# block 1

Figure 1. Signal metal coverage by tile (block 1).
24 x 24 tiles, from white (low) to dark blue (high), scaled to the fullest tile. Values are wire area over tile area, all layers added.
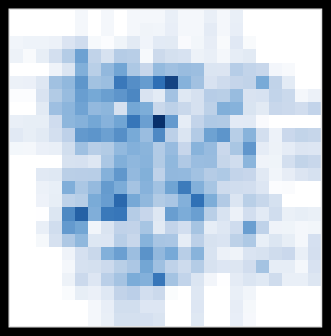
Figure 2. Metal layers overlaid (block 1).
The bar under the picture is 20 um long. Only two layers are drawn.
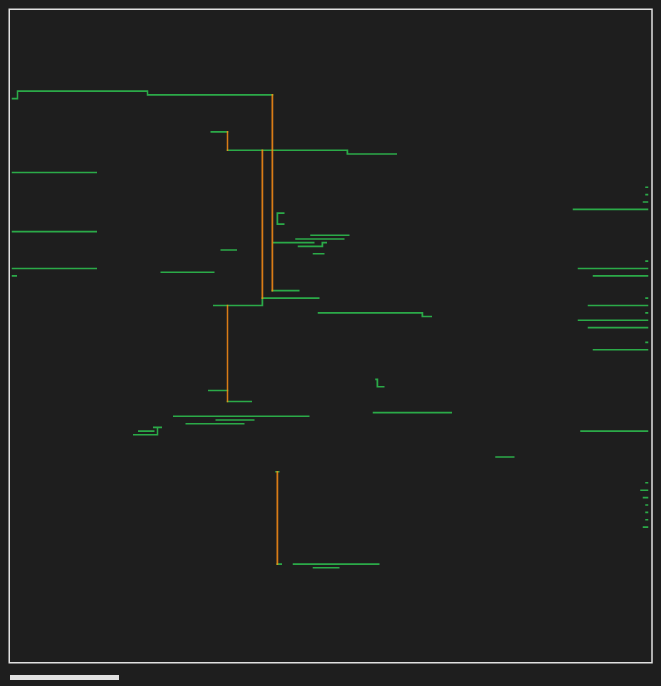
`src/rtl/stepper_phase_ctrl.sv`:
```
// Two-coil stepper phase controller: synchronised step/dir input, step divider,
// 8-entry half-step table, signed position tracking, idle hold current and PWM reference.
module stepper_phase_ctrl #(
  parameter int PWM_W  = 4,
  parameter int DIV_W  = 4,
  parameter int POS_W  = 16,
  parameter int IDLE_W = 20
) (
  input  logic              clk,
  input  logic              rst_n,
  input  logic              enable,
  input  logic              step_in,
  input  logic              dir,
  input  logic              half_step,
  input  logic [DIV_W-1:0]  step_div,
  input  logic [PWM_W-1:0]  run_level,
  input  logic [PWM_W-1:0]  hold_level,
  input  logic [IDLE_W-1:0] idle_timeout,
  output logic              ina1,
  output logic              ina2,
  output logic              inb1,
  output logic              inb2,
  output logic              stby,
  output logic              vref_pwm,
  output logic [POS_W-1:0]  position,
  output logic              holding,
  output logic [2:0]        phase_idx
);

  localparam logic [2:0]       IDX_RESET = 3'd1;
  localparam logic [DIV_W-1:0] DIV_ONE   = DIV_W'(1);
  localparam logic [PWM_W-1:0] PWM_ONE   = PWM_W'(1);
  localparam logic [IDLE_W-1:0] IDLE_ONE = IDLE_W'(1);

  // Coil drive per table index as {a_in1, a_in2, b_in1, b_in2}; 00 on a coil means coast.
  function automatic logic [3:0] coil_drive(input logic [2:0] idx);
    logic [3:0] drv;
    drv = 4'b0000;
    case (idx)
      3'd0: drv = 4'b10_00;
      3'd1: drv = 4'b10_10;
      3'd2: drv = 4'b00_10;
      3'd3: drv = 4'b01_10;
      3'd4: drv = 4'b01_00;
      3'd5: drv = 4'b01_01;
      3'd6: drv = 4'b00_01;
      3'd7: drv = 4'b10_01;
      default: drv = 4'b0000;
    endcase
    return drv;
  endfunction

  logic [2:0]        step_sync;
  logic [1:0]        dir_sync;
  logic [DIV_W-1:0]  div_cnt;
  logic [IDLE_W-1:0] idle_cnt;
  logic [PWM_W-1:0]  pwm_cnt;
  logic [PWM_W-1:0]  lvl_q;

  logic              step_ev;
  logic              dir_fwd;
  logic              advance;
  logic [1:0]        step_mag;
  logic [2:0]        idx_next;
  logic [POS_W-1:0]  mag_ext;
  logic [POS_W-1:0]  pos_next;
  logic [PWM_W-1:0]  eff_level;

  // Step edge is detected between sync2 and sync3; only sync2 of dir is consumed,
  // so dir needs no third stage.
  always_ff @(posedge clk or negedge rst_n) begin
    if (!rst_n) begin
      step_sync <= 3'b000;
      dir_sync  <= 2'b00;
    end else begin
      step_sync <= {step_sync[1:0], step_in};
      dir_sync  <= {dir_sync[0], dir};
    end
  end

  always_comb begin
    step_ev  = step_sync[1] & ~step_sync[2];
    dir_fwd  = dir_sync[1];
    advance  = enable & step_ev & (div_cnt == step_div);
    // Full-step from an even index moves one half-step, landing on the two-coil-on odd entries.
    step_mag = (half_step || !phase_idx[0]) ? 2'd1 : 2'd2;
    idx_next = dir_fwd ? (phase_idx + {1'b0, step_mag}) : (phase_idx - {1'b0, step_mag});
    mag_ext  = {{(POS_W-2){1'b0}}, step_mag};
    pos_next = dir_fwd ? (position + mag_ext) : (position - mag_ext);
    eff_level = holding ? hold_level : run_level;
  end

  // A step_div lowered below div_cnt lets div_cnt run through its natural wrap.
  always_ff @(posedge clk or negedge rst_n) begin
    if (!rst_n) begin
      div_cnt <= '0;
    end else if (!enable) begin
      div_cnt <= '0;
    end else if (step_ev) begin
      if (div_cnt == step_div) div_cnt <= '0;
      else                     div_cnt <= div_cnt + DIV_ONE;
    end
  end

  always_ff @(posedge clk or negedge rst_n) begin
    if (!rst_n) begin
      phase_idx <= IDX_RESET;
      position  <= '0;
    end else if (advance) begin
      phase_idx <= idx_next;
      position  <= pos_next;
    end
  end

  always_ff @(posedge clk or negedge rst_n) begin
    if (!rst_n) begin
      idle_cnt <= '0;
    end else if (enable) begin
      if (advance)              idle_cnt <= '0;
      else if (idle_cnt != '1)  idle_cnt <= idle_cnt + IDLE_ONE;
    end
  end

  always_ff @(posedge clk or negedge rst_n) begin
    if (!rst_n) holding <= 1'b0;
    else        holding <= (idle_timeout != '0) && (idle_cnt >= idle_timeout);
  end

  always_ff @(posedge clk or negedge rst_n) begin
    if (!rst_n) begin
      {ina1, ina2, inb1, inb2} <= 4'b0000;
      stby                     <= 1'b0;
    end else begin
      {ina1, ina2, inb1, inb2} <= enable ? coil_drive(phase_idx) : 4'b0000;
      stby                     <= enable;
    end
  end

  // Level is sampled only at the counter wrap so a change never splits a PWM period.
  always_ff @(posedge clk or negedge rst_n) begin
    if (!rst_n) begin
      pwm_cnt  <= '0;
      lvl_q    <= '0;
      vref_pwm <= 1'b0;
    end else begin
      pwm_cnt  <= pwm_cnt + PWM_ONE;
      if (pwm_cnt == '0) lvl_q <= eff_level;
      vref_pwm <= (pwm_cnt < lvl_q);
    end
  end

endmodule

```
`config.mk`:
```
export PLATFORM = sky130hd
export DESIGN_NAME = stepper_phase_ctrl
export DESIGN_NICKNAME = d
export VERILOG_FILES = /design/src/rtl/stepper_phase_ctrl.sv
export SDC_FILE = /design/constraint.sdc
export NUM_CORES = 1
export LEC_CHECK = 0
export CORE_AREA = 10 10 108 110
export DETAILED_ROUTE_END_ITERATION = 6
export DIE_AREA = 0 0 118 120
export GPL_TIMING_DRIVEN = 0
export PLACE_DENSITY_LB_ADDON = 0.08
export SETUP_SLACK_MARGIN = 0.5
export SKIP_LAST_GASP = 1
export SYNTH_ARGS = -nofsm -noshare
export SYNTH_HDL_FRONTEND = slang
export SYNTH_SLANG_ARGS = --single-unit
```
`constraint.sdc`:
```
create_clock -name clk -period 4.29 [get_ports clk]
set_input_delay 0.6435 -clock clk [delete_from_list [all_inputs] [get_ports clk]]
set_output_delay 0.6435 -clock clk [all_outputs]
set_load 0.1 [all_outputs]
```
==> impl_metrics.py <==
# Metrics from the implementation run
metrics = {
    "route": {
        "via_per_inst": 5.368,
        "routedWlPerCell_um": 15.52,
        "wirelength_um": 10320,
        "ant_nets": 0,
        "num_vias": 3570,
    },
    "clock_network": {
        "clk_pin_slew_ns": 0.07,
        "cts_buffers": 9,
        "cts_setup_buffers": 0,
        "cts.sinks": 63,
        "cts_tree": "done",
        "cts_root_buffer": "clkbuf_8",
        "h-tree-depth": 3,
    },
    "yosys": {
        "yosys_cells": 454,
        "async_reset_ff_share_pct": 100.0,
        "synth_area_sq_um": 4163,
        "synth_nets": 536,
        "yosysWarnings": 0,
        "synth-edff-count": 0,
        "syn_area_per_cell_sq_um": 9.169,
    },
    "final_layout": {
        "logic_area_sq_um": 2352,
        "flop-count": 63,
        "diodes": 0,
        "logic_gates": 337,
        "regArea_sq_um": 1578,
        "final_cell_mix": "62 x dfrtp_1, 62 x clkdlybuf4s50_1, 43 x nand2_1",
        "inverters": 39,
        "area.growth.synth_to_final_pct": 24.17,
    },
    "global_routing": {
        "grt_overflow": 0,
        "grt_max_degree": 64,
    },
    "sta": {
        "hold_violations": 0,
        "finalSetupViolCount": 0,
        "holdWs_ns": 0.3575,
        "period_used_pct": 66.49,
        "slew_headroom_pct": 34.62,
    },
    "outcome": {
        "run_status": "completed",
    },
    "floorplanning": {
        "ios": 64,
        "dieArea_sq_um": 14160,
    },
    "setup_path": {
        "r2r-start": "dir_sync[1]",
        "critPathMaxStageDelay_ns": 0.48,
        "worst_r2r_path_depth": 8,
    },
    "pwr": {
        "power_mw": 2.327,
        "peakVddDrop_uv": 248.6,
    },
    "placed_design": {
        "io_buffers": 63,
    },
    "job": {
        "warnings": 27,
    },
}
Notes on Figure 1 above:
fullest tile	0.55
nearly empty tiles	23%
mean over tiles	0.11

Notes on Figure 2 above:
layer	colour	wire length
metal 3	green	425 um
metal 4	orange	101 um

## cell families (layout without fill, tap and decap cells)
group	Yosys count	after routing	share of synthesized area [%]
simple gates	141	141	17.25
compound gates	124	124	19.54
flops	63	63	37.90
buf+inv	54	132	5.591
fa+ha+maj	44	44	13.59
xor+xnor	22	22	4.629
mux	6	6	1.503
## synthesized netlist by cell type (10+ instances only)
cell type,n
nor2_1,28
nand4_1,13
a21o_1,14
xor2_1,10
nand2_1,43
dfrtp_1,62
ha_1,42
nand3_1,13
a21oi_1,29
o21ai_0,32
inv_1,39
xnor2_1,12
## state kept, by name (all words and copies together) (netlist names), 2 cells and up
signal     flops
step_sync      3
div_cnt        4
phase_idx      3
dir_sync       2
pwm_cnt        4
position      16
idle_cnt      20
lvl_q          4
## per-layer routing
| layer | part of all wire, % | track usage (%) |
|---|---|---|
| met5 | 0 | 0 |
| met2 | 46 | 23.14 |
| met4 | 0.98 | 4.328 |
| met3 | 4.1 | 3.469 |
| met1 | 49 | 20.19 |
## report_power, final
part           leakage [nW]  switching (mW)  total, mW  internal, mW
registers             0.800           0.100      0.785         0.685
clock network         0.109           0.231      0.569         0.338
logic                  1.49           0.659      0.973         0.315
total                  2.39           0.989       2.33          1.34

# block 2

Figure 3. Metal layers overlaid (block 2).
The bar under the picture is 20 um long. Only two layers are drawn.
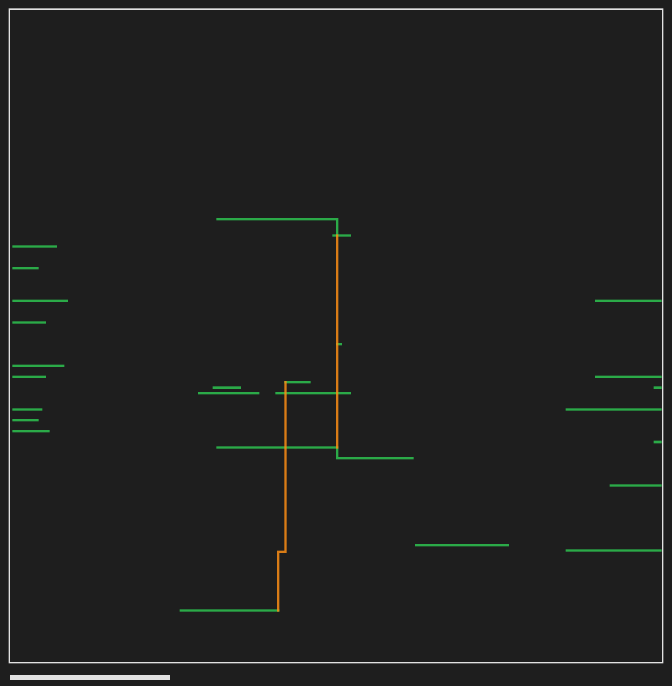
Figure 4. Layout detail (block 2).
The bar under the picture is 5 um long. Region (51, 51) to (71, 71) um. Cells in grey, sequential cells in the stronger grey; small squares are vias.
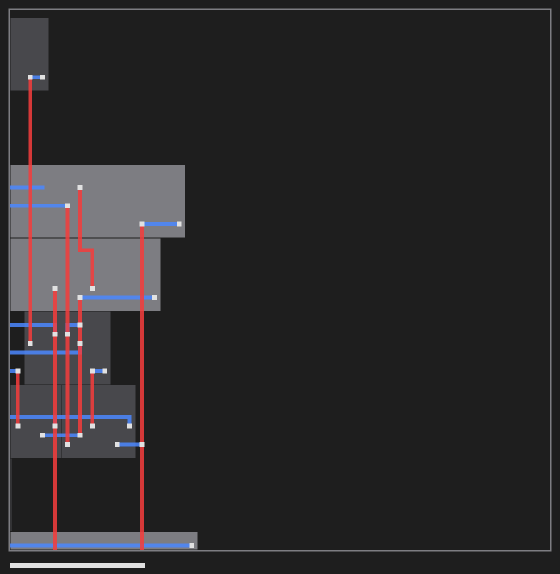
[src/rtl/serial_adder.sv]
// Bit-serial adder: one full-adder cell and a carry flop add WIDTH-bit operands LSB-first.
// Define SERIAL_ADDER_SUB_EN to add a 'sub' input that computes a-b with cout as the no-borrow flag.
module serial_adder #(
    parameter int WIDTH = 8
) (
    input  logic             clk,
    input  logic             rst_n,
    input  logic             start,
    input  logic [WIDTH-1:0] a,
    input  logic [WIDTH-1:0] b,
    input  logic             cin,
`ifdef SERIAL_ADDER_SUB_EN
    input  logic             sub,
`endif
    output logic             busy,
    output logic             done,
    output logic [WIDTH-1:0] sum,
    output logic             cout
);

    generate
        if (WIDTH < 2 || WIDTH > 64) begin : g_width_check
            $error("serial_adder: WIDTH must be in 2..64");
        end
    endgenerate

    localparam int CW = $clog2(WIDTH) + 1;
    localparam logic [CW-1:0] LAST = CW'(WIDTH - 1);

    typedef enum logic [1:0] {IDLE, SHIFT, DONE} state_t;

    state_t           state;
    logic [WIDTH-1:0] opa;
    logic [WIDTH-1:0] opb;
    logic [WIDTH-1:0] shreg;
    logic             carry;
    logic [CW-1:0]    cnt;

    logic             s;
    logic             cnext;
    logic [WIDTH-1:0] b_load;
    logic             c_load;
    logic [WIDTH-1:0] shreg_next;

    function automatic logic majority(input logic x, input logic y, input logic z);
        return (x & y) | (x & z) | (y & z);
    endfunction

    assign s          = opa[0] ^ opb[0] ^ carry;
    assign cnext      = majority(opa[0], opb[0], carry);
    assign shreg_next = {s, shreg[WIDTH-1:1]};

`ifdef SERIAL_ADDER_SUB_EN
    // Subtraction is a + ~b + 1; cin is ignored in that mode.
    assign b_load = sub ? ~b : b;
    assign c_load = sub ? 1'b1 : cin;
`else
    assign b_load = b;
    assign c_load = cin;
`endif

    always_ff @(posedge clk or negedge rst_n) begin
        if (!rst_n) begin
            state <= IDLE;
            opa   <= '0;
            opb   <= '0;
            shreg <= '0;
            carry <= 1'b0;
            cnt   <= '0;
            busy  <= 1'b0;
            done  <= 1'b0;
            sum   <= '0;
            cout  <= 1'b0;
        end else begin
            case (state)
                IDLE, DONE: begin
                    done <= 1'b0;
                    if (start) begin
                        opa   <= a;
                        opb   <= b_load;
                        carry <= c_load;
                        cnt   <= '0;
                        busy  <= 1'b1;
                        state <= SHIFT;
                    end else begin
                        state <= IDLE;
                    end
                end
                SHIFT: begin
                    opa   <= {1'b0, opa[WIDTH-1:1]};
                    opb   <= {1'b0, opb[WIDTH-1:1]};
                    shreg <= shreg_next;
                    carry <= cnext;
                    cnt   <= cnt + 1'b1;
                    // Final bit: publish the result on this same edge.
                    if (cnt == LAST) begin
                        sum   <= shreg_next;
                        cout  <= cnext;
                        busy  <= 1'b0;
                        done  <= 1'b1;
                        state <= DONE;
                    end
                end
                default: begin
                    busy  <= 1'b0;
                    done  <= 1'b0;
                    state <= IDLE;
                end
            endcase
        end
    end

endmodule

[config.mk]
export PLATFORM = sky130hd
export DESIGN_NAME = serial_adder
export DESIGN_NICKNAME = d
export VERILOG_FILES = /design/src/rtl/serial_adder.sv
export SDC_FILE = /design/constraint.sdc
export NUM_CORES = 1
export LEC_CHECK = 0
export ABC_CLOCK_PERIOD_IN_PS = 1900
export CAP_MARGIN = 20
export CORE_MARGIN = 3
export CORE_UTILIZATION = 29
export DETAILED_ROUTE_END_ITERATION = 10
export PLACE_DENSITY = 0.6
export RECOVER_POWER = 100
export SLEW_MARGIN = 20
export SYNTH_ARGS = -nofsm -noshare
export SYNTH_HDL_FRONTEND = slang
export SYNTH_SLANG_ARGS = --single-unit
[constraint.sdc]
create_clock -name clk -period 1.9 [get_ports clk]
set_input_delay 0.38 -clock clk [delete_from_list [all_inputs] [get_ports clk]]
set_output_delay 0.38 -clock clk [all_outputs]
set_load 0.1 [all_outputs]
==> impl_metrics.py <==
# Metrics from the implementation run
metrics = {
    "outcome": {
        "run_status": "completed",
    },
    "pwr": {
        "p_seq_share_pct": 37.9,
        "intPower_mw": 2.152,
        "power_mw": 3.910,
    },
    "route": {
        "ant_nets": 0,
        "dr.pass1.iters": 4,
        "dr_wl_met3_um": 177,
        "top_layer": "met4",
        "drc_errors": 0,
    },
    "sta": {
        "final-max-slew-violation-count": 0,
        "fin_tns_setup_ns": 0,
        "hold_violations": 0,
        "clock_skew_ns": 0.003297,
        "period_used_pct": 85.66,
        "rsz0062_at_grt": "false",
        "finalSetupViolCount": 0,
    },
    "global_routing": {
        "met3_usage_pct": 3.180,
        "antenna_found_initial": 0,
        "grt_pass1_wl_um": 5375,
        "met1_usage_pct": 14.24,
        "grt_overflow": 0,
        "grt_max_degree": 29,
    },
    "setup_path": {
        "r2r-end": "sum[5]",
        "cp_num_cells": 5,
        "r2r-start": "cnt[0]",
    },
    "worst_hold_path": {
        "hold_path_class": "in2async",
    },
    "clock_network": {
        "clock_latency_ns": 0.28,
        "clk_pin_slew_ns": 0.07,
    },
    "yosys": {
        "ys_top_logic_family": "AND-OR/OR-AND gates",
        "xor_share_pct": 0,
        "numSynthFlops": 40,
        "yosysSeqAreaShare_pct": 60.38,
        "synth_nets": 136,
    },
    "final_layout": {
        "clkbuf_count": 6,
        "final_layout_size_suffix_gt1_share_pct": 14.67,
        "final_util_pct": 38.39,
        "stdcell_area_sq_um": 2036,
        "num-nonclk-buffers": 36,
        "final_cell_mix": "40 x dfrtp_1, 19 x a22o_1, 18 x clkdlybuf4s50_1",
        "area_dominant_class": "registers",
    },
    "floorplanning": {
        "ios": 31,
    },
    "job": {
        "max_cap_viol_count": 0,
    },
}
Notes on Figure 3 above:
layer	colour	wire length
metal 3	green	178 um
metal 4	orange	56.0 um

Notes on Figure 4 above:
layer	colour
metal 1	blue
metal 2	red
most frequent	a21o_1 (2), dfrtp_1 (2), a22o_1 (1)
sequential cells in the window	2
cells with their middle in the window	5
netlist names of flops here include	`opb` (2)

[sequential cells by signal, indices dropped and copies added, names as in the netlist]
signal  cells
sum         8
opa         8
cnt         4
carry       1
cout        1
busy        1
state       2
shreg       7
opb         8
[synth_stat cells]
library cell,n,area [sq um]
buf_4,1,7.510
o21ai_0,1,5.000
nor3b_1,1,7.510
dfrtp_1,40,1001
nand4_1,1,6.260
nor2b_1,2,12.51
buf_6,3,33.78
ha_1,1,12.51
mux2i_1,2,20.02
nor2_1,1,3.750
nand3b_1,2,15.01
nand2b_1,1,6.260
clkbuf_1,1,3.750
a22o_1,19,166.4
nor2_2,1,6.260
mux2_1,16,180.2
nor2b_2,1,8.760
a21o_1,16,120.1
mux2_2,1,11.26
buf_2,2,10.01
fa_1,1,20.02
[worst min path at each step]
stage | cells after the start | startpoint | to | slack [ns]
global route | 1 | sum[3] | sum[3] | 0.50
CTS | 1 | rst_n | sum[3] | 0.12
global placement | 1 | rst_n | sum[6] | 0.41
floorplan | 0 | rst_n | busy | 0.08
finish | 1 | rst_n | sum[6] | 0.43
detailed placement | 1 | rst_n | shreg[6] | 0.43

# block 3

[config.mk]
export PLATFORM = sky130hd
export DESIGN_NAME = alu_operand_loader
export DESIGN_NICKNAME = d
export VERILOG_FILES = /design/src/rtl/alu_operand_loader.sv
export SDC_FILE = /design/constraint.sdc
export NUM_CORES = 1
export LEC_CHECK = 0
export CORE_UTILIZATION = 55
export CTS_CLUSTER_SIZE = 12
export DETAILED_ROUTE_END_ITERATION = 10
export PLACE_DENSITY = 0.92
export SYNTH_ARGS = -nofsm -noshare
export SYNTH_HDL_FRONTEND = slang
export SYNTH_SLANG_ARGS = --single-unit
[constraint.sdc]
create_clock -name clk -period 10.57 [get_ports clk]
set_input_delay 2.114 -clock clk [delete_from_list [all_inputs] [get_ports clk]]
set_output_delay 2.114 -clock clk [all_outputs]
set_load 0.03 [all_outputs]
[src/rtl/alu_operand_loader.sv]
// ----------------------------------------------------------------------------
// alu_operand_loader
//
// Front-end stage for the ALU + result-register stage. It assembles two signed
// operands (A, B) and an ALU opcode from a little-endian byte stream with a
// valid/ready handshake. It then presents them to the ALU as one stable frame,
// marked by a one-cycle issue strobe. After the issue the frame is held for
// HOLD_CYCLES cycles so the downstream result register can capture it before
// loading resumes.
//
// Parameters
//   DATA_W       operand width, a multiple of 8 (NB = DATA_W/8 bytes per operand)
//   OP_W         opcode width, at most 8
//   HOLD_CYCLES  cycles the frame is held after issue, at least 1
//
// Ports
//   clk        in   rising-edge clock
//   rst        in   asynchronous, active-high reset
//   in_data    in   byte stream input
//   in_valid   in   in_data is valid
//   in_ready   out  loader accepts a byte this cycle
//   flush      in   synchronous abort of a partially loaded frame
//   A, B       out  operands to the ALU; these change only when a frame issues
//   ALUOp      out  ALU operation code
//   op_valid   out  one-cycle pulse: A/B/ALUOp hold a new frame
//   op_err     out  one-cycle pulse: opcode byte rejected, frame dropped
//   frame_cnt  out  number of issued frames, wraps from 255 to 0
// ----------------------------------------------------------------------------
module alu_operand_loader #(
   parameter int DATA_W      = 32,
   parameter int OP_W        = 3,
   parameter int HOLD_CYCLES = 2
) (
   input  logic              clk,
   input  logic              rst,
   input  logic [7:0]        in_data,
   input  logic              in_valid,
   output logic              in_ready,
   input  logic              flush,
   output logic [DATA_W-1:0] A,
   output logic [DATA_W-1:0] B,
   output logic [OP_W-1:0]   ALUOp,
   output logic              op_valid,
   output logic              op_err,
   output logic [7:0]        frame_cnt
);

   localparam int NB     = DATA_W / 8;
   localparam int CNT_W  = (NB > 1) ? $clog2(NB) : 1;
   localparam int HOLD_W = (HOLD_CYCLES > 1) ? $clog2(HOLD_CYCLES) : 1;

   localparam logic [CNT_W-1:0]  LAST_BYTE = CNT_W'(NB - 1);
   localparam logic [HOLD_W-1:0] LAST_HOLD = HOLD_W'(HOLD_CYCLES - 1);

   typedef enum logic [2:0] {
      LOAD_A,
      LOAD_B,
      LOAD_OP,
      ISSUE,
      HOLD
   } state_t;

   state_t              state_q,     state_d;
   logic [CNT_W-1:0]    byte_cnt_q,  byte_cnt_d;
   logic [HOLD_W-1:0]   hold_cnt_q,  hold_cnt_d;
   logic [DATA_W-1:0]   shadow_a_q,  shadow_a_d;
   logic [DATA_W-1:0]   shadow_b_q,  shadow_b_d;
   logic [DATA_W-1:0]   a_q,         a_d;
   logic [DATA_W-1:0]   b_q,         b_d;
   logic [OP_W-1:0]     alu_op_q,    alu_op_d;
   logic                op_valid_q,  op_valid_d;
   logic                op_err_q,    op_err_d;
   logic [7:0]          frame_cnt_q, frame_cnt_d;

   logic load_state;
   logic accept;
   logic op_ok;

   always_comb begin
      // NOTE: every signal written here gets a default first, so no path can leave one unassigned and infer a latch.
      state_d     = state_q;
      byte_cnt_d  = byte_cnt_q;
      hold_cnt_d  = hold_cnt_q;
      shadow_a_d  = shadow_a_q;
      shadow_b_d  = shadow_b_q;
      a_d         = a_q;
      b_d         = b_q;
      alu_op_d    = alu_op_q;
      op_valid_d  = 1'b0;
      op_err_d    = 1'b0;
      frame_cnt_d = frame_cnt_q;

      load_state = (state_q == LOAD_A) || (state_q == LOAD_B) || (state_q == LOAD_OP);
      // Gated with rst so the source sees no ready while reset is held.
      in_ready   = load_state & ~rst;
      accept     = in_valid & in_ready;
      // The opcode is legal only if every bit above OP_W is zero. This also covers OP_W == 8.
      op_ok      = ((in_data >> OP_W) == 8'd0);

      if (load_state && flush) begin
         // flush takes priority over a byte accepted in the same cycle; that byte is dropped.
         state_d    = LOAD_A;
         byte_cnt_d = '0;
         shadow_a_d = '0;
         shadow_b_d = '0;
      end else begin
         case (state_q)
            LOAD_A: begin
               if (accept) begin
                  for (int k = 0; k < NB; k++) begin
                     if (byte_cnt_q == CNT_W'(k)) shadow_a_d[8*k +: 8] = in_data;
                  end
                  if (byte_cnt_q == LAST_BYTE) begin
                     byte_cnt_d = '0;
                     state_d    = LOAD_B;
                  end else begin
                     byte_cnt_d = byte_cnt_q + 1'b1;
                  end
               end
            end

            LOAD_B: begin
               if (accept) begin
                  for (int k = 0; k < NB; k++) begin
                     if (byte_cnt_q == CNT_W'(k)) shadow_b_d[8*k +: 8] = in_data;
                  end
                  if (byte_cnt_q == LAST_BYTE) begin
                     byte_cnt_d = '0;
                     state_d    = LOAD_OP;
                  end else begin
                     byte_cnt_d = byte_cnt_q + 1'b1;
                  end
               end
            end

            LOAD_OP: begin
               if (accept) begin
                  if (op_ok) begin
                     // The opcode goes straight to ALUOp on the edge that enters ISSUE,
                     // so it needs no separate shadow flop.
                     a_d        = shadow_a_q;
                     b_d        = shadow_b_q;
                     alu_op_d   = in_data[OP_W-1:0];
                     op_valid_d = 1'b1;
                     state_d    = ISSUE;
                  end else begin
                     op_err_d   = 1'b1;
                     shadow_a_d = '0;
                     shadow_b_d = '0;
                     state_d    = LOAD_A;
                  end
               end
            end

            ISSUE: begin
               frame_cnt_d = frame_cnt_q + 8'd1;
               hold_cnt_d  = '0;
               state_d     = HOLD;
            end

            HOLD: begin
               if (hold_cnt_q == LAST_HOLD) begin
                  hold_cnt_d = '0;
                  state_d    = LOAD_A;
               end else begin
                  hold_cnt_d = hold_cnt_q + 1'b1;
               end
            end

            default: state_d = LOAD_A;
         endcase
      end
   end

   // NOTE: state registers use non-blocking assignments so every flop samples pre-edge values.
   always_ff @(posedge clk or posedge rst) begin
      if (rst) begin
         // NOTE: the shadow registers are reset as well, so no partial frame survives a reset.
         state_q     <= LOAD_A;
         byte_cnt_q  <= '0;
         hold_cnt_q  <= '0;
         shadow_a_q  <= '0;
         shadow_b_q  <= '0;
         a_q         <= '0;
         b_q         <= '0;
         alu_op_q    <= '0;
         op_valid_q  <= 1'b0;
         op_err_q    <= 1'b0;
         frame_cnt_q <= '0;
      end else begin
         state_q     <= state_d;
         byte_cnt_q  <= byte_cnt_d;
         hold_cnt_q  <= hold_cnt_d;
         shadow_a_q  <= shadow_a_d;
         shadow_b_q  <= shadow_b_d;
         a_q         <= a_d;
         b_q         <= b_d;
         alu_op_q    <= alu_op_d;
         op_valid_q  <= op_valid_d;
         op_err_q    <= op_err_d;
         frame_cnt_q <= frame_cnt_d;
      end
   end

   assign A         = a_q;
   assign B         = b_q;
   assign ALUOp     = alu_op_q;
   assign op_valid  = op_valid_q;
   assign op_err    = op_err_q;
   assign frame_cnt = frame_cnt_q;

endmodule
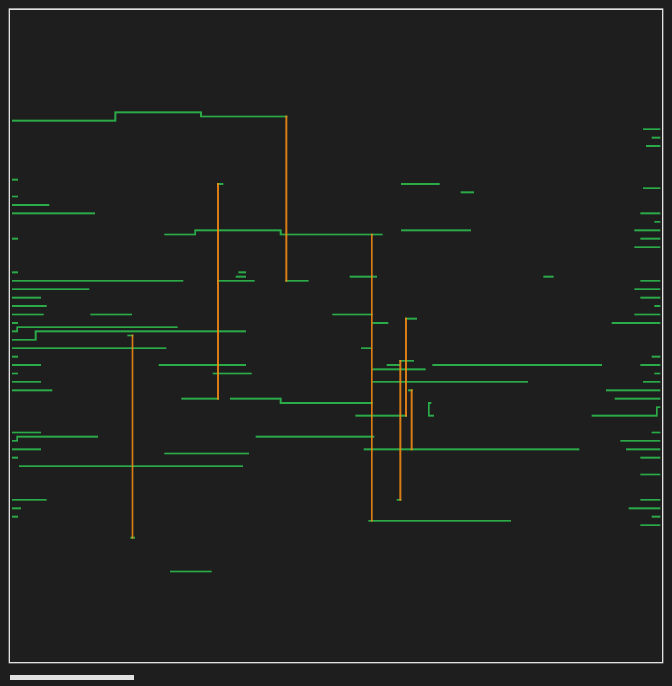
Figure 5: block 3, metal layers overlaid.
The bar under the picture is 20 um long. Only two layers are drawn.
layer	colour	wire length
metal 4	orange	188 um
metal 3	green	718 um

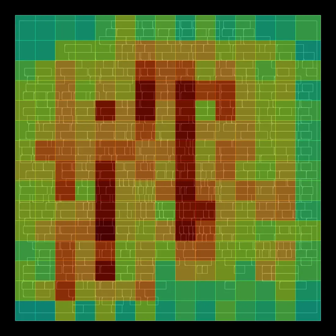
Figure 6: block 3, congestion heat map.
fin util: 72.55%
all-layer global routing usage: 25.19%
met3 Usage GRT: 6.555%
GR peak layer: met2
met2 Use GR: 39.19%

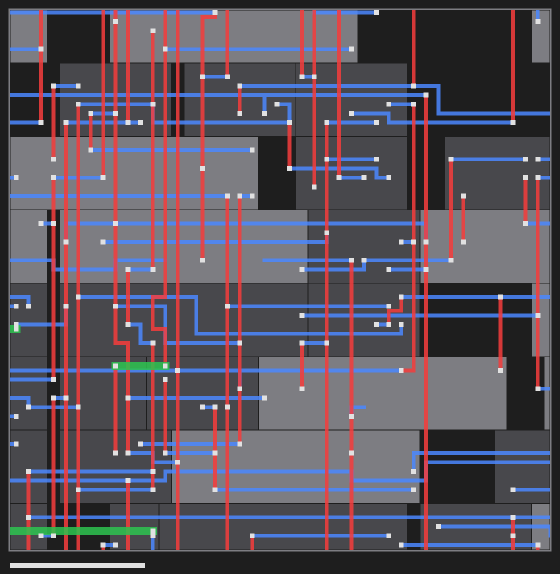
Figure 7: block 3, layout detail.
The bar under the picture is 5 um long. Region (69, 69) to (89, 89) um. Cells in grey, sequential cells in the stronger grey; small squares are vias.
layer	colour
metal 2	red
metal 1	blue
metal 3	green
netlist names of flops here include	`shadow_b_q` (4), `B` (2)
sequential cells in the window	6
cells with their middle in the window	20
most frequent	mux2_2 (10), dfrtp_1 (6), clkbuf_16 (2)

==> impl_metrics.py <==
# Metrics from the implementation run
metrics = {
    "pwr": {
        "top_power_group": "registers",
        "power_frac_clock_pct": 47.3,
        "p_seq_share_pct": 47.4,
        "p_switching_uw": 307.0,
        "peakVddDrop_uv": 107.1,
        "p_comb_uw": 68.0,
    },
    "route": {
        "via_per_inst": 5.750,
        "drc_errors": 0,
        "ant_nets": 0,
    },
    "yosys": {
        "numSynthFlops": 147,
        "netlist_top_cells_count": "147 x dfrtp_1, 100 x mux2_2, 32 x o2bb2ai_1",
        "yosysWarnings": 0,
        "synth_cells": 402,
        "adder_share_pct": 1.067,
        "top_cell": "dfrtp_1",
        "area_leaders": "dfrtp_1 63%, mux2_2 19%, o2bb2ai_1 4.8%, nor2_1 1.2%, ha_1 1.1%",
        "synth_area_leader_cell": "dfrtp_1",
    },
    "floorplanning": {
        "die_w_um": 105.3,
        "initial_utilization_pct": 56.81,
        "ios": 90,
    },
    "setup_path": {
        "critPathLaunch": "rst",
        "critPathKind": "in2out",
        "endpoint_kind": "primary output",
        "cp_max_fo": 4,
        "arrival_ns": 3.45,
        "crit_chain": "clkdlybuf4s50_1 -> nor2_1 -> clkdlybuf4s50_1",
        "reg2reg_slack_ns": 8.11,
    },
    "sta": {
        "hold_violations": 0,
        "min_period_ns": 5.563,
        "finalSetupViolCount": 0,
        "worst_pin_slew_ns": 1.045,
        "final-max-slew-violation-count": 0,
    },
    "clock_network": {
        "clock_path_buffers": 2,
        "cts_hold_buffers": 0,
    },
    "outcome": {
        "run_status": "completed",
    },
    "global_routing": {
        "grt_overflow": 0,
        "grt_max_degree": 87,
        "grt_pass1_vias": 3934,
    },
    "final_layout": {
        "buffer_area_share_pct": 12.30,
        "clkbuf_count": 18,
        "num-nonclk-buffers": 93,
        "logic_area_sq_um": 2102,
    },
    "placed_design": {
        "post_dp_cell_area_sq_um": 6895,
        "hpwl_um": 8239,
    },
    "job": {
        "warnings": 29,
    },
}
## cell usage in the layout, fill, tap and decap left out, types with 2 or more instances in the layout
master,n
nand4_1,2
clkdlybuf4s50_1,89
mux2i_1,2
inv_6,6
nand3_1,12
xnor2_1,5
clkbuf_16,16
o2bb2ai_1,32
buf_4,4
nor4_2,4
and2_1,8
o21ai_1,4
dfrtp_1,147
inv_8,3
clkbuf_8,2
o21ai_0,2
nand2b_1,2
ha_1,5
mux2_2,100
clkinvlp_4,2
nand2_1,3
nor2_1,19
xor2_1,2
nor2b_1,2
a21oi_1,10
inv_1,4
a21o_1,2
bufinv_16,2
## sequential cells by signal (all words and copies together), names as in the netlist
register    flops
op_valid        1
byte_cnt_q      2
A              32
B              32
hold_cnt_q      1
frame_cnt       8
shadow_a_q     32
op_err          1
state_q         3
ALUOp           3
shadow_b_q     32
## worst max-delay path, delay by kind of cell
kind / cells / cell delay [ns]
buf+inv: 2 / 1.18
simple gates: 1 / 0.15
## layer usage
metal	vias up	wire length, um	GRT usage [%]
li1	1673	-	-
met1	1915	5570	34.12
met2	127	6166	39.19
met3	17	717	6.555
met4	0	187	9.960
met5	-	0	0

# block 4

File: config.mk
export PLATFORM = sky130hd
export DESIGN_NAME = imem_loader_flat
export DESIGN_NICKNAME = d
export VERILOG_FILES = /design/src/rtl/imem_loader_pkg.sv /design/src/rtl/imem_loader_if.sv /design/src/rtl/imem_loader_word_packer.sv /design/src/rtl/imem_loader.sv /design/src/flat_wrapper.sv
export SDC_FILE = /design/constraint.sdc
export NUM_CORES = 1
export LEC_CHECK = 0
export CORE_ASPECT_RATIO = 1.5
export CORE_MARGIN = 4
export CORE_UTILIZATION = 60
export CTS_BUF_LIST = sky130_fd_sc_hd__clkbuf_4
export CTS_CLUSTER_SIZE = 20
export DETAILED_ROUTE_END_ITERATION = 12
export PLACE_DENSITY = 0.86
export SETUP_SLACK_MARGIN = 0.4
export SYNTH_ARGS = -nofsm -noshare
export SYNTH_HDL_FRONTEND = slang
export SYNTH_SLANG_ARGS = --single-unit
File: constraint.sdc
create_clock -name clk -period 3.5 [get_ports clk]
set_input_delay 0.7 -clock clk [delete_from_list [all_inputs] [get_ports clk]]
set_output_delay 0.7 -clock clk [all_outputs]
set_load 0.02 [all_outputs]
File: src/rtl/imem_loader_pkg.sv
// rtl/imem_loader_pkg.sv - shared types, widths and helpers for the instruction memory loader
package imem_loader_pkg;

   localparam int WORD_W = 32;
   localparam int BYTE_W = 8;
   localparam int HDR_W  = 16;

   // Frame parser states: two header bytes, payload, checksum, then a terminal state
   typedef enum logic [2:0] {
      S_HDR_HI = 3'd0,
      S_HDR_LO = 3'd1,
      S_DATA   = 3'd2,
      S_CHK    = 3'd3,
      S_DONE   = 3'd4,
      S_ERR    = 3'd5
   } state_e;

   // Byte address of a word slot; wraps modulo 2^32 by construction
   function automatic logic [WORD_W-1:0] word_addr(input logic [WORD_W-1:0] base,
                                                   input logic [HDR_W-1:0]  idx);
      return base + {14'd0, idx, 2'b00};
   endfunction

endpackage

File: src/rtl/imem_loader_if.sv
// rtl/imem_loader_if.sv - byte stream input and instruction memory write port
interface imem_loader_if;
   import imem_loader_pkg::*;

   logic              byte_valid;
   logic [BYTE_W-1:0] byte_data;
   logic              byte_ready;
   logic              mem_we;
   logic [WORD_W-1:0] mem_addr;
   logic [WORD_W-1:0] mem_wdata;

   // Loader side: consumes bytes, drives the memory write port
   modport slave (
      input  byte_valid,
      input  byte_data,
      output byte_ready,
      output mem_we,
      output mem_addr,
      output mem_wdata
   );

   // Source / memory side: presents bytes, observes writes
   modport master (
      output byte_valid,
      output byte_data,
      input  byte_ready,
      input  mem_we,
      input  mem_addr,
      input  mem_wdata
   );

endinterface

File: src/rtl/imem_loader_word_packer.sv
// rtl/imem_loader_word_packer.sv - packs four bytes MSB-first into a registered word
module word_packer
   import imem_loader_pkg::*;
(
   input  logic              clk,
   input  logic              rst_n,
   input  logic              clr_i,
   input  logic              shift_i,
   input  logic [BYTE_W-1:0] byte_i,
   output logic [1:0]        cnt_o,
   output logic [WORD_W-1:0] word_o,
   output logic              word_valid_o
);

   logic [23:0]       buf_q, buf_d;
   logic [1:0]        cnt_q, cnt_d;
   logic [WORD_W-1:0] word_q, word_d;
   logic              valid_q, valid_d;

   // Shift bytes in; the 4th byte completes the word and raises a one-cycle strobe
   always_comb begin
      buf_d   = buf_q;
      cnt_d   = cnt_q;
      word_d  = word_q;
      valid_d = 1'b0;
      if (clr_i) begin
         buf_d = '0;
         cnt_d = '0;
      end else if (shift_i) begin
         buf_d = {buf_q[15:0], byte_i};
         cnt_d = cnt_q + 2'd1;
         if (cnt_q == 2'd3) begin
            word_d  = {buf_q, byte_i};
            valid_d = 1'b1;
         end
      end
   end

   // State registers; reset drops any partially assembled word
   always_ff @(posedge clk or negedge rst_n) begin
      if (!rst_n) begin
         buf_q   <= '0;
         cnt_q   <= '0;
         word_q  <= '0;
         valid_q <= 1'b0;
      end else begin
         buf_q   <= buf_d;
         cnt_q   <= cnt_d;
         word_q  <= word_d;
         valid_q <= valid_d;
      end
   end

   assign cnt_o        = cnt_q;
   assign word_o       = word_q;
   assign word_valid_o = valid_q;

endmodule

File: src/rtl/imem_loader.sv
// rtl/imem_loader.sv - framed byte stream to instruction memory writer with CPU release
module imem_loader
   import imem_loader_pkg::*;
#(
   parameter logic [WORD_W-1:0] BASE_ADDR = 32'h0000_0000,
   parameter int                MAX_WORDS = 256
) (
   input  logic         clk,
   input  logic         rst_n,
   imem_loader_if.slave bus,
   input  logic         clear,
   output logic         done,
   output logic         error,
   output logic         cpu_run
);

   localparam logic [WORD_W-1:0] MAX_W = 32'(MAX_WORDS);

   state_e            state_q;
   logic [HDR_W-1:0]  n_q;
   logic [HDR_W-1:0]  word_cnt_q;
   logic [BYTE_W-1:0] chk_q;
   logic [WORD_W-1:0] addr_q;
   logic              ready_q;
   logic              done_q;
   logic              error_q;

   logic              accept;
   logic              terminal;
   logic              restart;
   logic [HDR_W-1:0]  n_full;
   logic              pk_shift;
   logic              pk_clr;
   logic [1:0]        pk_cnt;
   logic [WORD_W-1:0] pk_word;
   logic              pk_valid;

   assign accept   = bus.byte_valid && ready_q;
   assign terminal = (state_q == S_DONE) || (state_q == S_ERR);
   assign restart  = clear && terminal;
   assign n_full   = {n_q[HDR_W-1:BYTE_W], bus.byte_data};
   assign pk_shift = accept && (state_q == S_DATA);
   assign pk_clr   = restart || (accept && (state_q == S_HDR_LO));

   word_packer u_packer (
      .clk          (clk),
      .rst_n        (rst_n),
      .clr_i        (pk_clr),
      .shift_i      (pk_shift),
      .byte_i       (bus.byte_data),
      .cnt_o        (pk_cnt),
      .word_o       (pk_word),
      .word_valid_o (pk_valid)
   );

   // Frame FSM with checksum, word count, write address and registered status outputs
   always_ff @(posedge clk or negedge rst_n) begin
      if (!rst_n) begin
         state_q    <= S_HDR_HI;
         n_q        <= '0;
         word_cnt_q <= '0;
         chk_q      <= '0;
         addr_q     <= '0;
         ready_q    <= 1'b0;
         done_q     <= 1'b0;
         error_q    <= 1'b0;
      end else begin
         // Ready comes up the cycle after reset and stays up until a terminal state
         if (!terminal) begin
            ready_q <= 1'b1;
         end
         case (state_q)
            S_HDR_HI: begin
               if (accept) begin
                  n_q[HDR_W-1:BYTE_W] <= bus.byte_data;
                  state_q             <= S_HDR_LO;
               end
            end
            S_HDR_LO: begin
               if (accept) begin
                  n_q        <= n_full;
                  word_cnt_q <= '0;
                  chk_q      <= '0;
                  if ({16'd0, n_full} > MAX_W) begin
                     state_q <= S_ERR;
                     error_q <= 1'b1;
                     ready_q <= 1'b0;
                  end else if (n_full == '0) begin
                     state_q <= S_CHK;
                  end else begin
                     state_q <= S_DATA;
                  end
               end
            end
            S_DATA: begin
               if (accept) begin
                  chk_q <= chk_q ^ bus.byte_data;
                  if (pk_cnt == 2'd3) begin
                     addr_q     <= word_addr(BASE_ADDR, word_cnt_q);
                     word_cnt_q <= word_cnt_q + 16'd1;
                     if (word_cnt_q == n_q - 16'd1) begin
                        state_q <= S_CHK;
                     end
                  end
               end
            end
            S_CHK: begin
               if (accept) begin
                  ready_q <= 1'b0;
                  if (bus.byte_data == chk_q) begin
                     state_q <= S_DONE;
                     done_q  <= 1'b1;
                  end else begin
                     state_q <= S_ERR;
                     error_q <= 1'b1;
                  end
               end
            end
            S_DONE, S_ERR: begin
               if (clear) begin
                  state_q    <= S_HDR_HI;
                  n_q        <= '0;
                  word_cnt_q <= '0;
                  chk_q      <= '0;
                  done_q     <= 1'b0;
                  error_q    <= 1'b0;
                  ready_q    <= 1'b1;
               end
            end
            default: begin
               state_q <= S_HDR_HI;
            end
         endcase
      end
   end

   assign bus.byte_ready = ready_q;
   assign bus.mem_we     = pk_valid;
   assign bus.mem_addr   = addr_q;
   assign bus.mem_wdata  = pk_word;
   assign done           = done_q;
   assign error          = error_q;
   assign cpu_run        = done_q;

endmodule

File: src/flat_wrapper.sv
// flat-port wrapper written by rule: the top's interface ports become plain ports
module imem_loader_flat import imem_loader_pkg::*;
#(
   parameter logic [WORD_W-1:0] BASE_ADDR = 32'h0000_0000,
   parameter int                MAX_WORDS = 256
)
  (clk, rst_n, clear, done, error, cpu_run, bus_byte_valid, bus_byte_data, bus_byte_ready, bus_mem_we, bus_mem_addr, bus_mem_wdata);
  imem_loader_if bus_i ();
  input  logic clk;
  input  logic rst_n;
  input  logic clear;
  output logic done;
  output logic error;
  output logic cpu_run;
  input wire logic [$bits(bus_i.byte_valid)-1:0] bus_byte_valid;
  input wire logic [$bits(bus_i.byte_data)-1:0] bus_byte_data;
  output wire logic [$bits(bus_i.byte_ready)-1:0] bus_byte_ready;
  output wire logic [$bits(bus_i.mem_we)-1:0] bus_mem_we;
  output wire logic [$bits(bus_i.mem_addr)-1:0] bus_mem_addr;
  output wire logic [$bits(bus_i.mem_wdata)-1:0] bus_mem_wdata;
  assign bus_i.byte_valid = bus_byte_valid;
  assign bus_i.byte_data = bus_byte_data;
  assign bus_byte_ready = bus_i.byte_ready;
  assign bus_mem_we = bus_i.mem_we;
  assign bus_mem_addr = bus_i.mem_addr;
  assign bus_mem_wdata = bus_i.mem_wdata;
  imem_loader #(.BASE_ADDR(BASE_ADDR), .MAX_WORDS(MAX_WORDS)) u_core (.clk(clk), .rst_n(rst_n), .bus(bus_i), .clear(clear), .done(done), .error(error), .cpu_run(cpu_run));
endmodule
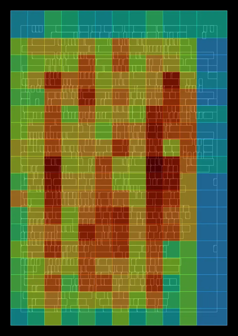
Figure 8: block 4, congestion heat map.
M1 GR Usage: 30.57%
met2 Use GR: 43.59%

==> impl_metrics.py <==
# Metrics from the implementation run
metrics = {
    "yosys": {
        "synth_area_sq_um": 5801,
        "ys_chip_area_sq_um": 5801,
        "area_leaders": "dfrtp_1 52%, nand2_1 14%, xnor2_1 3.5%, xor2_1 3.2%, a21oi_1 2.8%",
        "adder_share_pct": 0.6471,
        "async_reset_ff_share_pct": 100.0,
        "syn_area_per_cell_sq_um": 8.869,
        "top_cell": "nand2_1",
    },
    "pwr": {
        "power_mw": 3.827,
        "power_frac_comb_pct": 28.4,
        "cellPowerDensity_nw_per_um2": 567.2,
        "swShare_pct": 37.17,
        "p_seq_share_pct": 45.5,
        "p_leak_nw": 3.163,
        "p_switching_mw": 1.422,
        "intPower_mw": 2.404,
        "peakVddDrop_uv": 384.5,
    },
    "final_layout": {
        "area.growth.synth_to_final_pct": 16.31,
        "largest_reg_flops": 32,
    },
    "global_routing": {
        "grt_pass1_wl_um": 22840,
        "grt_overflow": 0,
        "top_usage_layer": "met2",
        "grt_max_degree": 65,
    },
    "setup_path": {
        "arrival_ns": 3.08,
        "critPathLaunch": "u_core.n_q[0]",
        "reg2reg_slack_ns": 0.89,
        "r2r-start": "u_core.n_q[0]",
    },
    "clock_network": {
        "clock_path_buffers": 2,
        "cts_hold_buffers": 0,
        "cts.sinks": 121,
    },
    "worst_hold_path": {
        "hold_path_class": "in2async",
    },
    "route": {
        "wirelength_um": 13290,
        "dr.pass1.iters": 5,
        "ant_nets": 0,
        "num_vias": 4747,
    },
    "floorplanning": {
        "die_w_um": 88.28,
        "core_region_area_sq_um": 9361,
    },
    "sta": {
        "holdWs_ns": 0.2011,
        "min_period_ns": 2.610,
        "clock_skew_ns": 0.01310,
    },
    "placed_design": {
        "hpwl_um": 9419,
    },
    "outcome": {
        "run_status": "completed",
    },
}
-- critical path, stage by stage, from the launching register on --
cell and delay, ns:
dfrtp_1 0.44, inv_1 0.10, ha_1 0.23, or4b_4 0.50, or4_1 0.51, o21ai_1 0.13, nand4_1 0.14, a2111oi_2 0.36
a211o_1 0.14
-- area by class of cell --
cell class                      instances  area (sq um)
Inverter                               14         52.55
Fill cell                             713          2615
Clock inverter                         14         150.1
Antenna cell                            1         2.502
Timing Repair Buffer                   75         745.7
Multi-Input combinational cell        472          2492
Tap cell                              112         140.1
Sequential cell                       121          3028
Clock buffer                           18         135.1
-- power groups by stage --
| stage | Sequential (mW) | Clock (mW) | Combinational, mW |
|---|---|---|---|
| floorplan | 1.67 | 0 | 0.875 |
| global placement | 1.74 | 0 | 1.04 |
| detailed placement | 1.76 | 0 | 1.08 |
| CTS | 1.73 | 1.01 | 1.08 |
| global route | 1.76 | 1.08 | 1.20 |
| finish | 1.74 | 1.00 | 1.09 |
-- per-layer routing --
metal | vias to the layer above | wire length (um)
met5 | - | 0
met2 | 147 | 6911
li1 | 2221 | -
met1 | 2345 | 5224
met4 | 0 | 461
met3 | 34 | 695

# block 5

<file path="config.mk">
export PLATFORM = sky130hd
export DESIGN_NAME = csr_counters
export DESIGN_NICKNAME = d
export VERILOG_FILES = /design/src/rtl/csr_counters.sv
export SDC_FILE = /design/constraint.sdc
export NUM_CORES = 1
export LEC_CHECK = 0
export CORE_UTILIZATION = 25
export DETAILED_ROUTE_END_ITERATION = 10
export PLACE_DENSITY = 0.49
export SLEW_MARGIN = 20
export SYNTH_ARGS = -nofsm -noshare
export SYNTH_HDL_FRONTEND = slang
export SYNTH_SLANG_ARGS = --single-unit
</file>
<file path="constraint.sdc">
create_clock -name clk -period 7.85 [get_ports clk]
set_input_delay 0.785 -clock clk [delete_from_list [all_inputs] [get_ports clk]]
set_output_delay 0.785 -clock clk [all_outputs]
set_load 0.05 [all_outputs]
</file>
<file path="src/rtl/csr_counters.sv">
// Machine counter CSR block: cycle, instret, NUM_HPM event counters, mcountinhibit, mhpmevent selectors.
// Optional overflow interrupt (OF bits in mhpmevent[31], ovf_irq) enabled by defining CSR_HPM_OVF_IRQ_EN.
module csr_counters #(
    parameter int NUM_HPM    = 4,
    parameter int CNT_WIDTH  = 64,
    parameter int NUM_EVENTS = 8
) (
    input  logic                  clk,
    input  logic                  reset_n,
    input  logic                  inc_instret,
    input  logic [NUM_EVENTS-1:0] events,
    input  logic [11:0]           addr,
    input  logic [1:0]            write,
    input  logic [31:0]           data_in,
    output logic [31:0]           data_out,
    output logic                  illegal,
    output logic                  ovf_irq
);

    // Counter arrays are indexed by the low address bits; index 1 (time) is unused and stays zero.
    localparam int NCNT = NUM_HPM + 3;
    localparam int HI_W = CNT_WIDTH - 32;
    localparam logic [31:0] INHIBIT_MASK = 32'h5 | (((32'd1 << NUM_HPM) - 32'd1) << 3);

    typedef enum logic [1:0] {
        OP_NONE  = 2'b00,
        OP_WRITE = 2'b01,
        OP_SET   = 2'b10,
        OP_CLEAR = 2'b11
    } csr_op_e;

    csr_op_e              op;
    logic [CNT_WIDTH-1:0] cnt_q   [NCNT];
    logic [7:0]           evsel_q [NCNT];
    logic [31:0]          inhibit_q;
    logic [NCNT-1:0]      of_q;
    logic [NCNT-1:0]      cnt_inc;
    logic [NCNT-1:0]      cnt_wr;
    logic [NCNT-1:0]      evt_wr;
    logic [4:0]           idx;
    logic                 hi_sel, ro_sel, cnt_sel, inh_sel, evt_sel;
    logic [31:0]          wdata;
    logic                 we;

    function automatic logic impl_hpm(input logic [4:0] n);
        return (n >= 5'd3) && (int'(n) < NCNT);
    endfunction

    function automatic logic event_hit(input logic [7:0] sel, input logic [NUM_EVENTS-1:0] ev);
        logic hit;
        hit = 1'b0;
        for (int k = 0; k < NUM_EVENTS; k++)
            if (sel == 8'(k + 1)) hit = ev[k];
        return hit;
    endfunction

    assign op = csr_op_e'(write);

    always_comb begin
        idx     = addr[4:0];
        hi_sel  = addr[7];
        ro_sel  = (addr[11:8] == 4'hC);
        cnt_sel = (addr[11:8] == 4'hB || ro_sel) && (addr[6:5] == 2'b00)
                  && (idx == 5'd0 || idx == 5'd2 || impl_hpm(idx));
        inh_sel = (addr == 12'h320);
        evt_sel = (addr[11:5] == 7'h19) && impl_hpm(idx);
        illegal = !(cnt_sel || inh_sel || evt_sel) || (op != OP_NONE && ro_sel);
        we      = (op != OP_NONE) && !illegal;
    end

    always_comb begin
        logic [63:0] cnt_ext;
        // NOTE: every output gets a default first, so no path through the block can infer a latch.
        cnt_ext  = '0;
        data_out = '0;
        for (int n = 0; n < NCNT; n++)
            if (idx == 5'(n)) cnt_ext = 64'(cnt_q[n]);
        if (cnt_sel) begin
            data_out = hi_sel ? cnt_ext[63:32] : cnt_ext[31:0];
        end else if (inh_sel) begin
            data_out = inhibit_q;
        end else if (evt_sel) begin
            for (int n = 0; n < NCNT; n++)
                if (idx == 5'(n)) data_out = {of_q[n], 23'd0, evsel_q[n]};
        end
    end

    // Read-modify-write operand is always derived from the pre-write read value.
    always_comb begin
        case (op)
            OP_WRITE: wdata = data_in;
            OP_SET:   wdata = data_out | data_in;
            OP_CLEAR: wdata = data_out & ~data_in;
            default:  wdata = data_out;
        endcase
    end

    always_comb begin
        cnt_inc = '0;
        cnt_wr  = '0;
        evt_wr  = '0;
        for (int n = 0; n < NCNT; n++) begin
            if (n == 0)      cnt_inc[n] = ~inhibit_q[n];
            else if (n == 2) cnt_inc[n] = inc_instret & ~inhibit_q[n];
            else if (n >= 3) cnt_inc[n] = event_hit(evsel_q[n], events) & ~inhibit_q[n];
            cnt_wr[n] = we && cnt_sel && (idx == 5'(n));
            evt_wr[n] = we && evt_sel && (idx == 5'(n));
        end
    end

    always_ff @(posedge clk) begin
        if (!reset_n) begin
            inhibit_q <= '0;
            // NOTE: the counter and selector arrays are architectural registers, so each entry is cleared.
            for (int n = 0; n < NCNT; n++) begin
                cnt_q[n]   <= '0;
                evsel_q[n] <= '0;
            end
        end else begin
            // NOTE: non-blocking updates keep every counter working from the same pre-edge values.
            if (we && inh_sel) inhibit_q <= wdata & INHIBIT_MASK;
            for (int n = 0; n < NCNT; n++) begin
                if (cnt_wr[n]) begin
                    if (hi_sel) cnt_q[n][CNT_WIDTH-1:32] <= wdata[HI_W-1:0];
                    else        cnt_q[n][31:0]           <= wdata;
                end else if (cnt_inc[n]) begin
                    cnt_q[n] <= cnt_q[n] + CNT_WIDTH'(1);
                end
                if (evt_wr[n]) evsel_q[n] <= wdata[7:0];
            end
        end
    end

`ifdef CSR_HPM_OVF_IRQ_EN
    logic [NCNT-1:0] of_d;

    // A software write of OF wins over a wrap in the same cycle.
    always_comb begin
        of_d = of_q;
        for (int n = 3; n < NCNT; n++) begin
            if (evt_wr[n])
                of_d[n] = wdata[31];
            else if (cnt_inc[n] && !cnt_wr[n] && (&cnt_q[n]))
                of_d[n] = 1'b1;
        end
    end

    always_ff @(posedge clk) begin
        if (!reset_n) begin
            of_q    <= '0;
            ovf_irq <= 1'b0;
        end else begin
            of_q    <= of_d;
            ovf_irq <= |of_d;
        end
    end
`else
    assign of_q    = '0;
    assign ovf_irq = 1'b0;
`endif

endmodule
</file>
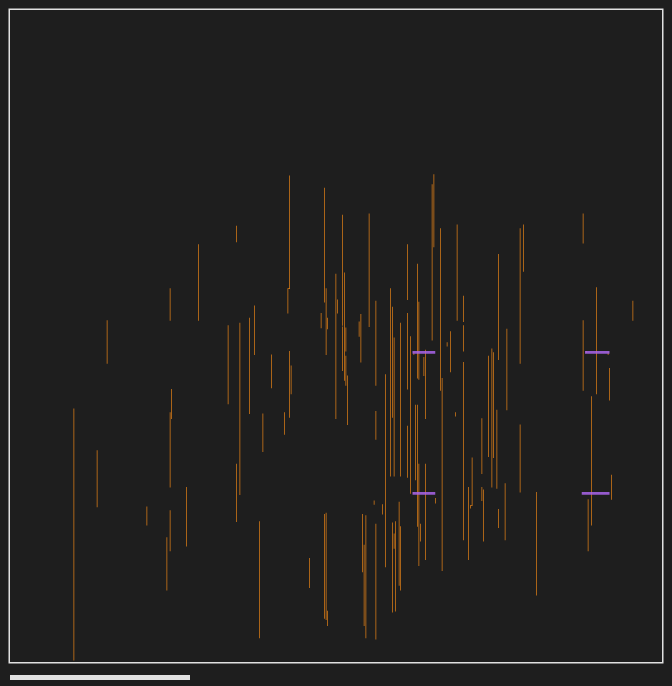
Figure 9: block 5, metal layers overlaid.
The bar under the picture is 100 um long. Only two layers are drawn.
layer	colour	wire length
metal 4	orange	4530 um
metal 5	purple	47.8 um

[flip-flops by register name, summed over array words and instances, names as in the netlist]
register	count
cnt_q	448
inhibit_q	6
evsel_q	53
[cell usage after synthesis, types with 16 or more instances]
| master | count |
|---|---|
| a21oi_1 | 114 |
| a221oi_1 | 32 |
| a22o_1 | 21 |
| and2_1 | 28 |
| and3_1 | 51 |
| and4_1 | 37 |
| buf_1 | 18 |
| buf_2 | 66 |
| clkbuf_1 | 146 |
| edfxtp_1 | 501 |
| inv_1 | 93 |
| mux2_2 | 21 |
| mux2i_1 | 59 |
| mux4_2 | 29 |
| nand2_1 | 225 |
| nand2b_1 | 16 |
| nand3_1 | 148 |
| nand4_1 | 94 |
| nor2_1 | 233 |
| nor3_1 | 90 |
| nor4_1 | 29 |
| o211ai_1 | 16 |
| o21ai_0 | 129 |
| o22ai_1 | 342 |
| or3_1 | 16 |
| xnor2_1 | 215 |
| xor2_1 | 182 |
[power by group through the flow]
stage,logic [mW],clock network (mW),registers (mW)
after floorplan,0.425,0,3.26
after global placement,0.757,0,3.33
after detailed placement,0.761,0,3.33
after CTS,0.764,2.76,3.27
after global routing,0.816,2.85,3.29
final,0.792,2.73,3.28
==> impl_metrics.py <==
# Metrics from the implementation run
metrics = {
    "final_layout": {
        "sh_seq_area_pct": 40.59,
        "regArea_sq_um": 15160,
        "inverters": 97,
    },
    "clock_network": {
        "cts_hold_buffers": 0,
        "cts_resized": 0,
        "clock_path_buffers": 3,
        "cts_tree": "done",
    },
    "route": {
        "wl_met2_um": 59960,
        "wirelength_um": 144100,
        "dr_wl_met3_um": 18390,
        "num_vias": 28950,
    },
    "yosys": {
        "adder_share_pct": 0.2322,
        "yosysWarnings": 0,
    },
    "pwr": {
        "intPower_mw": 4.850,
        "power_frac_clock_pct": 40.2,
        "peakVddDrop_uv": 178.6,
        "power_mw": 6.803,
        "swShare_pct": 28.71,
    },
    "sta": {
        "slew_headroom_pct": 16.69,
        "hold_violations": 0,
        "min_period_ns": 6.078,
    },
    "worst_hold_path": {
        "hold_end": "inhibit_q[3]",
        "hp-start": "inhibit_q[3]",
        "hold_path_class": "reg2reg",
    },
    "outcome": {
        "run_status": "completed",
    },
    "placed_design": {
        "post_dp_cell_area_sq_um": 35540,
        "place_congestion": 0.9730,
    },
    "setup_path": {
        "worst_r2r_path_depth": 7,
        "arrival_ns": 5.29,
        "reg2reg_slack_ns": 3.99,
        "r2r-end": "cnt_q[0][13]",
    },
    "floorplanning": {
        "initial_utilization_pct": 25.28,
        "die_h_um": 361.6,
        "ios": 91,
        "die_w_um": 361.6,
    },
    "global_routing": {
        "grt_pass1_vias": 26640,
    },
}

# block 6

Figure 10. Congestion heat map (block 6).
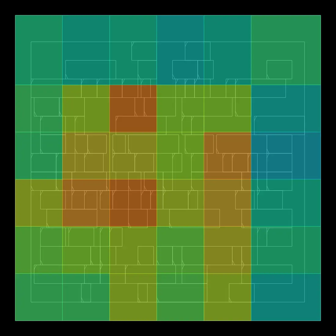
## src/rtl/digit_entry_pkg.sv

```systemverilog
// ---------------------------------------------------------------------------
// digit_entry_pkg
// Shared definitions for the keypad digit-entry block:
//   - key codes for the two control keys (enter, clear)
//   - the digit-entry FSM state type
//   - a helper that classifies a key code as a decimal digit
// ---------------------------------------------------------------------------
package digit_entry_pkg;

    localparam logic [3:0] KEY_ENTER = 4'hA;
    localparam logic [3:0] KEY_CLEAR = 4'hB;
    localparam logic [3:0] MAX_DIGIT = 4'h9;
    localparam logic [1:0] MAX_COUNT = 2'd3;

    typedef enum logic [1:0] {
        ST_IDLE   = 2'd0,
        ST_ENTRY  = 2'd1,
        ST_COMMIT = 2'd2
    } state_e;

    // Codes 0x0-0x9 are digits; everything above is a control or unused code.
    function automatic logic is_digit(input logic [3:0] code);
        return (code <= MAX_DIGIT);
    endfunction

endpackage

```

## src/rtl/entry_timer.sv

```systemverilog
// ---------------------------------------------------------------------------
// entry_timer
// Idle-cycle counter used to auto-clear a half-typed number.
// Only compiled when DIGIT_ENTRY_TIMEOUT_EN is defined; without the macro
// this file contributes no module and no counter exists in the design.
//
// Parameters:
//   TIMEOUT_CYCLES - number of idle cycles before expiry
// Ports:
//   clk     - clock, rising edge
//   reset   - synchronous active-high reset
//   run     - count while high, held at zero while low
//   restart - zero the counter this edge (a key was accepted)
//   expired - high while running and the count has reached TIMEOUT_CYCLES-1
// ---------------------------------------------------------------------------
`ifdef DIGIT_ENTRY_TIMEOUT_EN
module entry_timer #(
    parameter int unsigned TIMEOUT_CYCLES = 50_000_000
) (
    input  logic clk,
    input  logic reset,
    input  logic run,
    input  logic restart,
    output logic expired
);

    localparam int unsigned CW = (TIMEOUT_CYCLES > 1) ? $clog2(TIMEOUT_CYCLES) : 1;
    localparam logic [CW-1:0] LAST = CW'(TIMEOUT_CYCLES - 1);

    logic [CW-1:0] count_q;
    logic [CW-1:0] count_d;

    // The counter saturates at LAST so expiry stays asserted until the FSM
    // leaves ENTRY, which drops run and zeroes the count.
    always_comb begin
        count_d = count_q;
        if (!run || restart) begin
            count_d = '0;
        end else if (count_q != LAST) begin
            count_d = count_q + CW'(1);
        end
    end

    always_ff @(posedge clk) begin
        if (reset) begin
            count_q <= '0;
        end else begin
            count_q <= count_d;
        end
    end

    assign expired = run && (count_q == LAST);

endmodule
`endif

```

## src/rtl/digit_entry.sv

```systemverilog
// ---------------------------------------------------------------------------
// digit_entry
// Collects up to three BCD digits from a keypad strobe interface and hands
// them to a downstream accumulator with a one-cycle load strobe.
//
// Optional feature macro: DIGIT_ENTRY_TIMEOUT_EN
//   When defined, an idle timer clears a partial entry after TIMEOUT_CYCLES
//   cycles without an accepted key. When undefined, entry persists forever.
//
// Parameters:
//   TIMEOUT_CYCLES - idle cycles in ENTRY before auto-clear (timeout build only)
// Ports:
//   clk         - sole clock, rising edge
//   reset       - synchronous active-high reset
//   key_valid   - one-cycle strobe qualifying key_code
//   key_code    - 0-9 digit, 0xA enter, 0xB clear, 0xC-0xF ignored
//   centenas    - hundreds digit
//   decenas     - tens digit
//   unidades    - units digit
//   cargar      - one-cycle load strobe, high during the COMMIT cycle
//   digit_count - digits entered so far (0-3)
//   entry_full  - high while three digits are held
// ---------------------------------------------------------------------------
module digit_entry
    import digit_entry_pkg::*;
#(
    parameter int unsigned TIMEOUT_CYCLES = 50_000_000
) (
    input  logic       clk,
    input  logic       reset,
    input  logic       key_valid,
    input  logic [3:0] key_code,
    output logic [3:0] centenas,
    output logic [3:0] decenas,
    output logic [3:0] unidades,
    output logic       cargar,
    output logic [1:0] digit_count,
    output logic       entry_full
);

    state_e     state_q,    state_d;
    logic [3:0] centenas_q, centenas_d;
    logic [3:0] decenas_q,  decenas_d;
    logic [3:0] unidades_q, unidades_d;
    logic [1:0] count_q,    count_d;
    logic       keyAccepted;
    logic       timeoutHit;

`ifdef DIGIT_ENTRY_TIMEOUT_EN
    entry_timer #(
        .TIMEOUT_CYCLES (TIMEOUT_CYCLES)
    ) u_entry_timer (
        .clk     (clk),
        .reset   (reset),
        .run     (state_q == ST_ENTRY),
        .restart (keyAccepted),
        .expired (timeoutHit)
    );
`else
    assign timeoutHit = 1'b0;

    // The parameter only matters in the timeout build; this empty block keeps
    // it referenced so both builds elaborate the same interface.
    if (TIMEOUT_CYCLES == 0) begin : g_timeout_unused
    end
`endif

    // Next-state logic. Digits only ever come from key codes 0-9 or zero, so
    // the outputs can never hold a non-BCD value. A key in the same cycle as
    // a timeout wins, since the user is evidently still typing.
    always_comb begin
        state_d     = state_q;
        centenas_d  = centenas_q;
        decenas_d   = decenas_q;
        unidades_d  = unidades_q;
        count_d     = count_q;
        keyAccepted = 1'b0;

        case (state_q)
            ST_IDLE, ST_ENTRY: begin
                if (key_valid && is_digit(key_code)) begin
                    keyAccepted = 1'b1;
                    if (count_q != MAX_COUNT) begin
                        centenas_d = decenas_q;
                        decenas_d  = unidades_q;
                        unidades_d = key_code;
                        count_d    = count_q + 2'd1;
                        state_d    = ST_ENTRY;
                    end
                end else if (key_valid && (key_code == KEY_ENTER)) begin
                    keyAccepted = 1'b1;
                    if (state_q == ST_ENTRY) begin
                        state_d = ST_COMMIT;
                    end
                end else if ((key_valid && (key_code == KEY_CLEAR)) ||
                             (timeoutHit && (state_q == ST_ENTRY))) begin
                    keyAccepted = key_valid;
                    centenas_d  = 4'd0;
                    decenas_d   = 4'd0;
                    unidades_d  = 4'd0;
                    count_d     = 2'd0;
                    state_d     = ST_IDLE;
                end
            end

            // The load strobe lasts exactly this one cycle; keys are ignored.
            ST_COMMIT: begin
                centenas_d = 4'd0;
                decenas_d  = 4'd0;
                unidades_d = 4'd0;
                count_d    = 2'd0;
                state_d    = ST_IDLE;
            end

            default: begin
                centenas_d = 4'd0;
                decenas_d  = 4'd0;
                unidades_d = 4'd0;
                count_d    = 2'd0;
                state_d    = ST_IDLE;
            end
        endcase
    end

    always_ff @(posedge clk) begin
        if (reset) begin
            state_q    <= ST_IDLE;
            centenas_q <= 4'd0;
            decenas_q  <= 4'd0;
            unidades_q <= 4'd0;
            count_q    <= 2'd0;
        end else begin
            state_q    <= state_d;
            centenas_q <= centenas_d;
            decenas_q  <= decenas_d;
            unidades_q <= unidades_d;
            count_q    <= count_d;
        end
    end

    // COMMIT always exits after one cycle, so cargar cannot stay high twice.
    assign cargar      = (state_q == ST_COMMIT);
    assign centenas    = centenas_q;
    assign decenas     = decenas_q;
    assign unidades    = unidades_q;
    assign digit_count = count_q;
    assign entry_full  = (count_q == MAX_COUNT);

endmodule
```

## config.mk

```make
export PLATFORM = sky130hd
export DESIGN_NAME = digit_entry
export DESIGN_NICKNAME = d
export VERILOG_FILES = /design/src/rtl/digit_entry_pkg.sv /design/src/rtl/entry_timer.sv /design/src/rtl/digit_entry.sv
export SDC_FILE = /design/constraint.sdc
export NUM_CORES = 1
export LEC_CHECK = 0
export ABC_AREA = 0
export CORE_MARGIN = 2
export CORE_UTILIZATION = 40
export DETAILED_ROUTE_END_ITERATION = 10
export GPL_TIMING_DRIVEN = 0
export PLACE_DENSITY_LB_ADDON = 0.08
export SYNTH_ARGS = -nofsm -noshare
export SYNTH_HDL_FRONTEND = slang
export SYNTH_SLANG_ARGS = --single-unit
```

## constraint.sdc

```tcl
create_clock -name clk -period 2.8 [get_ports clk]
set_input_delay 0.56 -clock clk [delete_from_list [all_inputs] [get_ports clk]]
set_output_delay 0.56 -clock clk [all_outputs]
set_load 0.005 [all_outputs]
```

==> impl_metrics.py <==
# Metrics from the implementation run
metrics = {
    "outcome": {
        "run_status": "completed",
    },
    "final_layout": {
        "area.growth.synth_to_final_pct": 41.78,
        "fin_cells": 115,
        "diodes": 0,
        "area_dominant_class": "registers",
    },
    "placed_design": {
        "place_congestion": 0.6978,
    },
    "global_routing": {
        "antenna_found_initial": 0,
    },
    "floorplanning": {
        "die_w_um": 44.68,
        "core_region_area_sq_um": 1524,
    },
    "setup_path": {
        "endpoint_kind": "primary output",
        "cp_max_fo": 6,
        "critPathKind": "reg2out",
        "worst_r2r_path_depth": 5,
    },
    "clock_network": {
        "cts_hold_buffers": 0,
        "clock_latency_ns": 0.29,
        "clock_path_buffers": 2,
    },
    "yosys": {
        "synth_cells": 73,
        "ys_chip_area_sq_um": 661.9,
        "adder_share_pct": 1.890,
        "yosys_cells": 73,
        "top_cell": "nand2_1",
        "ys_sh_simple_pct": 20.79,
        "synthAoiAreaFrac_pct": 24.57,
    },
    "route": {
        "ant_nets": 0,
        "num_vias": 628,
    },
    "pwr": {
        "top_power_group": "registers",
        "p_clk_uw": 153,
        "cellPowerDensity_nw_per_um2": 492.2,
        "peakVddDrop_uv": 463.5,
    },
    "job": {
        "max_cap_viol_count": 0,
    },
    "sta": {
        "hold_violations": 0,
    },
}
## Picture notes: Figure 10
all-layer global routing usage: 16.90%
GR peak layer: met2
met3 Usage GRT: 7.347%
M1 GR Usage: 21.05%

## worst paths after layout
kind	from	end	slack, ns
setup reg to reg	digit_count[0]	decenas[2]	1.23
setup / recovery	digit_count[0]	entry_full	0.73
hold / removal	centenas[0]	centenas[0]	0.47
hold reg to reg	centenas[0]	centenas[0]	0.47
## placed cells by master (no fill, tap or decap)
cell type        instances
clkdlybuf4s50_1         22
nand2_1                 17
dfxtp_1                 16
o22ai_1                 11
o21ai_0                  3
nor2_1                   3
clkbuf_4                 3
nor2b_1                  2
nand3b_1                 2
buf_2                    2
nand3_1                  2
clkbuf_1                 1
a21o_2                   1
o21a_1                   1
inv_1                    1
a211oi_4                 1
buf_6                    1
o22ai_4                  1
nor3b_1                  1
o211a_1                  1
a21oi_1                  1
a21boi_0                 1
nor3_1                   1
nand4_1                  1
or3_1                    1
ha_1                     1
clkbuf_8                 1
## routing by layer
layer  global-route usage [%]  wire (um)  up-vias
met3                    7.347         95        2
met4                    7.273         16        0
met1                    21.05        699      290
met5                        0          0        -
met2                    25.22        678       20
li1                         -          -      316
## critical path, stage by stage, from the launching register on
cell and delay (ns):
dfxtp_1 0.39, ha_1 0.30, clkdlybuf4s50_1 0.55

# block 7

Figure 11. Signal metal coverage by tile (block 7).
22 x 22 tiles, from white (low) to dark blue (high), scaled to the fullest tile. Values are wire area over tile area, all layers added.
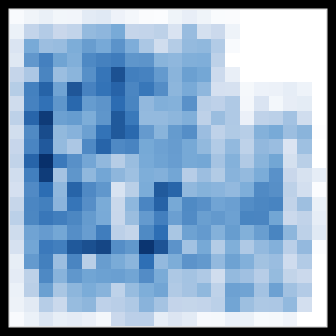
### config.mk
export PLATFORM = sky130hd
export DESIGN_NAME = rr_arbiter_7way_flat
export DESIGN_NICKNAME = d
export VERILOG_FILES = /design/src/rtl/rr_arbiter_7way_if.sv /design/src/rtl/rr_arbiter_7way.sv /design/src/flat_wrapper.sv
export SDC_FILE = /design/constraint.sdc
export NUM_CORES = 1
export LEC_CHECK = 0
export ABC_AREA = 1
export CELL_PAD_IN_SITES_DETAIL_PLACEMENT = 2
export CELL_PAD_IN_SITES_GLOBAL_PLACEMENT = 2
export CORE_MARGIN = 2
export CORE_UTILIZATION = 25
export DETAILED_ROUTE_END_ITERATION = 8
export PLACE_DENSITY_LB_ADDON = 0.15
export RECOVER_POWER = 25
export SYNTH_ARGS = -nofsm -noshare
export SYNTH_HDL_FRONTEND = slang
export SYNTH_SLANG_ARGS = --single-unit
### constraint.sdc
create_clock -name clk -period 2.9 [get_ports clk]
set_input_delay 0.435 -clock clk [delete_from_list [all_inputs] [get_ports clk]]
set_output_delay 0.435 -clock clk [all_outputs]
set_load 0.02 [all_outputs]
### src/rtl/rr_arbiter_7way_if.sv
// Request/grant bundle between the seven requesters and rr_arbiter_7way.
// The arbiter connects to the slave modport; requesters drive through the master modport.
interface rr_arbiter_7way_if;
  logic       Enable;
  logic [6:0] Request;
  logic [6:0] Grant;
  logic       Grant_Valid;
  logic [2:0] Grant_Index;
  logic       Any_Request;

  modport master (
    output Enable, Request,
    input  Grant, Grant_Valid, Grant_Index, Any_Request
  );

  modport slave (
    input  Enable, Request,
    output Grant, Grant_Valid, Grant_Index, Any_Request
  );
endinterface

### src/rtl/rr_arbiter_7way.sv
// Seven-way round-robin arbiter with a registered one-hot grant held until the owner releases.
// Define ARB_TIMEOUT_EN to force rotation after MAX_HOLD cycles while other requesters wait.
module rr_arbiter_7way #(
  parameter int unsigned UUID     = 0,
  parameter string       NAME     = "",
  parameter int unsigned MAX_HOLD = 8
) (
  input logic              clk,
  input logic              rst,
  rr_arbiter_7way_if.slave bus
);

  typedef enum logic {IDLE, OWNED} state_t;

  state_t     state, state_n;
  logic [2:0] owner, owner_n;
  logic [2:0] ptr, ptr_n;
  logic [6:0] others;
  logic       rotate;
`ifdef ARB_TIMEOUT_EN
  localparam logic [7:0] HOLD_LAST = 8'(MAX_HOLD - 1);
  logic [7:0] hold_cnt, hold_cnt_n;
`endif

  function automatic logic [2:0] inc7(input logic [2:0] i);
    return (i == 3'd6) ? 3'd0 : i + 3'd1;
  endfunction

  // First set bit of req scanning start, start+1, ... with wrap 6 -> 0.
  function automatic logic [2:0] pick(input logic [6:0] req, input logic [2:0] start);
    logic [2:0] idx;
    logic [2:0] sel;
    logic       found;
    idx   = start;
    sel   = start;
    found = 1'b0;
    for (int k = 0; k < 7; k++) begin
      if (!found && req[idx]) begin
        sel   = idx;
        found = 1'b1;
      end
      idx = inc7(idx);
    end
    return sel;
  endfunction

  // NOTE: sequential state uses non-blocking assignments so every flop samples pre-edge values.
  always_ff @(posedge clk or negedge rst) begin
    if (!rst) begin
      state    <= IDLE;
      owner    <= '0;
      ptr      <= '0;
`ifdef ARB_TIMEOUT_EN
      hold_cnt <= '0;
`endif
    end else begin
      state    <= state_n;
      owner    <= owner_n;
      ptr      <= ptr_n;
`ifdef ARB_TIMEOUT_EN
      hold_cnt <= hold_cnt_n;
`endif
    end
  end

  // NOTE: every combinational output gets a default first so no path can infer a latch.
  always_comb begin
    state_n = state;
    owner_n = owner;
    ptr_n   = ptr;
`ifdef ARB_TIMEOUT_EN
    hold_cnt_n = hold_cnt;
`endif
    others  = bus.Request & ~(7'd1 << owner);
    rotate  = 1'b0;
    case (state)
      IDLE: begin
        if (bus.Enable && (|bus.Request)) begin
          state_n = OWNED;
          owner_n = pick(bus.Request, ptr);
`ifdef ARB_TIMEOUT_EN
          hold_cnt_n = '0;
`endif
        end
      end
      OWNED: begin
        rotate = !bus.Request[owner];
`ifdef ARB_TIMEOUT_EN
        if (hold_cnt == HOLD_LAST && bus.Enable && (|others)) rotate = 1'b1;
`endif
        if (rotate) begin
          // Handover on the release edge itself, searching just past the old owner.
          ptr_n = inc7(owner);
          if (bus.Enable && (|others)) begin
            owner_n = pick(others, inc7(owner));
`ifdef ARB_TIMEOUT_EN
            hold_cnt_n = '0;
`endif
          end else begin
            state_n = IDLE;
          end
        end
`ifdef ARB_TIMEOUT_EN
        else if (hold_cnt != HOLD_LAST) begin
          hold_cnt_n = hold_cnt + 8'd1;
        end
`endif
      end
      default: state_n = IDLE;
    endcase
  end

  // Grant outputs decode flops only, so they change exactly at clock edges or reset.
  always_comb begin
    bus.Grant       = '0;
    bus.Grant_Valid = 1'b0;
    bus.Grant_Index = '0;
    if (state == OWNED) begin
      bus.Grant       = 7'd1 << owner;
      bus.Grant_Valid = 1'b1;
      bus.Grant_Index = owner + 3'd1;
    end
  end

  assign bus.Any_Request = |bus.Request;

endmodule

### src/flat_wrapper.sv
// flat-port wrapper written by rule: the top's interface ports become plain ports
module rr_arbiter_7way_flat 
#(
  parameter int unsigned UUID     = 0,
  parameter string       NAME     = "",
  parameter int unsigned MAX_HOLD = 8
)
  (clk, rst, bus_Enable, bus_Request, bus_Grant, bus_Grant_Valid, bus_Grant_Index, bus_Any_Request);
  rr_arbiter_7way_if bus_i ();
  input logic clk;
  input logic rst;
  input wire logic [$bits(bus_i.Enable)-1:0] bus_Enable;
  input wire logic [$bits(bus_i.Request)-1:0] bus_Request;
  output wire logic [$bits(bus_i.Grant)-1:0] bus_Grant;
  output wire logic [$bits(bus_i.Grant_Valid)-1:0] bus_Grant_Valid;
  output wire logic [$bits(bus_i.Grant_Index)-1:0] bus_Grant_Index;
  output wire logic [$bits(bus_i.Any_Request)-1:0] bus_Any_Request;
  assign bus_i.Enable = bus_Enable;
  assign bus_i.Request = bus_Request;
  assign bus_Grant = bus_i.Grant;
  assign bus_Grant_Valid = bus_i.Grant_Valid;
  assign bus_Grant_Index = bus_i.Grant_Index;
  assign bus_Any_Request = bus_i.Any_Request;
  rr_arbiter_7way #(.UUID(UUID), .NAME(NAME), .MAX_HOLD(MAX_HOLD)) u_core (.clk(clk), .rst(rst), .bus(bus_i));
endmodule
==> impl_metrics.py <==
# Metrics from the implementation run
metrics = {
    "global_routing": {
        "top_usage_layer": "met2",
        "gr-usage-all-layers_pct": 27.49,
        "met3_usage_pct": 0.7706,
        "grt.met2_usage_pct": 54.85,
        "met1_usage_pct": 31.78,
        "grt_max_degree": 15,
    },
    "floorplanning": {
        "die_w_um": 109.5,
        "dieArea_sq_um": 12000,
        "core_region_area_sq_um": 10840,
    },
    "sta": {
        "finalWorstSetupSlack_ns": -0.5182,
        "slew_headroom_pct": 54.91,
        "finalSetupViolCount": 3,
        "hold_violations": 0,
        "rsz0062_at_grt": "true",
        "min_period_ns": 3.418,
    },
    "yosys": {
        "top_cell_area_share_pct": 23.46,
        "yosysWarnings": 0,
        "synth_area_sq_um": 2784,
    },
    "clock_network": {
        "cts_root_buffer": "clkbuf_8",
    },
    "final_layout": {
        "diodes": 0,
        "nFillCells": 1353,
        "buffer_area_share_pct": 26.56,
        "stdcell_area_sq_um": 4457,
        "flop-count": 7,
        "regArea_sq_um": 178.9,
        "fin_nets": 694,
        "comb_area_share_pct": 58.00,
    },
    "outcome": {
        "run_status": "finished with violations",
        "failed_checks": "setup timing",
    },
    "setup_path": {
        "crit_required_ns": 3.01,
    },
    "job": {
        "max_cap_viol_count": 0,
    },
}
About Figure 11:
nearly empty tiles	9.5%
emptiest ninth of the die	north-east
mean over tiles	0.24
fullest tile	0.62
densest ninth of the die	west

-- worst max-delay path, stage by stage (launching register included) --
cell and delay [ns]:
dfrtp_2 0.45, buf_6 0.15, inv_4 0.07, buf_4 0.15, ha_1 0.19, inv_1 0.09
o21ai_2 0.14, buf_4 0.16, nand2_1 0.07, nand3_1 0.11, nand2_1 0.09, nand2_1 0.10
nand2_1 0.17, nor2_4 0.19, nand2_2 0.11, inv_2 0.10, nand3_2 0.12, nor2_4 0.20
inv_2 0.07, nor2_4 0.17, buf_6 0.12, nand4_1 0.09, nand3_2 0.12, a21oi_2 0.06
-- flip-flops by register name, summed over array words and instances (netlist names) --
register      flops
u_core.owner      3
u_core.ptr        3
u_core.state      1
-- routing by layer --
layer  up-vias  wire length [um]
li1       2050                 -
met1      2179              7617
met2        87              9738
met3        48               465
met4         0               686
met5         -                 0
-- how the worst max path moves through the flow --
stage,end,slack [ns],depth (start not counted)
floorplan,u_core.owner[2],0.0002,23
global placement,u_core.owner[1],-0.20,21
detailed placement,u_core.owner[1],-0.45,23
CTS,u_core.owner[1],-0.20,23
global route,u_core.owner[2],-0.66,25
finish,u_core.owner[1],-0.52,23

# block 8

Figure 12. Metal layers overlaid (block 8).
The bar under the picture is 50 um long. Only two layers are drawn.
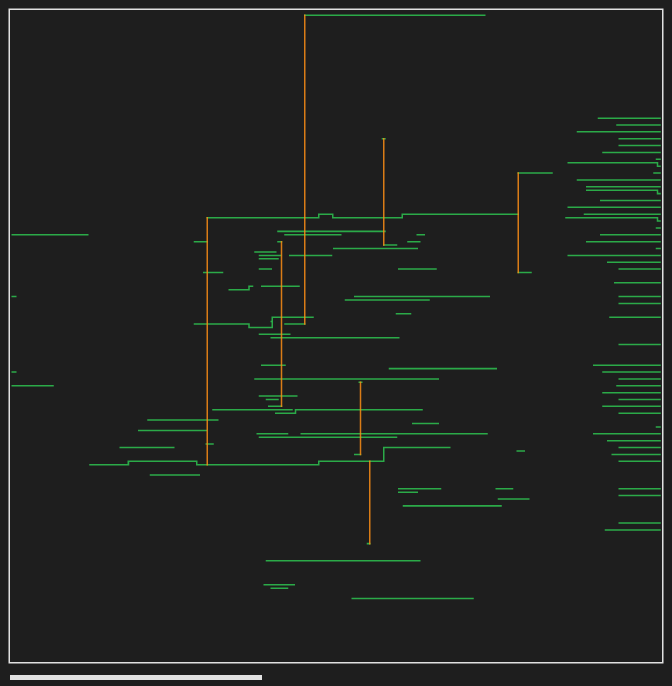
Figure 13. Layout detail (block 8).
The bar under the picture is 5 um long. Region (87, 87) to (107, 107) um. Cells in grey, sequential cells in the stronger grey; small squares are vias.
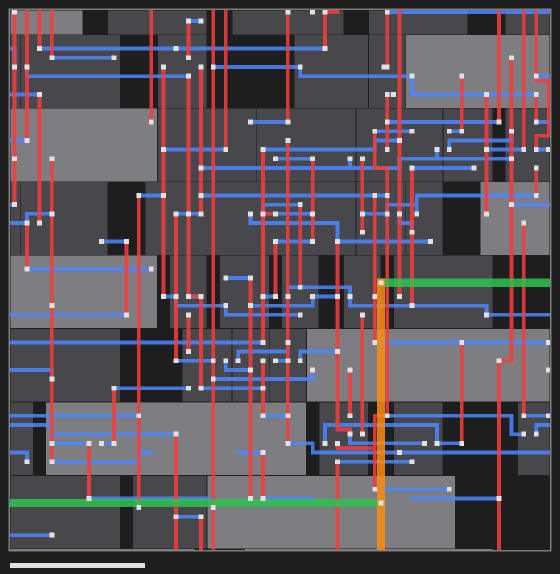
<file path="src/rtl/jtag_uart_pkg.sv">
// Shared types and register map for the JTAG UART byte bridge.
package jtag_uart_pkg;

    typedef enum logic [1:0] {
        ST_IDLE,
        ST_RD_CTRL,
        ST_WR_DATA,
        ST_RD_DATA
    } state_t;

    localparam logic ADDR_DATA  = 1'b0;
    localparam logic ADDR_CTRL  = 1'b1;
    localparam int   WSPACE_LSB = 16;
    localparam int   RVALID_BIT = 15;

    function automatic logic [31:0] pack_wdata(input logic [7:0] b);
        return {24'b0, b};
    endfunction

endpackage

</file>
<file path="src/rtl/jtag_uart_tx_fifo.sv">
// Synchronous circular-buffer FIFO holding bytes waiting for the JTAG UART.
module jtag_uart_tx_fifo #(
    parameter int FIFO_DEPTH = 16
) (
    input  logic       i_clk,
    input  logic       i_rst_n,
    input  logic       i_push,
    input  logic [7:0] i_data,
    input  logic       i_pop,
    output logic       o_full,
    output logic       o_empty,
    output logic [7:0] o_head
);

    localparam int AW = $clog2(FIFO_DEPTH);
    localparam logic [AW-1:0] PTR_ONE   = AW'(1);
    localparam logic [AW:0]   CNT_ONE   = (AW + 1)'(1);
    localparam logic [AW:0]   CNT_DEPTH = (AW + 1)'(FIFO_DEPTH);

    logic [7:0]    r_mem [FIFO_DEPTH];
    logic [AW-1:0] r_wr_ptr;
    logic [AW-1:0] r_rd_ptr;
    logic [AW:0]   r_count;
    logic          w_push_ok;
    logic          w_pop_ok;

    // A push into a full buffer is discarded even if a pop happens the same cycle.
    assign w_push_ok = i_push && !o_full;
    assign w_pop_ok  = i_pop && !o_empty;
    assign o_full    = (r_count == CNT_DEPTH);
    assign o_empty   = (r_count == '0);
    assign o_head    = r_mem[r_rd_ptr];

    always_ff @(posedge i_clk) begin
        if (w_push_ok) begin
            r_mem[r_wr_ptr] <= i_data;
        end
    end

    always_ff @(posedge i_clk or negedge i_rst_n) begin
        if (!i_rst_n) begin
            r_wr_ptr <= '0;
            r_rd_ptr <= '0;
            r_count  <= '0;
        end else begin
            if (w_push_ok) begin
                r_wr_ptr <= r_wr_ptr + PTR_ONE;
            end
            if (w_pop_ok) begin
                r_rd_ptr <= r_rd_ptr + PTR_ONE;
            end
            case ({w_push_ok, w_pop_ok})
                2'b10:   r_count <= r_count + CNT_ONE;
                2'b01:   r_count <= r_count - CNT_ONE;
                default: r_count <= r_count;
            endcase
        end
    end

endmodule

</file>
<file path="src/rtl/jtag_uart_bridge.sv">
// Byte-stream bridge: strobe-driven TX queue drained into an Avalon-MM JTAG UART,
// with RX polling of the data register whenever nothing is waiting to go out.
module jtag_uart_bridge
    import jtag_uart_pkg::*;
#(
    parameter int FIFO_DEPTH  = 16,
    parameter int SYNC_STAGES = 2
) (
    input  logic        CLK_50,
    input  logic        RESET,
    input  logic        WR_STROBE,
    input  logic [7:0]  WR_DATA,
    output logic [7:0]  READ_DATA,
    output logic        RX_VALID,
    output logic        TX_OVERFLOW,
    output logic        av_chipselect,
    output logic        av_address,
    output logic        av_read_n,
    output logic        av_write_n,
    output logic [31:0] av_writedata,
    input  logic [31:0] av_readdata,
    input  logic        av_waitrequest
);

    logic [SYNC_STAGES-1:0] r_sync;
    logic                   r_edge;
    logic                   r_overflow;
    state_t                 r_state;
    logic                   r_cs;
    logic                   r_addr;
    logic                   r_rd_n;
    logic                   r_wr_n;
    logic [31:0]            r_wdata;
    logic [7:0]             r_rdata;
    logic                   r_rx_valid;

    logic       w_push;
    logic       w_pop;
    logic       w_full;
    logic       w_empty;
    logic [7:0] w_head;
    logic       w_wspace;
    logic       w_rvalid;
    logic       w_unused;

    // Flops reset high so a strobe already high at reset release is not an edge.
    always_ff @(posedge CLK_50 or negedge RESET) begin
        if (!RESET) begin
            r_sync <= '1;
            r_edge <= 1'b1;
        end else begin
            r_sync <= {r_sync[SYNC_STAGES-2:0], WR_STROBE};
            r_edge <= r_sync[SYNC_STAGES-1];
        end
    end

    assign w_push   = r_sync[SYNC_STAGES-1] && !r_edge;
    assign w_pop    = (r_state == ST_WR_DATA) && !av_waitrequest;
    assign w_wspace = |av_readdata[31:WSPACE_LSB];
    assign w_rvalid = av_readdata[RVALID_BIT];
    assign w_unused = ^av_readdata[14:8];

    jtag_uart_tx_fifo #(
        .FIFO_DEPTH (FIFO_DEPTH)
    ) u_tx_fifo (
        .i_clk   (CLK_50),
        .i_rst_n (RESET),
        .i_push  (w_push),
        .i_data  (WR_DATA),
        .i_pop   (w_pop),
        .o_full  (w_full),
        .o_empty (w_empty),
        .o_head  (w_head)
    );

    always_ff @(posedge CLK_50 or negedge RESET) begin
        if (!RESET) begin
            r_overflow <= 1'b0;
        end else if (w_push && w_full) begin
            r_overflow <= 1'b1;
        end
    end

    // Bus outputs are set on state entry and held until waitrequest drops.
    always_ff @(posedge CLK_50 or negedge RESET) begin
        if (!RESET) begin
            r_state    <= ST_IDLE;
            r_cs       <= 1'b0;
            r_addr     <= ADDR_DATA;
            r_rd_n     <= 1'b1;
            r_wr_n     <= 1'b1;
            r_wdata    <= '0;
            r_rdata    <= '0;
            r_rx_valid <= 1'b0;
        end else begin
            r_rx_valid <= 1'b0;
            case (r_state)
                ST_IDLE: begin
                    r_cs   <= 1'b1;
                    r_rd_n <= 1'b0;
                    if (!w_empty) begin
                        r_state <= ST_RD_CTRL;
                        r_addr  <= ADDR_CTRL;
                    end else begin
                        r_state <= ST_RD_DATA;
                        r_addr  <= ADDR_DATA;
                    end
                end
                ST_RD_CTRL: begin
                    if (!av_waitrequest) begin
                        r_rd_n <= 1'b1;
                        r_addr <= ADDR_DATA;
                        if (w_wspace) begin
                            r_state <= ST_WR_DATA;
                            r_wr_n  <= 1'b0;
                            r_wdata <= pack_wdata(w_head);
                        end else begin
                            r_state <= ST_IDLE;
                            r_cs    <= 1'b0;
                        end
                    end
                end
                ST_WR_DATA: begin
                    if (!av_waitrequest) begin
                        r_state <= ST_IDLE;
                        r_cs    <= 1'b0;
                        r_wr_n  <= 1'b1;
                    end
                end
                ST_RD_DATA: begin
                    if (!av_waitrequest) begin
                        r_state <= ST_IDLE;
                        r_cs    <= 1'b0;
                        r_rd_n  <= 1'b1;
                        if (w_rvalid) begin
                            r_rdata    <= av_readdata[7:0];
                            r_rx_valid <= 1'b1;
                        end
                    end
                end
                default: r_state <= ST_IDLE;
            endcase
        end
    end

    assign av_chipselect = r_cs;
    assign av_address    = r_addr;
    assign av_read_n     = r_rd_n;
    assign av_write_n    = r_wr_n;
    assign av_writedata  = r_wdata;
    assign READ_DATA     = r_rdata;
    assign RX_VALID      = r_rx_valid;
    assign TX_OVERFLOW   = r_overflow;

endmodule

</file>
<file path="config.mk">
export PLATFORM = sky130hd
export DESIGN_NAME = jtag_uart_bridge
export DESIGN_NICKNAME = d
export VERILOG_FILES = /design/src/rtl/jtag_uart_pkg.sv /design/src/rtl/jtag_uart_tx_fifo.sv /design/src/rtl/jtag_uart_bridge.sv
export SDC_FILE = /design/constraint.sdc
export NUM_CORES = 1
export LEC_CHECK = 0
export CORE_MARGIN = 8
export CORE_UTILIZATION = 55
export DETAILED_ROUTE_END_ITERATION = 16
export PLACE_DENSITY = 0.83
export SLEW_MARGIN = 0
export SYNTH_ARGS = -nofsm -noshare
export SYNTH_HDL_FRONTEND = slang
export SYNTH_SLANG_ARGS = --single-unit
</file>
<file path="constraint.sdc">
create_clock -name CLK_50 -period 3.8 [get_ports CLK_50]
set_clock_uncertainty 0.05 [all_clocks]
set_input_delay 0.76 -clock CLK_50 [delete_from_list [all_inputs] [get_ports CLK_50]]
set_output_delay 0.76 -clock CLK_50 [all_outputs]
set_load 0.05 [all_outputs]
</file>
==> impl_metrics.py <==
# Metrics from the implementation run
metrics = {
    "floorplanning": {
        "initial_utilization_pct": 56.09,
        "rows": 41,
        "ios": 90,
        "core_region_area_sq_um": 12570,
    },
    "outcome": {
        "run_status": "completed",
    },
    "yosys": {
        "yosysWarnings": 0,
        "numSynthFlops": 168,
        "ys_chip_area_sq_um": 7049,
    },
    "global_routing": {
        "grt.met2_usage_pct": 27.14,
        "grt_pass1_vias": 3673,
        "antenna_found_initial": 0,
        "gr-usage-all-layers_pct": 16.82,
        "met3_usage_pct": 4.848,
    },
    "pwr": {
        "p_leak_nw": 2.990,
    },
    "setup_path": {
        "crit_top_cell": "ha_1",
        "critPathLaunch": "u_tx_fifo.r_count[2]",
        "worst-path-buf-inv": 1,
        "arrival_ns": 3.76,
        "r2r-end": "u_tx_fifo.r_count[4]",
    },
    "final_layout": {
        "final_cell_mix": "128 x edfxtp_1, 57 x clkdlybuf4s50_1, 35 x dfrtp_1",
        "diodes": 0,
        "area_dominant_class": "registers",
        "inverters": 8,
        "sh_seq_area_pct": 59.17,
        "flop-count": 168,
        "fin_nets": 505,
        "nFillCells": 797,
    },
    "clock_network": {
        "cts_hold_buffers": 0,
    },
    "route": {
        "routedWlPerCell_um": 21.49,
        "wl_met1_um": 5304,
    },
    "sta": {
        "fin_tns_setup_ns": 0,
        "holdWs_ns": 0.3052,
        "finalSetupViolCount": 0,
    },
    "placed_design": {
        "dpl.cell_count": 605,
    },
    "worst_hold_path": {
        "hp-start": "r_sync[0]",
    },
}
Notes on Figure 12 above:
layer	colour	wire length
metal 3	green	1240 um
metal 4	orange	214 um

Notes on Figure 13 above:
layer	colour
metal 1	blue
metal 2	red
metal 3	green
metal 4	orange
cells with their middle in the window	31
netlist names of flops here include	`r_state` (2)
sequential cells in the window	6
most frequent	a21oi_1 (5), dfrtp_1 (4)

cell families after synthesis:
| group | after synthesis |
|---|---|
| buffers and inverters | 47 |
| AND/OR/NAND/NOR | 53 |
| multiplexers | 43 |
| adder cells (fa/ha/maj) | 9 |
| XOR/XNOR | 12 |
| flip-flops | 168 |
| AND-OR/OR-AND | 55 |
| other | 1 |
registers in the layout, summed over array words and instances, names as in the netlist:
name / flops
r_state: 2
RX_VALID: 1
av_chipselect: 1
TX_OVERFLOW: 1
r_edge: 1
READ_DATA: 8
u_tx_fifo.r_count: 5
av_writedata: 8
av_write_n: 1
av_read_n: 1
u_tx_fifo.r_mem: 128
av_address: 1
u_tx_fifo.r_wr_ptr: 4
u_tx_fifo.r_rd_ptr: 4
r_sync: 2
power by group through the flow:
stage	logic, mW	clock network, mW	registers [mW]
finish	2.02	1.67	2.45
global route	2.14	1.77	2.47
CTS	2.03	1.69	2.45
detailed placement	2.01	0	2.48
global placement	1.95	0	2.46
floorplan	1.18	0	2.80

# block 9

Figure 14. Metal layers overlaid (block 9).
The bar under the picture is 20 um long. Only two layers are drawn.
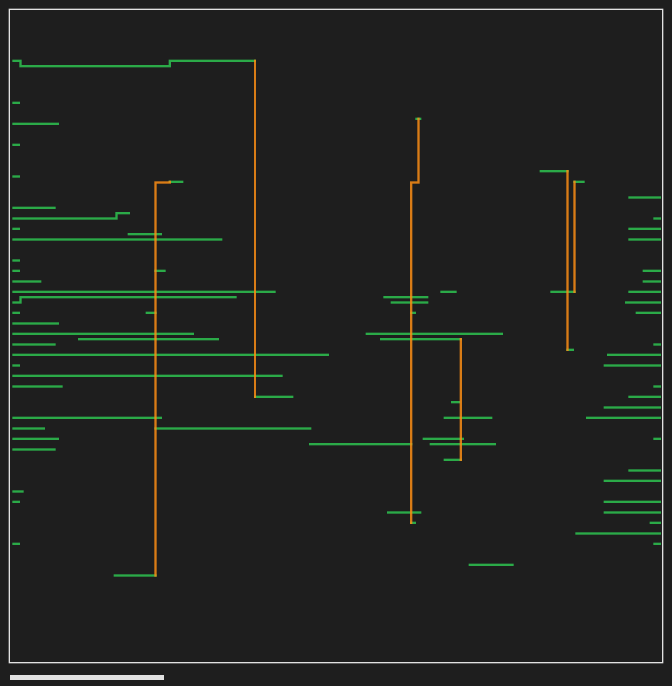
Figure 15. Congestion heat map (block 9).
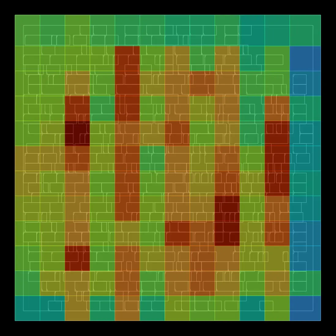
File: config.mk
export PLATFORM = sky130hd
export DESIGN_NAME = wavelet_channel_demux_flat
export DESIGN_NICKNAME = d
export VERILOG_FILES = /design/src/rtl/wavelet_channel_demux_if.sv /design/src/rtl/wavelet_channel_demux.sv /design/src/flat_wrapper.sv
export SDC_FILE = /design/constraint.sdc
export NUM_CORES = 1
export LEC_CHECK = 0
export CAP_MARGIN = 20
export CORE_MARGIN = 2
export CORE_UTILIZATION = 52
export CTS_BUF_LIST = sky130_fd_sc_hd__clkbuf_4 sky130_fd_sc_hd__clkbuf_8
export DETAILED_ROUTE_END_ITERATION = 10
export PLACE_DENSITY_LB_ADDON = 0.25
export SLEW_MARGIN = 20
export SYNTH_ARGS = -nofsm -noshare
export SYNTH_HDL_FRONTEND = slang
export SYNTH_SLANG_ARGS = --single-unit
File: constraint.sdc
create_clock -name clk -period 4.6 [get_ports clk]
set_input_delay 0.92 -clock clk [delete_from_list [all_inputs] [get_ports clk]]
set_output_delay 0.92 -clock clk [all_outputs]
set_load 0.03 [all_outputs]
File: src/rtl/wavelet_channel_demux_if.sv
// Bus between the wavelet channel demux and its producer/consumer.
// WAVELET_DEMUX_FRAME_COUNT_EN adds the o_frame_count member.
interface wavelet_channel_demux_if #(
    parameter int unsigned NUM_FILTERS    = 8,
    parameter int unsigned SUM_TRUNCATION = 8
);
    logic [SUM_TRUNCATION-1:0]             i_sample;
    logic                                  i_sample_valid;
    logic [7:0]                            i_channel;
    logic                                  i_auto_scan;
    logic                                  i_frame_ack;
    logic [NUM_FILTERS*SUM_TRUNCATION-1:0] o_channel_data;
    logic [NUM_FILTERS-1:0]                o_channel_fresh;
    logic                                  o_frame_valid;
    logic [7:0]                            o_next_channel;
    logic                                  o_overrun;
    logic                                  o_bad_channel;
`ifdef WAVELET_DEMUX_FRAME_COUNT_EN
    logic [15:0]                           o_frame_count;

    modport master (
        output i_sample, i_sample_valid, i_channel, i_auto_scan, i_frame_ack,
        input  o_channel_data, o_channel_fresh, o_frame_valid, o_next_channel,
               o_overrun, o_bad_channel, o_frame_count
    );
    modport slave (
        input  i_sample, i_sample_valid, i_channel, i_auto_scan, i_frame_ack,
        output o_channel_data, o_channel_fresh, o_frame_valid, o_next_channel,
               o_overrun, o_bad_channel, o_frame_count
    );
`else
    modport master (
        output i_sample, i_sample_valid, i_channel, i_auto_scan, i_frame_ack,
        input  o_channel_data, o_channel_fresh, o_frame_valid, o_next_channel,
               o_overrun, o_bad_channel
    );
    modport slave (
        input  i_sample, i_sample_valid, i_channel, i_auto_scan, i_frame_ack,
        output o_channel_data, o_channel_fresh, o_frame_valid, o_next_channel,
               o_overrun, o_bad_channel
    );
`endif
endinterface

File: src/rtl/wavelet_channel_demux.sv
// Scatters a time-multiplexed sample stream into per-channel hold registers
// and presents complete frames; WAVELET_DEMUX_FRAME_COUNT_EN adds a frame counter.
module wavelet_channel_demux #(
    parameter int unsigned NUM_FILTERS    = 8,
    parameter int unsigned SUM_TRUNCATION = 8
) (
    input logic                    clk,
    input logic                    rst,
    wavelet_channel_demux_if.slave bus
);
    localparam int unsigned W = NUM_FILTERS * SUM_TRUNCATION;

    typedef enum logic [1:0] {EMPTY, FILLING, FULL} state_t;

    state_t                 state;
    logic [W-1:0]           data;
    logic [NUM_FILTERS-1:0] fresh;
    logic [NUM_FILTERS-1:0] fresh_base;
    logic [NUM_FILTERS-1:0] fresh_next;
    logic [NUM_FILTERS-1:0] onehot;
    logic [7:0]             ptr;
    logic [7:0]             target;
    logic                   accept;
    logic                   ack;
    logic                   hit;
    logic                   frame_valid;
    logic                   overrun;
    logic                   bad;
`ifdef WAVELET_DEMUX_FRAME_COUNT_EN
    logic [15:0]            frame_count;
`endif

    // An ack clears fresh before the coincident write lands, so that write
    // starts the next frame instead of counting as an overrun.
    always_comb begin
        target     = bus.i_auto_scan ? ptr : bus.i_channel;
        accept     = bus.i_sample_valid && (target < 8'(NUM_FILTERS));
        ack        = (state == FULL) && bus.i_frame_ack;
        onehot     = '0;
        for (int unsigned k = 0; k < NUM_FILTERS; k++) begin
            if (target == 8'(k)) onehot[k] = accept;
        end
        fresh_base = ack ? '0 : fresh;
        fresh_next = fresh_base | onehot;
        hit        = |(fresh_base & onehot);
    end

    always_ff @(posedge clk) begin
        if (rst) begin
            state       <= EMPTY;
            data        <= '0;
            fresh       <= '0;
            ptr         <= '0;
            frame_valid <= 1'b0;
            overrun     <= 1'b0;
            bad         <= 1'b0;
`ifdef WAVELET_DEMUX_FRAME_COUNT_EN
            frame_count <= '0;
`endif
        end else begin
            fresh <= fresh_next;
            for (int unsigned k = 0; k < NUM_FILTERS; k++) begin
                if (onehot[k]) data[k*SUM_TRUNCATION +: SUM_TRUNCATION] <= bus.i_sample;
            end
            if (hit) overrun <= 1'b1;
            if (bus.i_sample_valid && !accept) bad <= 1'b1;

            if (!bus.i_auto_scan)
                ptr <= '0;
            else if (accept)
                ptr <= (ptr == 8'(NUM_FILTERS - 1)) ? '0 : ptr + 8'd1;

            case (state)
                EMPTY: begin
                    if (accept) state <= FILLING;
                end
                FILLING: begin
                    if (&fresh_next) begin
                        state       <= FULL;
                        frame_valid <= 1'b1;
                    end
                end
                FULL: begin
                    if (ack) begin
                        state       <= accept ? FILLING : EMPTY;
                        frame_valid <= 1'b0;
`ifdef WAVELET_DEMUX_FRAME_COUNT_EN
                        if (frame_count != 16'hFFFF) frame_count <= frame_count + 16'd1;
`endif
                    end
                end
                default: begin
                    state       <= EMPTY;
                    frame_valid <= 1'b0;
                end
            endcase
        end
    end

    assign bus.o_channel_data  = data;
    assign bus.o_channel_fresh = fresh;
    assign bus.o_frame_valid   = frame_valid;
    assign bus.o_next_channel  = ptr;
    assign bus.o_overrun       = overrun;
    assign bus.o_bad_channel   = bad;
`ifdef WAVELET_DEMUX_FRAME_COUNT_EN
    assign bus.o_frame_count   = frame_count;
`endif
endmodule

File: src/flat_wrapper.sv
// flat-port wrapper written by rule: the top's interface ports become plain ports
module wavelet_channel_demux_flat 
#(
    parameter int unsigned NUM_FILTERS    = 8,
    parameter int unsigned SUM_TRUNCATION = 8
)
  (clk, rst, bus_i_sample, bus_i_sample_valid, bus_i_channel, bus_i_auto_scan, bus_i_frame_ack, bus_o_channel_data, bus_o_channel_fresh, bus_o_frame_valid, bus_o_next_channel, bus_o_overrun, bus_o_bad_channel);
  wavelet_channel_demux_if #(.NUM_FILTERS(NUM_FILTERS), .SUM_TRUNCATION(SUM_TRUNCATION)) bus_i ();
  input logic clk;
  input logic rst;
  input wire logic [$bits(bus_i.i_sample)-1:0] bus_i_sample;
  input wire logic [$bits(bus_i.i_sample_valid)-1:0] bus_i_sample_valid;
  input wire logic [$bits(bus_i.i_channel)-1:0] bus_i_channel;
  input wire logic [$bits(bus_i.i_auto_scan)-1:0] bus_i_auto_scan;
  input wire logic [$bits(bus_i.i_frame_ack)-1:0] bus_i_frame_ack;
  output wire logic [$bits(bus_i.o_channel_data)-1:0] bus_o_channel_data;
  output wire logic [$bits(bus_i.o_channel_fresh)-1:0] bus_o_channel_fresh;
  output wire logic [$bits(bus_i.o_frame_valid)-1:0] bus_o_frame_valid;
  output wire logic [$bits(bus_i.o_next_channel)-1:0] bus_o_next_channel;
  output wire logic [$bits(bus_i.o_overrun)-1:0] bus_o_overrun;
  output wire logic [$bits(bus_i.o_bad_channel)-1:0] bus_o_bad_channel;
  assign bus_i.i_sample = bus_i_sample;
  assign bus_i.i_sample_valid = bus_i_sample_valid;
  assign bus_i.i_channel = bus_i_channel;
  assign bus_i.i_auto_scan = bus_i_auto_scan;
  assign bus_i.i_frame_ack = bus_i_frame_ack;
  assign bus_o_channel_data = bus_i.o_channel_data;
  assign bus_o_channel_fresh = bus_i.o_channel_fresh;
  assign bus_o_frame_valid = bus_i.o_frame_valid;
  assign bus_o_next_channel = bus_i.o_next_channel;
  assign bus_o_overrun = bus_i.o_overrun;
  assign bus_o_bad_channel = bus_i.o_bad_channel;
  wavelet_channel_demux #(.NUM_FILTERS(NUM_FILTERS), .SUM_TRUNCATION(SUM_TRUNCATION)) u_core (.clk(clk), .rst(rst), .bus(bus_i));
endmodule
==> impl_metrics.py <==
# Metrics from the implementation run
metrics = {
    "sta": {
        "holdWs_ns": 0.4800,
        "fin_tns_setup_ns": 0,
        "final-max-slew-violation-count": 0,
        "clock_skew_ns": 0.006283,
        "slew_headroom_pct": 47.67,
        "fmax_mhz": 304.2,
        "hold_violations": 0,
        "min_period_ns": 3.288,
        "finalSetupViolCount": 0,
    },
    "final_layout": {
        "inverters": 7,
        "num-nonclk-buffers": 113,
        "logic_area_sq_um": 1510,
        "clkbuf_count": 12,
        "comb_area_share_pct": 32.69,
        "regArea_sq_um": 1702,
        "final_layout_size_suffix_gt1_share_pct": 9.339,
        "stdcell_area_sq_um": 4619,
    },
    "floorplanning": {
        "die_w_um": 84.47,
        "rows": 29,
        "initial_utilization_pct": 53.33,
    },
    "yosys": {
        "top_cell": "nor2_1",
        "syn_area_per_cell_sq_um": 9.932,
        "synth.mux.area_fraction_pct": 19.62,
        "async_reset_ff_share_pct": 0,
        "synth_area_leader_cell": "dfxtp_1",
    },
    "outcome": {
        "run_status": "completed",
    },
    "setup_path": {
        "crit_path_end": "u_core.state[1]",
        "reg2reg_slack_ns": 2.05,
        "worst_r2r_path_depth": 7,
        "crit_family": "buffers and inverters",
        "critPathMaxStageDelay_ns": 0.71,
        "critPathLaunch": "bus_i_auto_scan",
    },
    "placed_design": {
        "hpwl_um": 5788,
        "dpl.cell_count": 501,
    },
    "route": {
        "num_vias": 2775,
        "drtIter0Drc": 119,
        "wirelength_um": 8512,
        "dr.pass1.iters": 4,
    },
    "global_routing": {
        "gr-usage-all-layers_pct": 24.66,
        "grt_overflow": 0,
        "met1_usage_pct": 30.45,
    },
    "worst_hold_path": {
        "hold_path_class": "reg2reg",
    },
    "clock_network": {
        "cts_buffers": 9,
    },
    "pwr": {
        "p_leak_nw": 1.569,
        "power_mw": 1.367,
    },
}
About Figure 14:
layer	colour	wire length
metal 3	green	563 um
metal 4	orange	203 um

About Figure 15:
met3 Usage GRT: 6.686%
fin util: 73.17%
met2 Use GR: 39.83%

==> cells in the final DEF, fill, tap and decap left out, types with 2 or more instances in the layout <==
| cell | synthesis | layout |
|---|---|---|
| o21a_1 | 4 | 4 |
| o41ai_1 | 2 | 2 |
| clkdlybuf4s50_1 | 0 | 102 |
| a21oi_1 | 11 | 11 |
| clkbuf_8 | 0 | 12 |
| clkinv_2 | 0 | 2 |
| nor2b_1 | 2 | 2 |
| nand3_1 | 2 | 2 |
| a211oi_1 | 6 | 2 |
| dfxtp_1 | 85 | 85 |
| nand2b_1 | 3 | 3 |
| mux2i_1 | 66 | 66 |
| a32oi_1 | 4 | 4 |
| a21oi_2 | 2 | 2 |
| nor2_1 | 87 | 87 |
| inv_1 | 7 | 7 |
| o22ai_1 | 2 | 2 |
| nand2_1 | 4 | 4 |
| a211oi_2 | 3 | 7 |
| buf_4 | 1 | 10 |
==> flip-flops by register name (all words and copies together), names as in the netlist <==
register	flops
u_core.bus.o_bad_channel	1
u_core.bus.o_channel_data	64
u_core.bus.o_channel_fresh	8
u_core.bus.o_frame_valid	1
u_core.bus.o_next_channel	8
u_core.bus.o_overrun	1
u_core.state	2

# block 10

### src/rtl/custom_types_pkg.sv
// Shared types for the coherence bus: RAM handshake state and bus controller FSM states.
package custom_types_pkg;

  typedef enum logic [1:0] {
    FREE,
    BUSY,
    ACCESS,
    ERROR
  } ramstate_t;

  typedef enum logic [3:0] {
    IDLE,
    WB1,
    WB2,
    INV,
    SNOOP,
    C2C1,
    C2C2,
    RAM1,
    RAM2
  } busstate_t;

  localparam int WORD_W = 32;

  // States that move one word through RAM and finish it on ACCESS.
  function automatic logic is_word_state(input busstate_t s);
    return s inside {WB1, WB2, C2C1, C2C2, RAM1, RAM2};
  endfunction

endpackage

### src/rtl/rr_arbiter.sv
// Two-way round-robin grant; the pointer moves past the owner when its transaction is done.
module rr_arbiter (
  input  logic       CLK,
  input  logic       RST,
  input  logic [1:0] req,
  input  logic       accept,
  input  logic       done,
  output logic       gnt_valid,
  output logic       gnt_idx,
  output logic       owner
);

  logic rr_reg;
  logic owner_reg;

  assign gnt_valid = |req;
  assign gnt_idx   = req[rr_reg] ? rr_reg : ~rr_reg;
  assign owner     = owner_reg;

  always_ff @(posedge CLK or posedge RST) begin
    if (RST) begin
      rr_reg    <= 1'b0;
      owner_reg <= 1'b0;
    end else begin
      if (accept) owner_reg <= gnt_idx;
      if (done)   rr_reg    <= ~owner_reg;
    end
  end

endmodule

### src/rtl/coherence_bus_ctrl.sv
// Snooping bus controller between two dcaches and shared RAM: writebacks, invalidations,
// and block reads served cache-to-cache (with RAM write-through) or from RAM.
module coherence_bus_ctrl
  import custom_types_pkg::*;
#(
  parameter int CPUS = 2
) (
  input  logic                CLK,
  input  logic                RST,
  input  logic [CPUS-1:0]     dREN,
  input  logic [CPUS-1:0]     dWEN,
  input  logic [WORD_W-1:0]   daddr [CPUS],
  input  logic [WORD_W-1:0]   dstore [CPUS],
  input  logic [CPUS-1:0]     cctrans,
  input  logic [CPUS-1:0]     ccwrite,
  output logic [CPUS-1:0]     dwait,
  output logic [WORD_W-1:0]   dload [CPUS],
  output logic [CPUS-1:0]     ccwait,
  output logic [CPUS-1:0]     ccinv,
  output logic [WORD_W-1:0]   ccsnoopaddr [CPUS],
  output logic                ramREN,
  output logic                ramWEN,
  output logic [WORD_W-1:0]   ramaddr,
  output logic [WORD_W-1:0]   ramstore,
  input  logic [WORD_W-1:0]   ramload,
  input  ramstate_t           ramstate
);

  busstate_t state_reg;
  logic gnt_valid, gnt_idx, owner, other;
  logic accept, done, access, word_done;
  logic wb_phase, c2c_phase, ram_phase, snoop_phase;

  assign other     = ~owner;
  assign access    = (ramstate == ACCESS);
  assign accept    = (state_reg == IDLE) && gnt_valid;
  assign word_done = access && is_word_state(state_reg);
  assign done      = (state_reg == INV) ||
                     (word_done && (state_reg inside {WB2, C2C2, RAM2}));

  rr_arbiter u_arb (
    .CLK       (CLK),
    .RST       (RST),
    .req       (dREN | dWEN | cctrans),
    .accept    (accept),
    .done      (done),
    .gnt_valid (gnt_valid),
    .gnt_idx   (gnt_idx),
    .owner     (owner)
  );

  // ERROR and BUSY both leave the word pending, so only ACCESS advances.
  always_ff @(posedge CLK or posedge RST) begin
    if (RST) begin
      state_reg <= IDLE;
    end else begin
      case (state_reg)
        IDLE:
          if (gnt_valid) begin
            if (dWEN[gnt_idx])      state_reg <= WB1;
            else if (dREN[gnt_idx]) state_reg <= SNOOP;
            else                    state_reg <= INV;
          end
        WB1:   if (access) state_reg <= WB2;
        WB2:   if (access) state_reg <= IDLE;
        INV:   state_reg <= IDLE;
        SNOOP: state_reg <= ccwrite[other] ? C2C1 : RAM1;
        C2C1:  if (access) state_reg <= C2C2;
        C2C2:  if (access) state_reg <= IDLE;
        RAM1:  if (access) state_reg <= RAM2;
        RAM2:  if (access) state_reg <= IDLE;
        default: state_reg <= IDLE;
      endcase
    end
  end

  assign wb_phase    = state_reg inside {WB1, WB2};
  assign c2c_phase   = state_reg inside {C2C1, C2C2};
  assign ram_phase   = state_reg inside {RAM1, RAM2};
  assign snoop_phase = state_reg inside {INV, SNOOP, C2C1, C2C2};

  assign ramWEN   = wb_phase | c2c_phase;
  assign ramREN   = ram_phase;
  assign ramaddr  = (wb_phase | c2c_phase | ram_phase) ? daddr[owner] : '0;
  assign ramstore = wb_phase  ? dstore[owner] :
                    c2c_phase ? dstore[other] : '0;

  for (genvar gi = 0; gi < CPUS; gi++) begin : g_port
    localparam logic IDX = (gi != 0);
    logic is_r;
    assign is_r = (owner == IDX);

    assign dwait[gi]       = ~(is_r & word_done);
    assign dload[gi]       = ~is_r     ? '0 :
                             c2c_phase ? dstore[other] :
                             ram_phase ? ramload : '0;
    assign ccwait[gi]      = ~is_r & snoop_phase;
    // Invalidating on the first word would leave the second word unserved.
    assign ccinv[gi]       = ~is_r & ((state_reg == INV) |
                                      ((state_reg == C2C2) & cctrans[owner]));
    assign ccsnoopaddr[gi] = (~is_r & snoop_phase) ? daddr[owner] : '0;
  end

endmodule

### config.mk
export PLATFORM = sky130hd
export DESIGN_NAME = coherence_bus_ctrl
export DESIGN_NICKNAME = d
export VERILOG_FILES = /design/src/rtl/custom_types_pkg.sv /design/src/rtl/rr_arbiter.sv /design/src/rtl/coherence_bus_ctrl.sv
export SDC_FILE = /design/constraint.sdc
export NUM_CORES = 1
export LEC_CHECK = 0
export ABC_AREA = 1
export CAP_MARGIN = 20
export CORE_AREA = 2 2 144 146
export DETAILED_ROUTE_END_ITERATION = 8
export DIE_AREA = 0 0 146 148
export MAX_ROUTING_LAYER = met4
export PLACE_DENSITY = 0.65
export SYNTH_ARGS = -nofsm -noshare
export SYNTH_HDL_FRONTEND = slang
export SYNTH_SLANG_ARGS = --single-unit
### constraint.sdc
create_clock -name CLK -period 1.6 [get_ports CLK]
set_input_delay 0.16 -clock CLK [delete_from_list [all_inputs] [get_ports CLK]]
set_output_delay 0.16 -clock CLK [all_outputs]
set_load 0.01 [all_outputs]
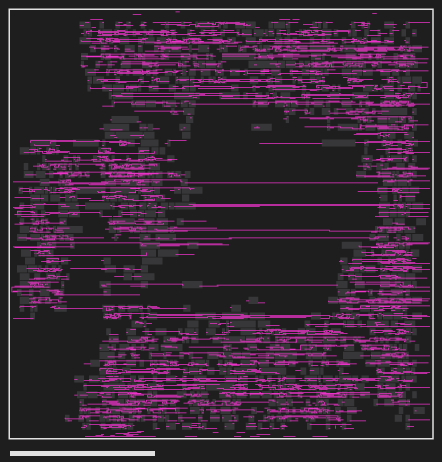
Figure 16: block 10, met1 routing.
The bar under the picture is 50 um long. Cells faint in the background.
main direction	horizontal
nets with wire on the layer	1186
share of all routed wire	42%

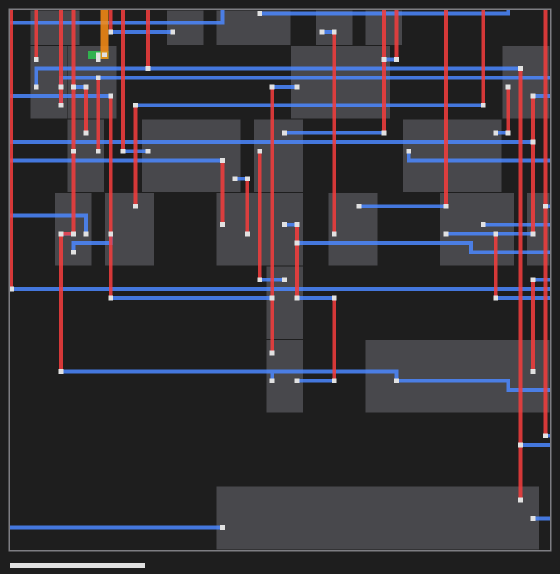
Figure 17: block 10, layout detail.
The bar under the picture is 5 um long. Region (100, 101) to (120, 121) um. Cells in grey, sequential cells in the stronger grey; small squares are vias.
layer	colour
metal 4	orange
metal 3	green
metal 2	red
metal 1	blue
cells with their middle in the window	17
sequential cells in the window	0
most frequent	nor2_1 (5), buf_2 (4), clkdlybuf4s50_1 (2)

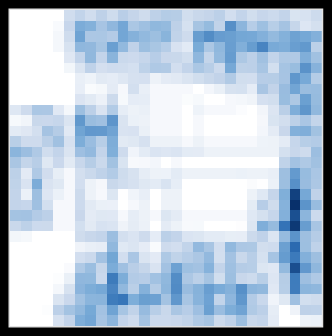
Figure 18: block 10, signal metal coverage by tile.
29 x 30 tiles, from white (low) to dark blue (high), scaled to the fullest tile. Values are wire area over tile area, all layers added.
nearly empty tiles	17%
tiles over half the peak	8.3%
fullest tile	0.68

==> impl_metrics.py <==
# Metrics from the implementation run
metrics = {
    "outcome": {
        "run_status": "finished with violations",
        "failed_checks": "setup timing",
    },
    "pwr": {
        "p_comb_mw": 12.3,
        "peakVddDrop_uv": 563.1,
        "p_switching_mw": 6.742,
    },
    "final_layout": {
        "sh_seq_area_pct": 1.893,
        "inverters": 106,
        "diodes": 0,
        "num-nonclk-buffers": 506,
        "logic_gates": 518,
        "final_common_cell": "buf_2",
        "area.growth.synth_to_final_pct": 145.2,
        "final-clk-cell-share_pct": 0.9543,
        "area_dominant_class": "buffers",
        "largest_reg_flops": 4,
    },
    "route": {
        "wl_met1_um": 8994,
        "top_layer": "met4",
        "drtIter0Drc": 272,
        "wirelength_um": 21180,
    },
    "placed_design": {
        "hpwl_um": 15920,
        "io_buffers": 371,
    },
    "yosys": {
        "ys_types": 30,
        "xor_share_pct": 0,
        "numSynthFlops": 6,
        "synth.mux.area_fraction_pct": 3.863,
        "synth_nets": 847,
    },
    "global_routing": {
        "met1_usage_pct": 21.21,
        "grt_overflow": 0,
        "gr-usage-all-layers_pct": 17.79,
        "top_usage_layer": "met2",
    },
    "clock_network": {
        "clk_pin_slew_ns": 0.04,
        "clock_latency_ns": 0.24,
        "cts_tree": "done",
    },
    "sta": {
        "finalWorstSetupSlack_ns": -0.4406,
        "rsz0062_at_grt": "true",
        "hold_violations": 0,
        "finalSetupViolCount": 203,
    },
    "floorplanning": {
        "dieArea_sq_um": 21610,
        "initial_utilization_pct": 16.81,
        "die_w_um": 146,
    },
    "worst_hold_path": {
        "hold_path_class": "in2async",
    },
    "setup_path": {
        "critPathKind": "reg2out",
        "critPathLaunchType": "register",
        "endpoint_kind": "primary output",
    },
}
[metrics by stage]
step / hold WS, ns / instances / util (%) / worst slack [ns] / total power [mW]
after global placement: 0.4077 / 1367 / 39.89 / -0.5614 / 11.29
after global routing: 0.1969 / 1410 / 41.22 / -0.5032 / 13.99
after CTS: 0.1589 / 1396 / 38.95 / -0.4329 / 11.85
final: 0.1518 / 1410 / 41.22 / -0.4406 / 13.07
after detailed placement: 0.4098 / 1367 / 39.89 / -0.6024 / 11.35
after floorplan: -0.04904 / 675 / - / 0.003198 / 5.257
[critical path: stages, from the launching register on]
cell and delay, ns:
dfrtp_1 0.39, inv_2 0.11, buf_6 0.10, nand4_1 0.17, nand2_2 0.19, buf_12 0.16, clkbuf_16 0.15, nand2_1 0.05
nand2_1 0.07, inv_2 0.04, nor2_1 0.07, buf_2 0.13
[kinds of logic after synthesis]
kind of cell           after synthesis
AOI/OAI and AO/OA                  126
DFF                                  6
muxes                               13
buffers and inverters              152
and+or+nand+nor                    378


==> screenshots <==
Metal layers overlaid.
Plate I
The bar under the picture is 10 um long. Only two layers are drawn.
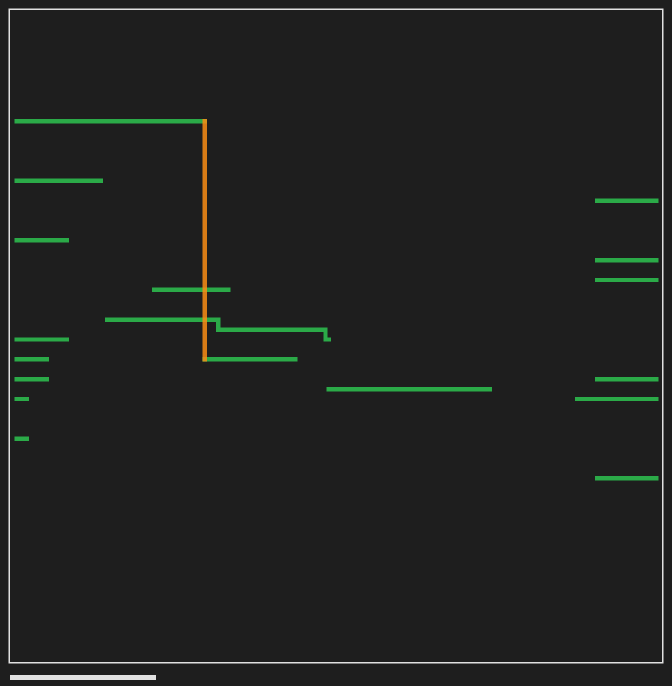
Plate II
The bar under the picture is 20 um long. Only two layers are drawn.
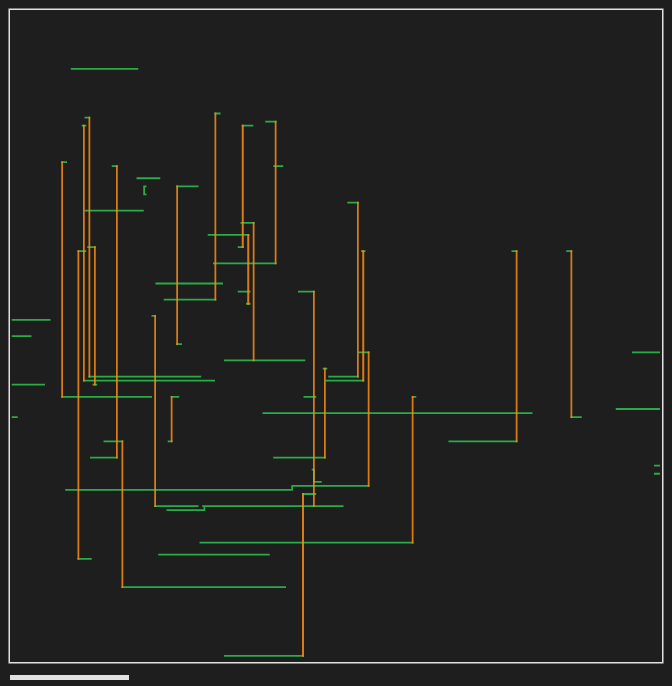
Plate III
The bar under the picture is 50 um long. Only two layers are drawn.
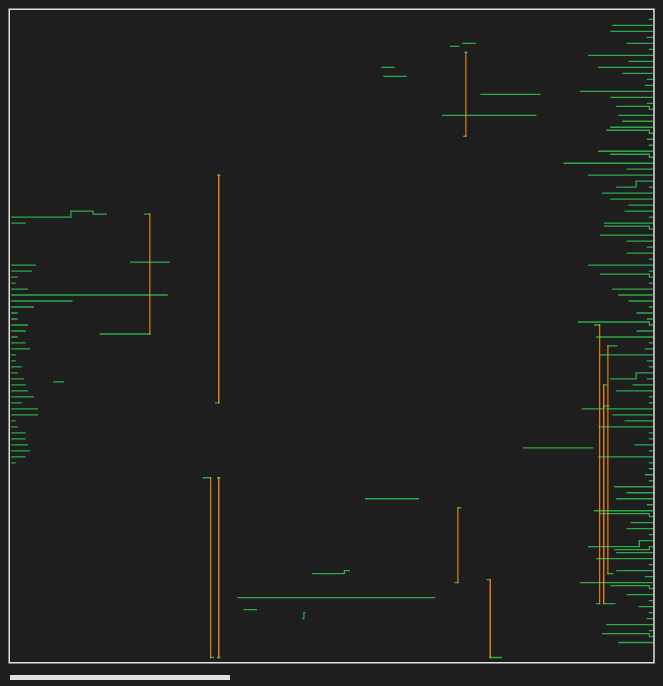
Plate IV
The bar under the picture is 20 um long. Only two layers are drawn.
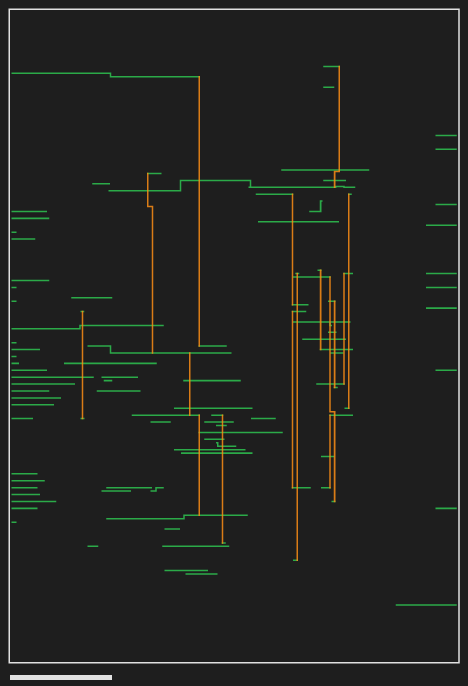
- block 4 = Plate IV
- block 10 = Plate III
- block 6 = Plate I
- block 7 = Plate II

Key to Plate IV:
layer	colour	wire length
metal 4	orange	461 um
metal 3	green	696 um


==> gallery <==
Congestion heat map.
image #1
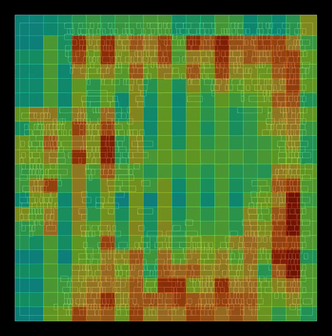
image #2
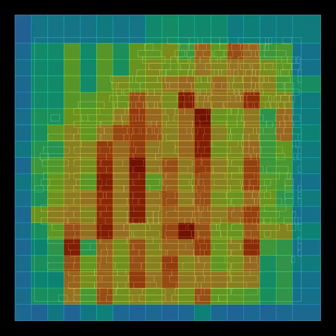
image #3
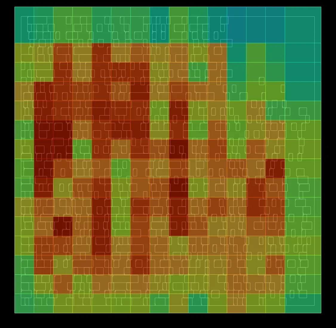
image #4
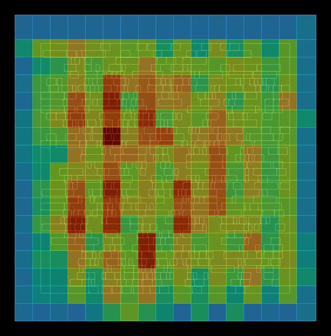
image #5
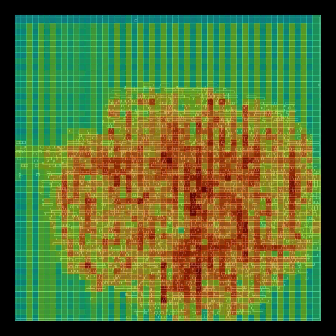
image #6
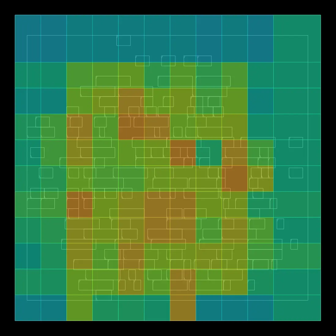
- highest utilization: image #2
image #3: block 7
image #1: block 10
image #6: block 2
image #5: block 5
image #4: block 1
image #2: block 8

Power is estimated from default activity; no workload was simulated.
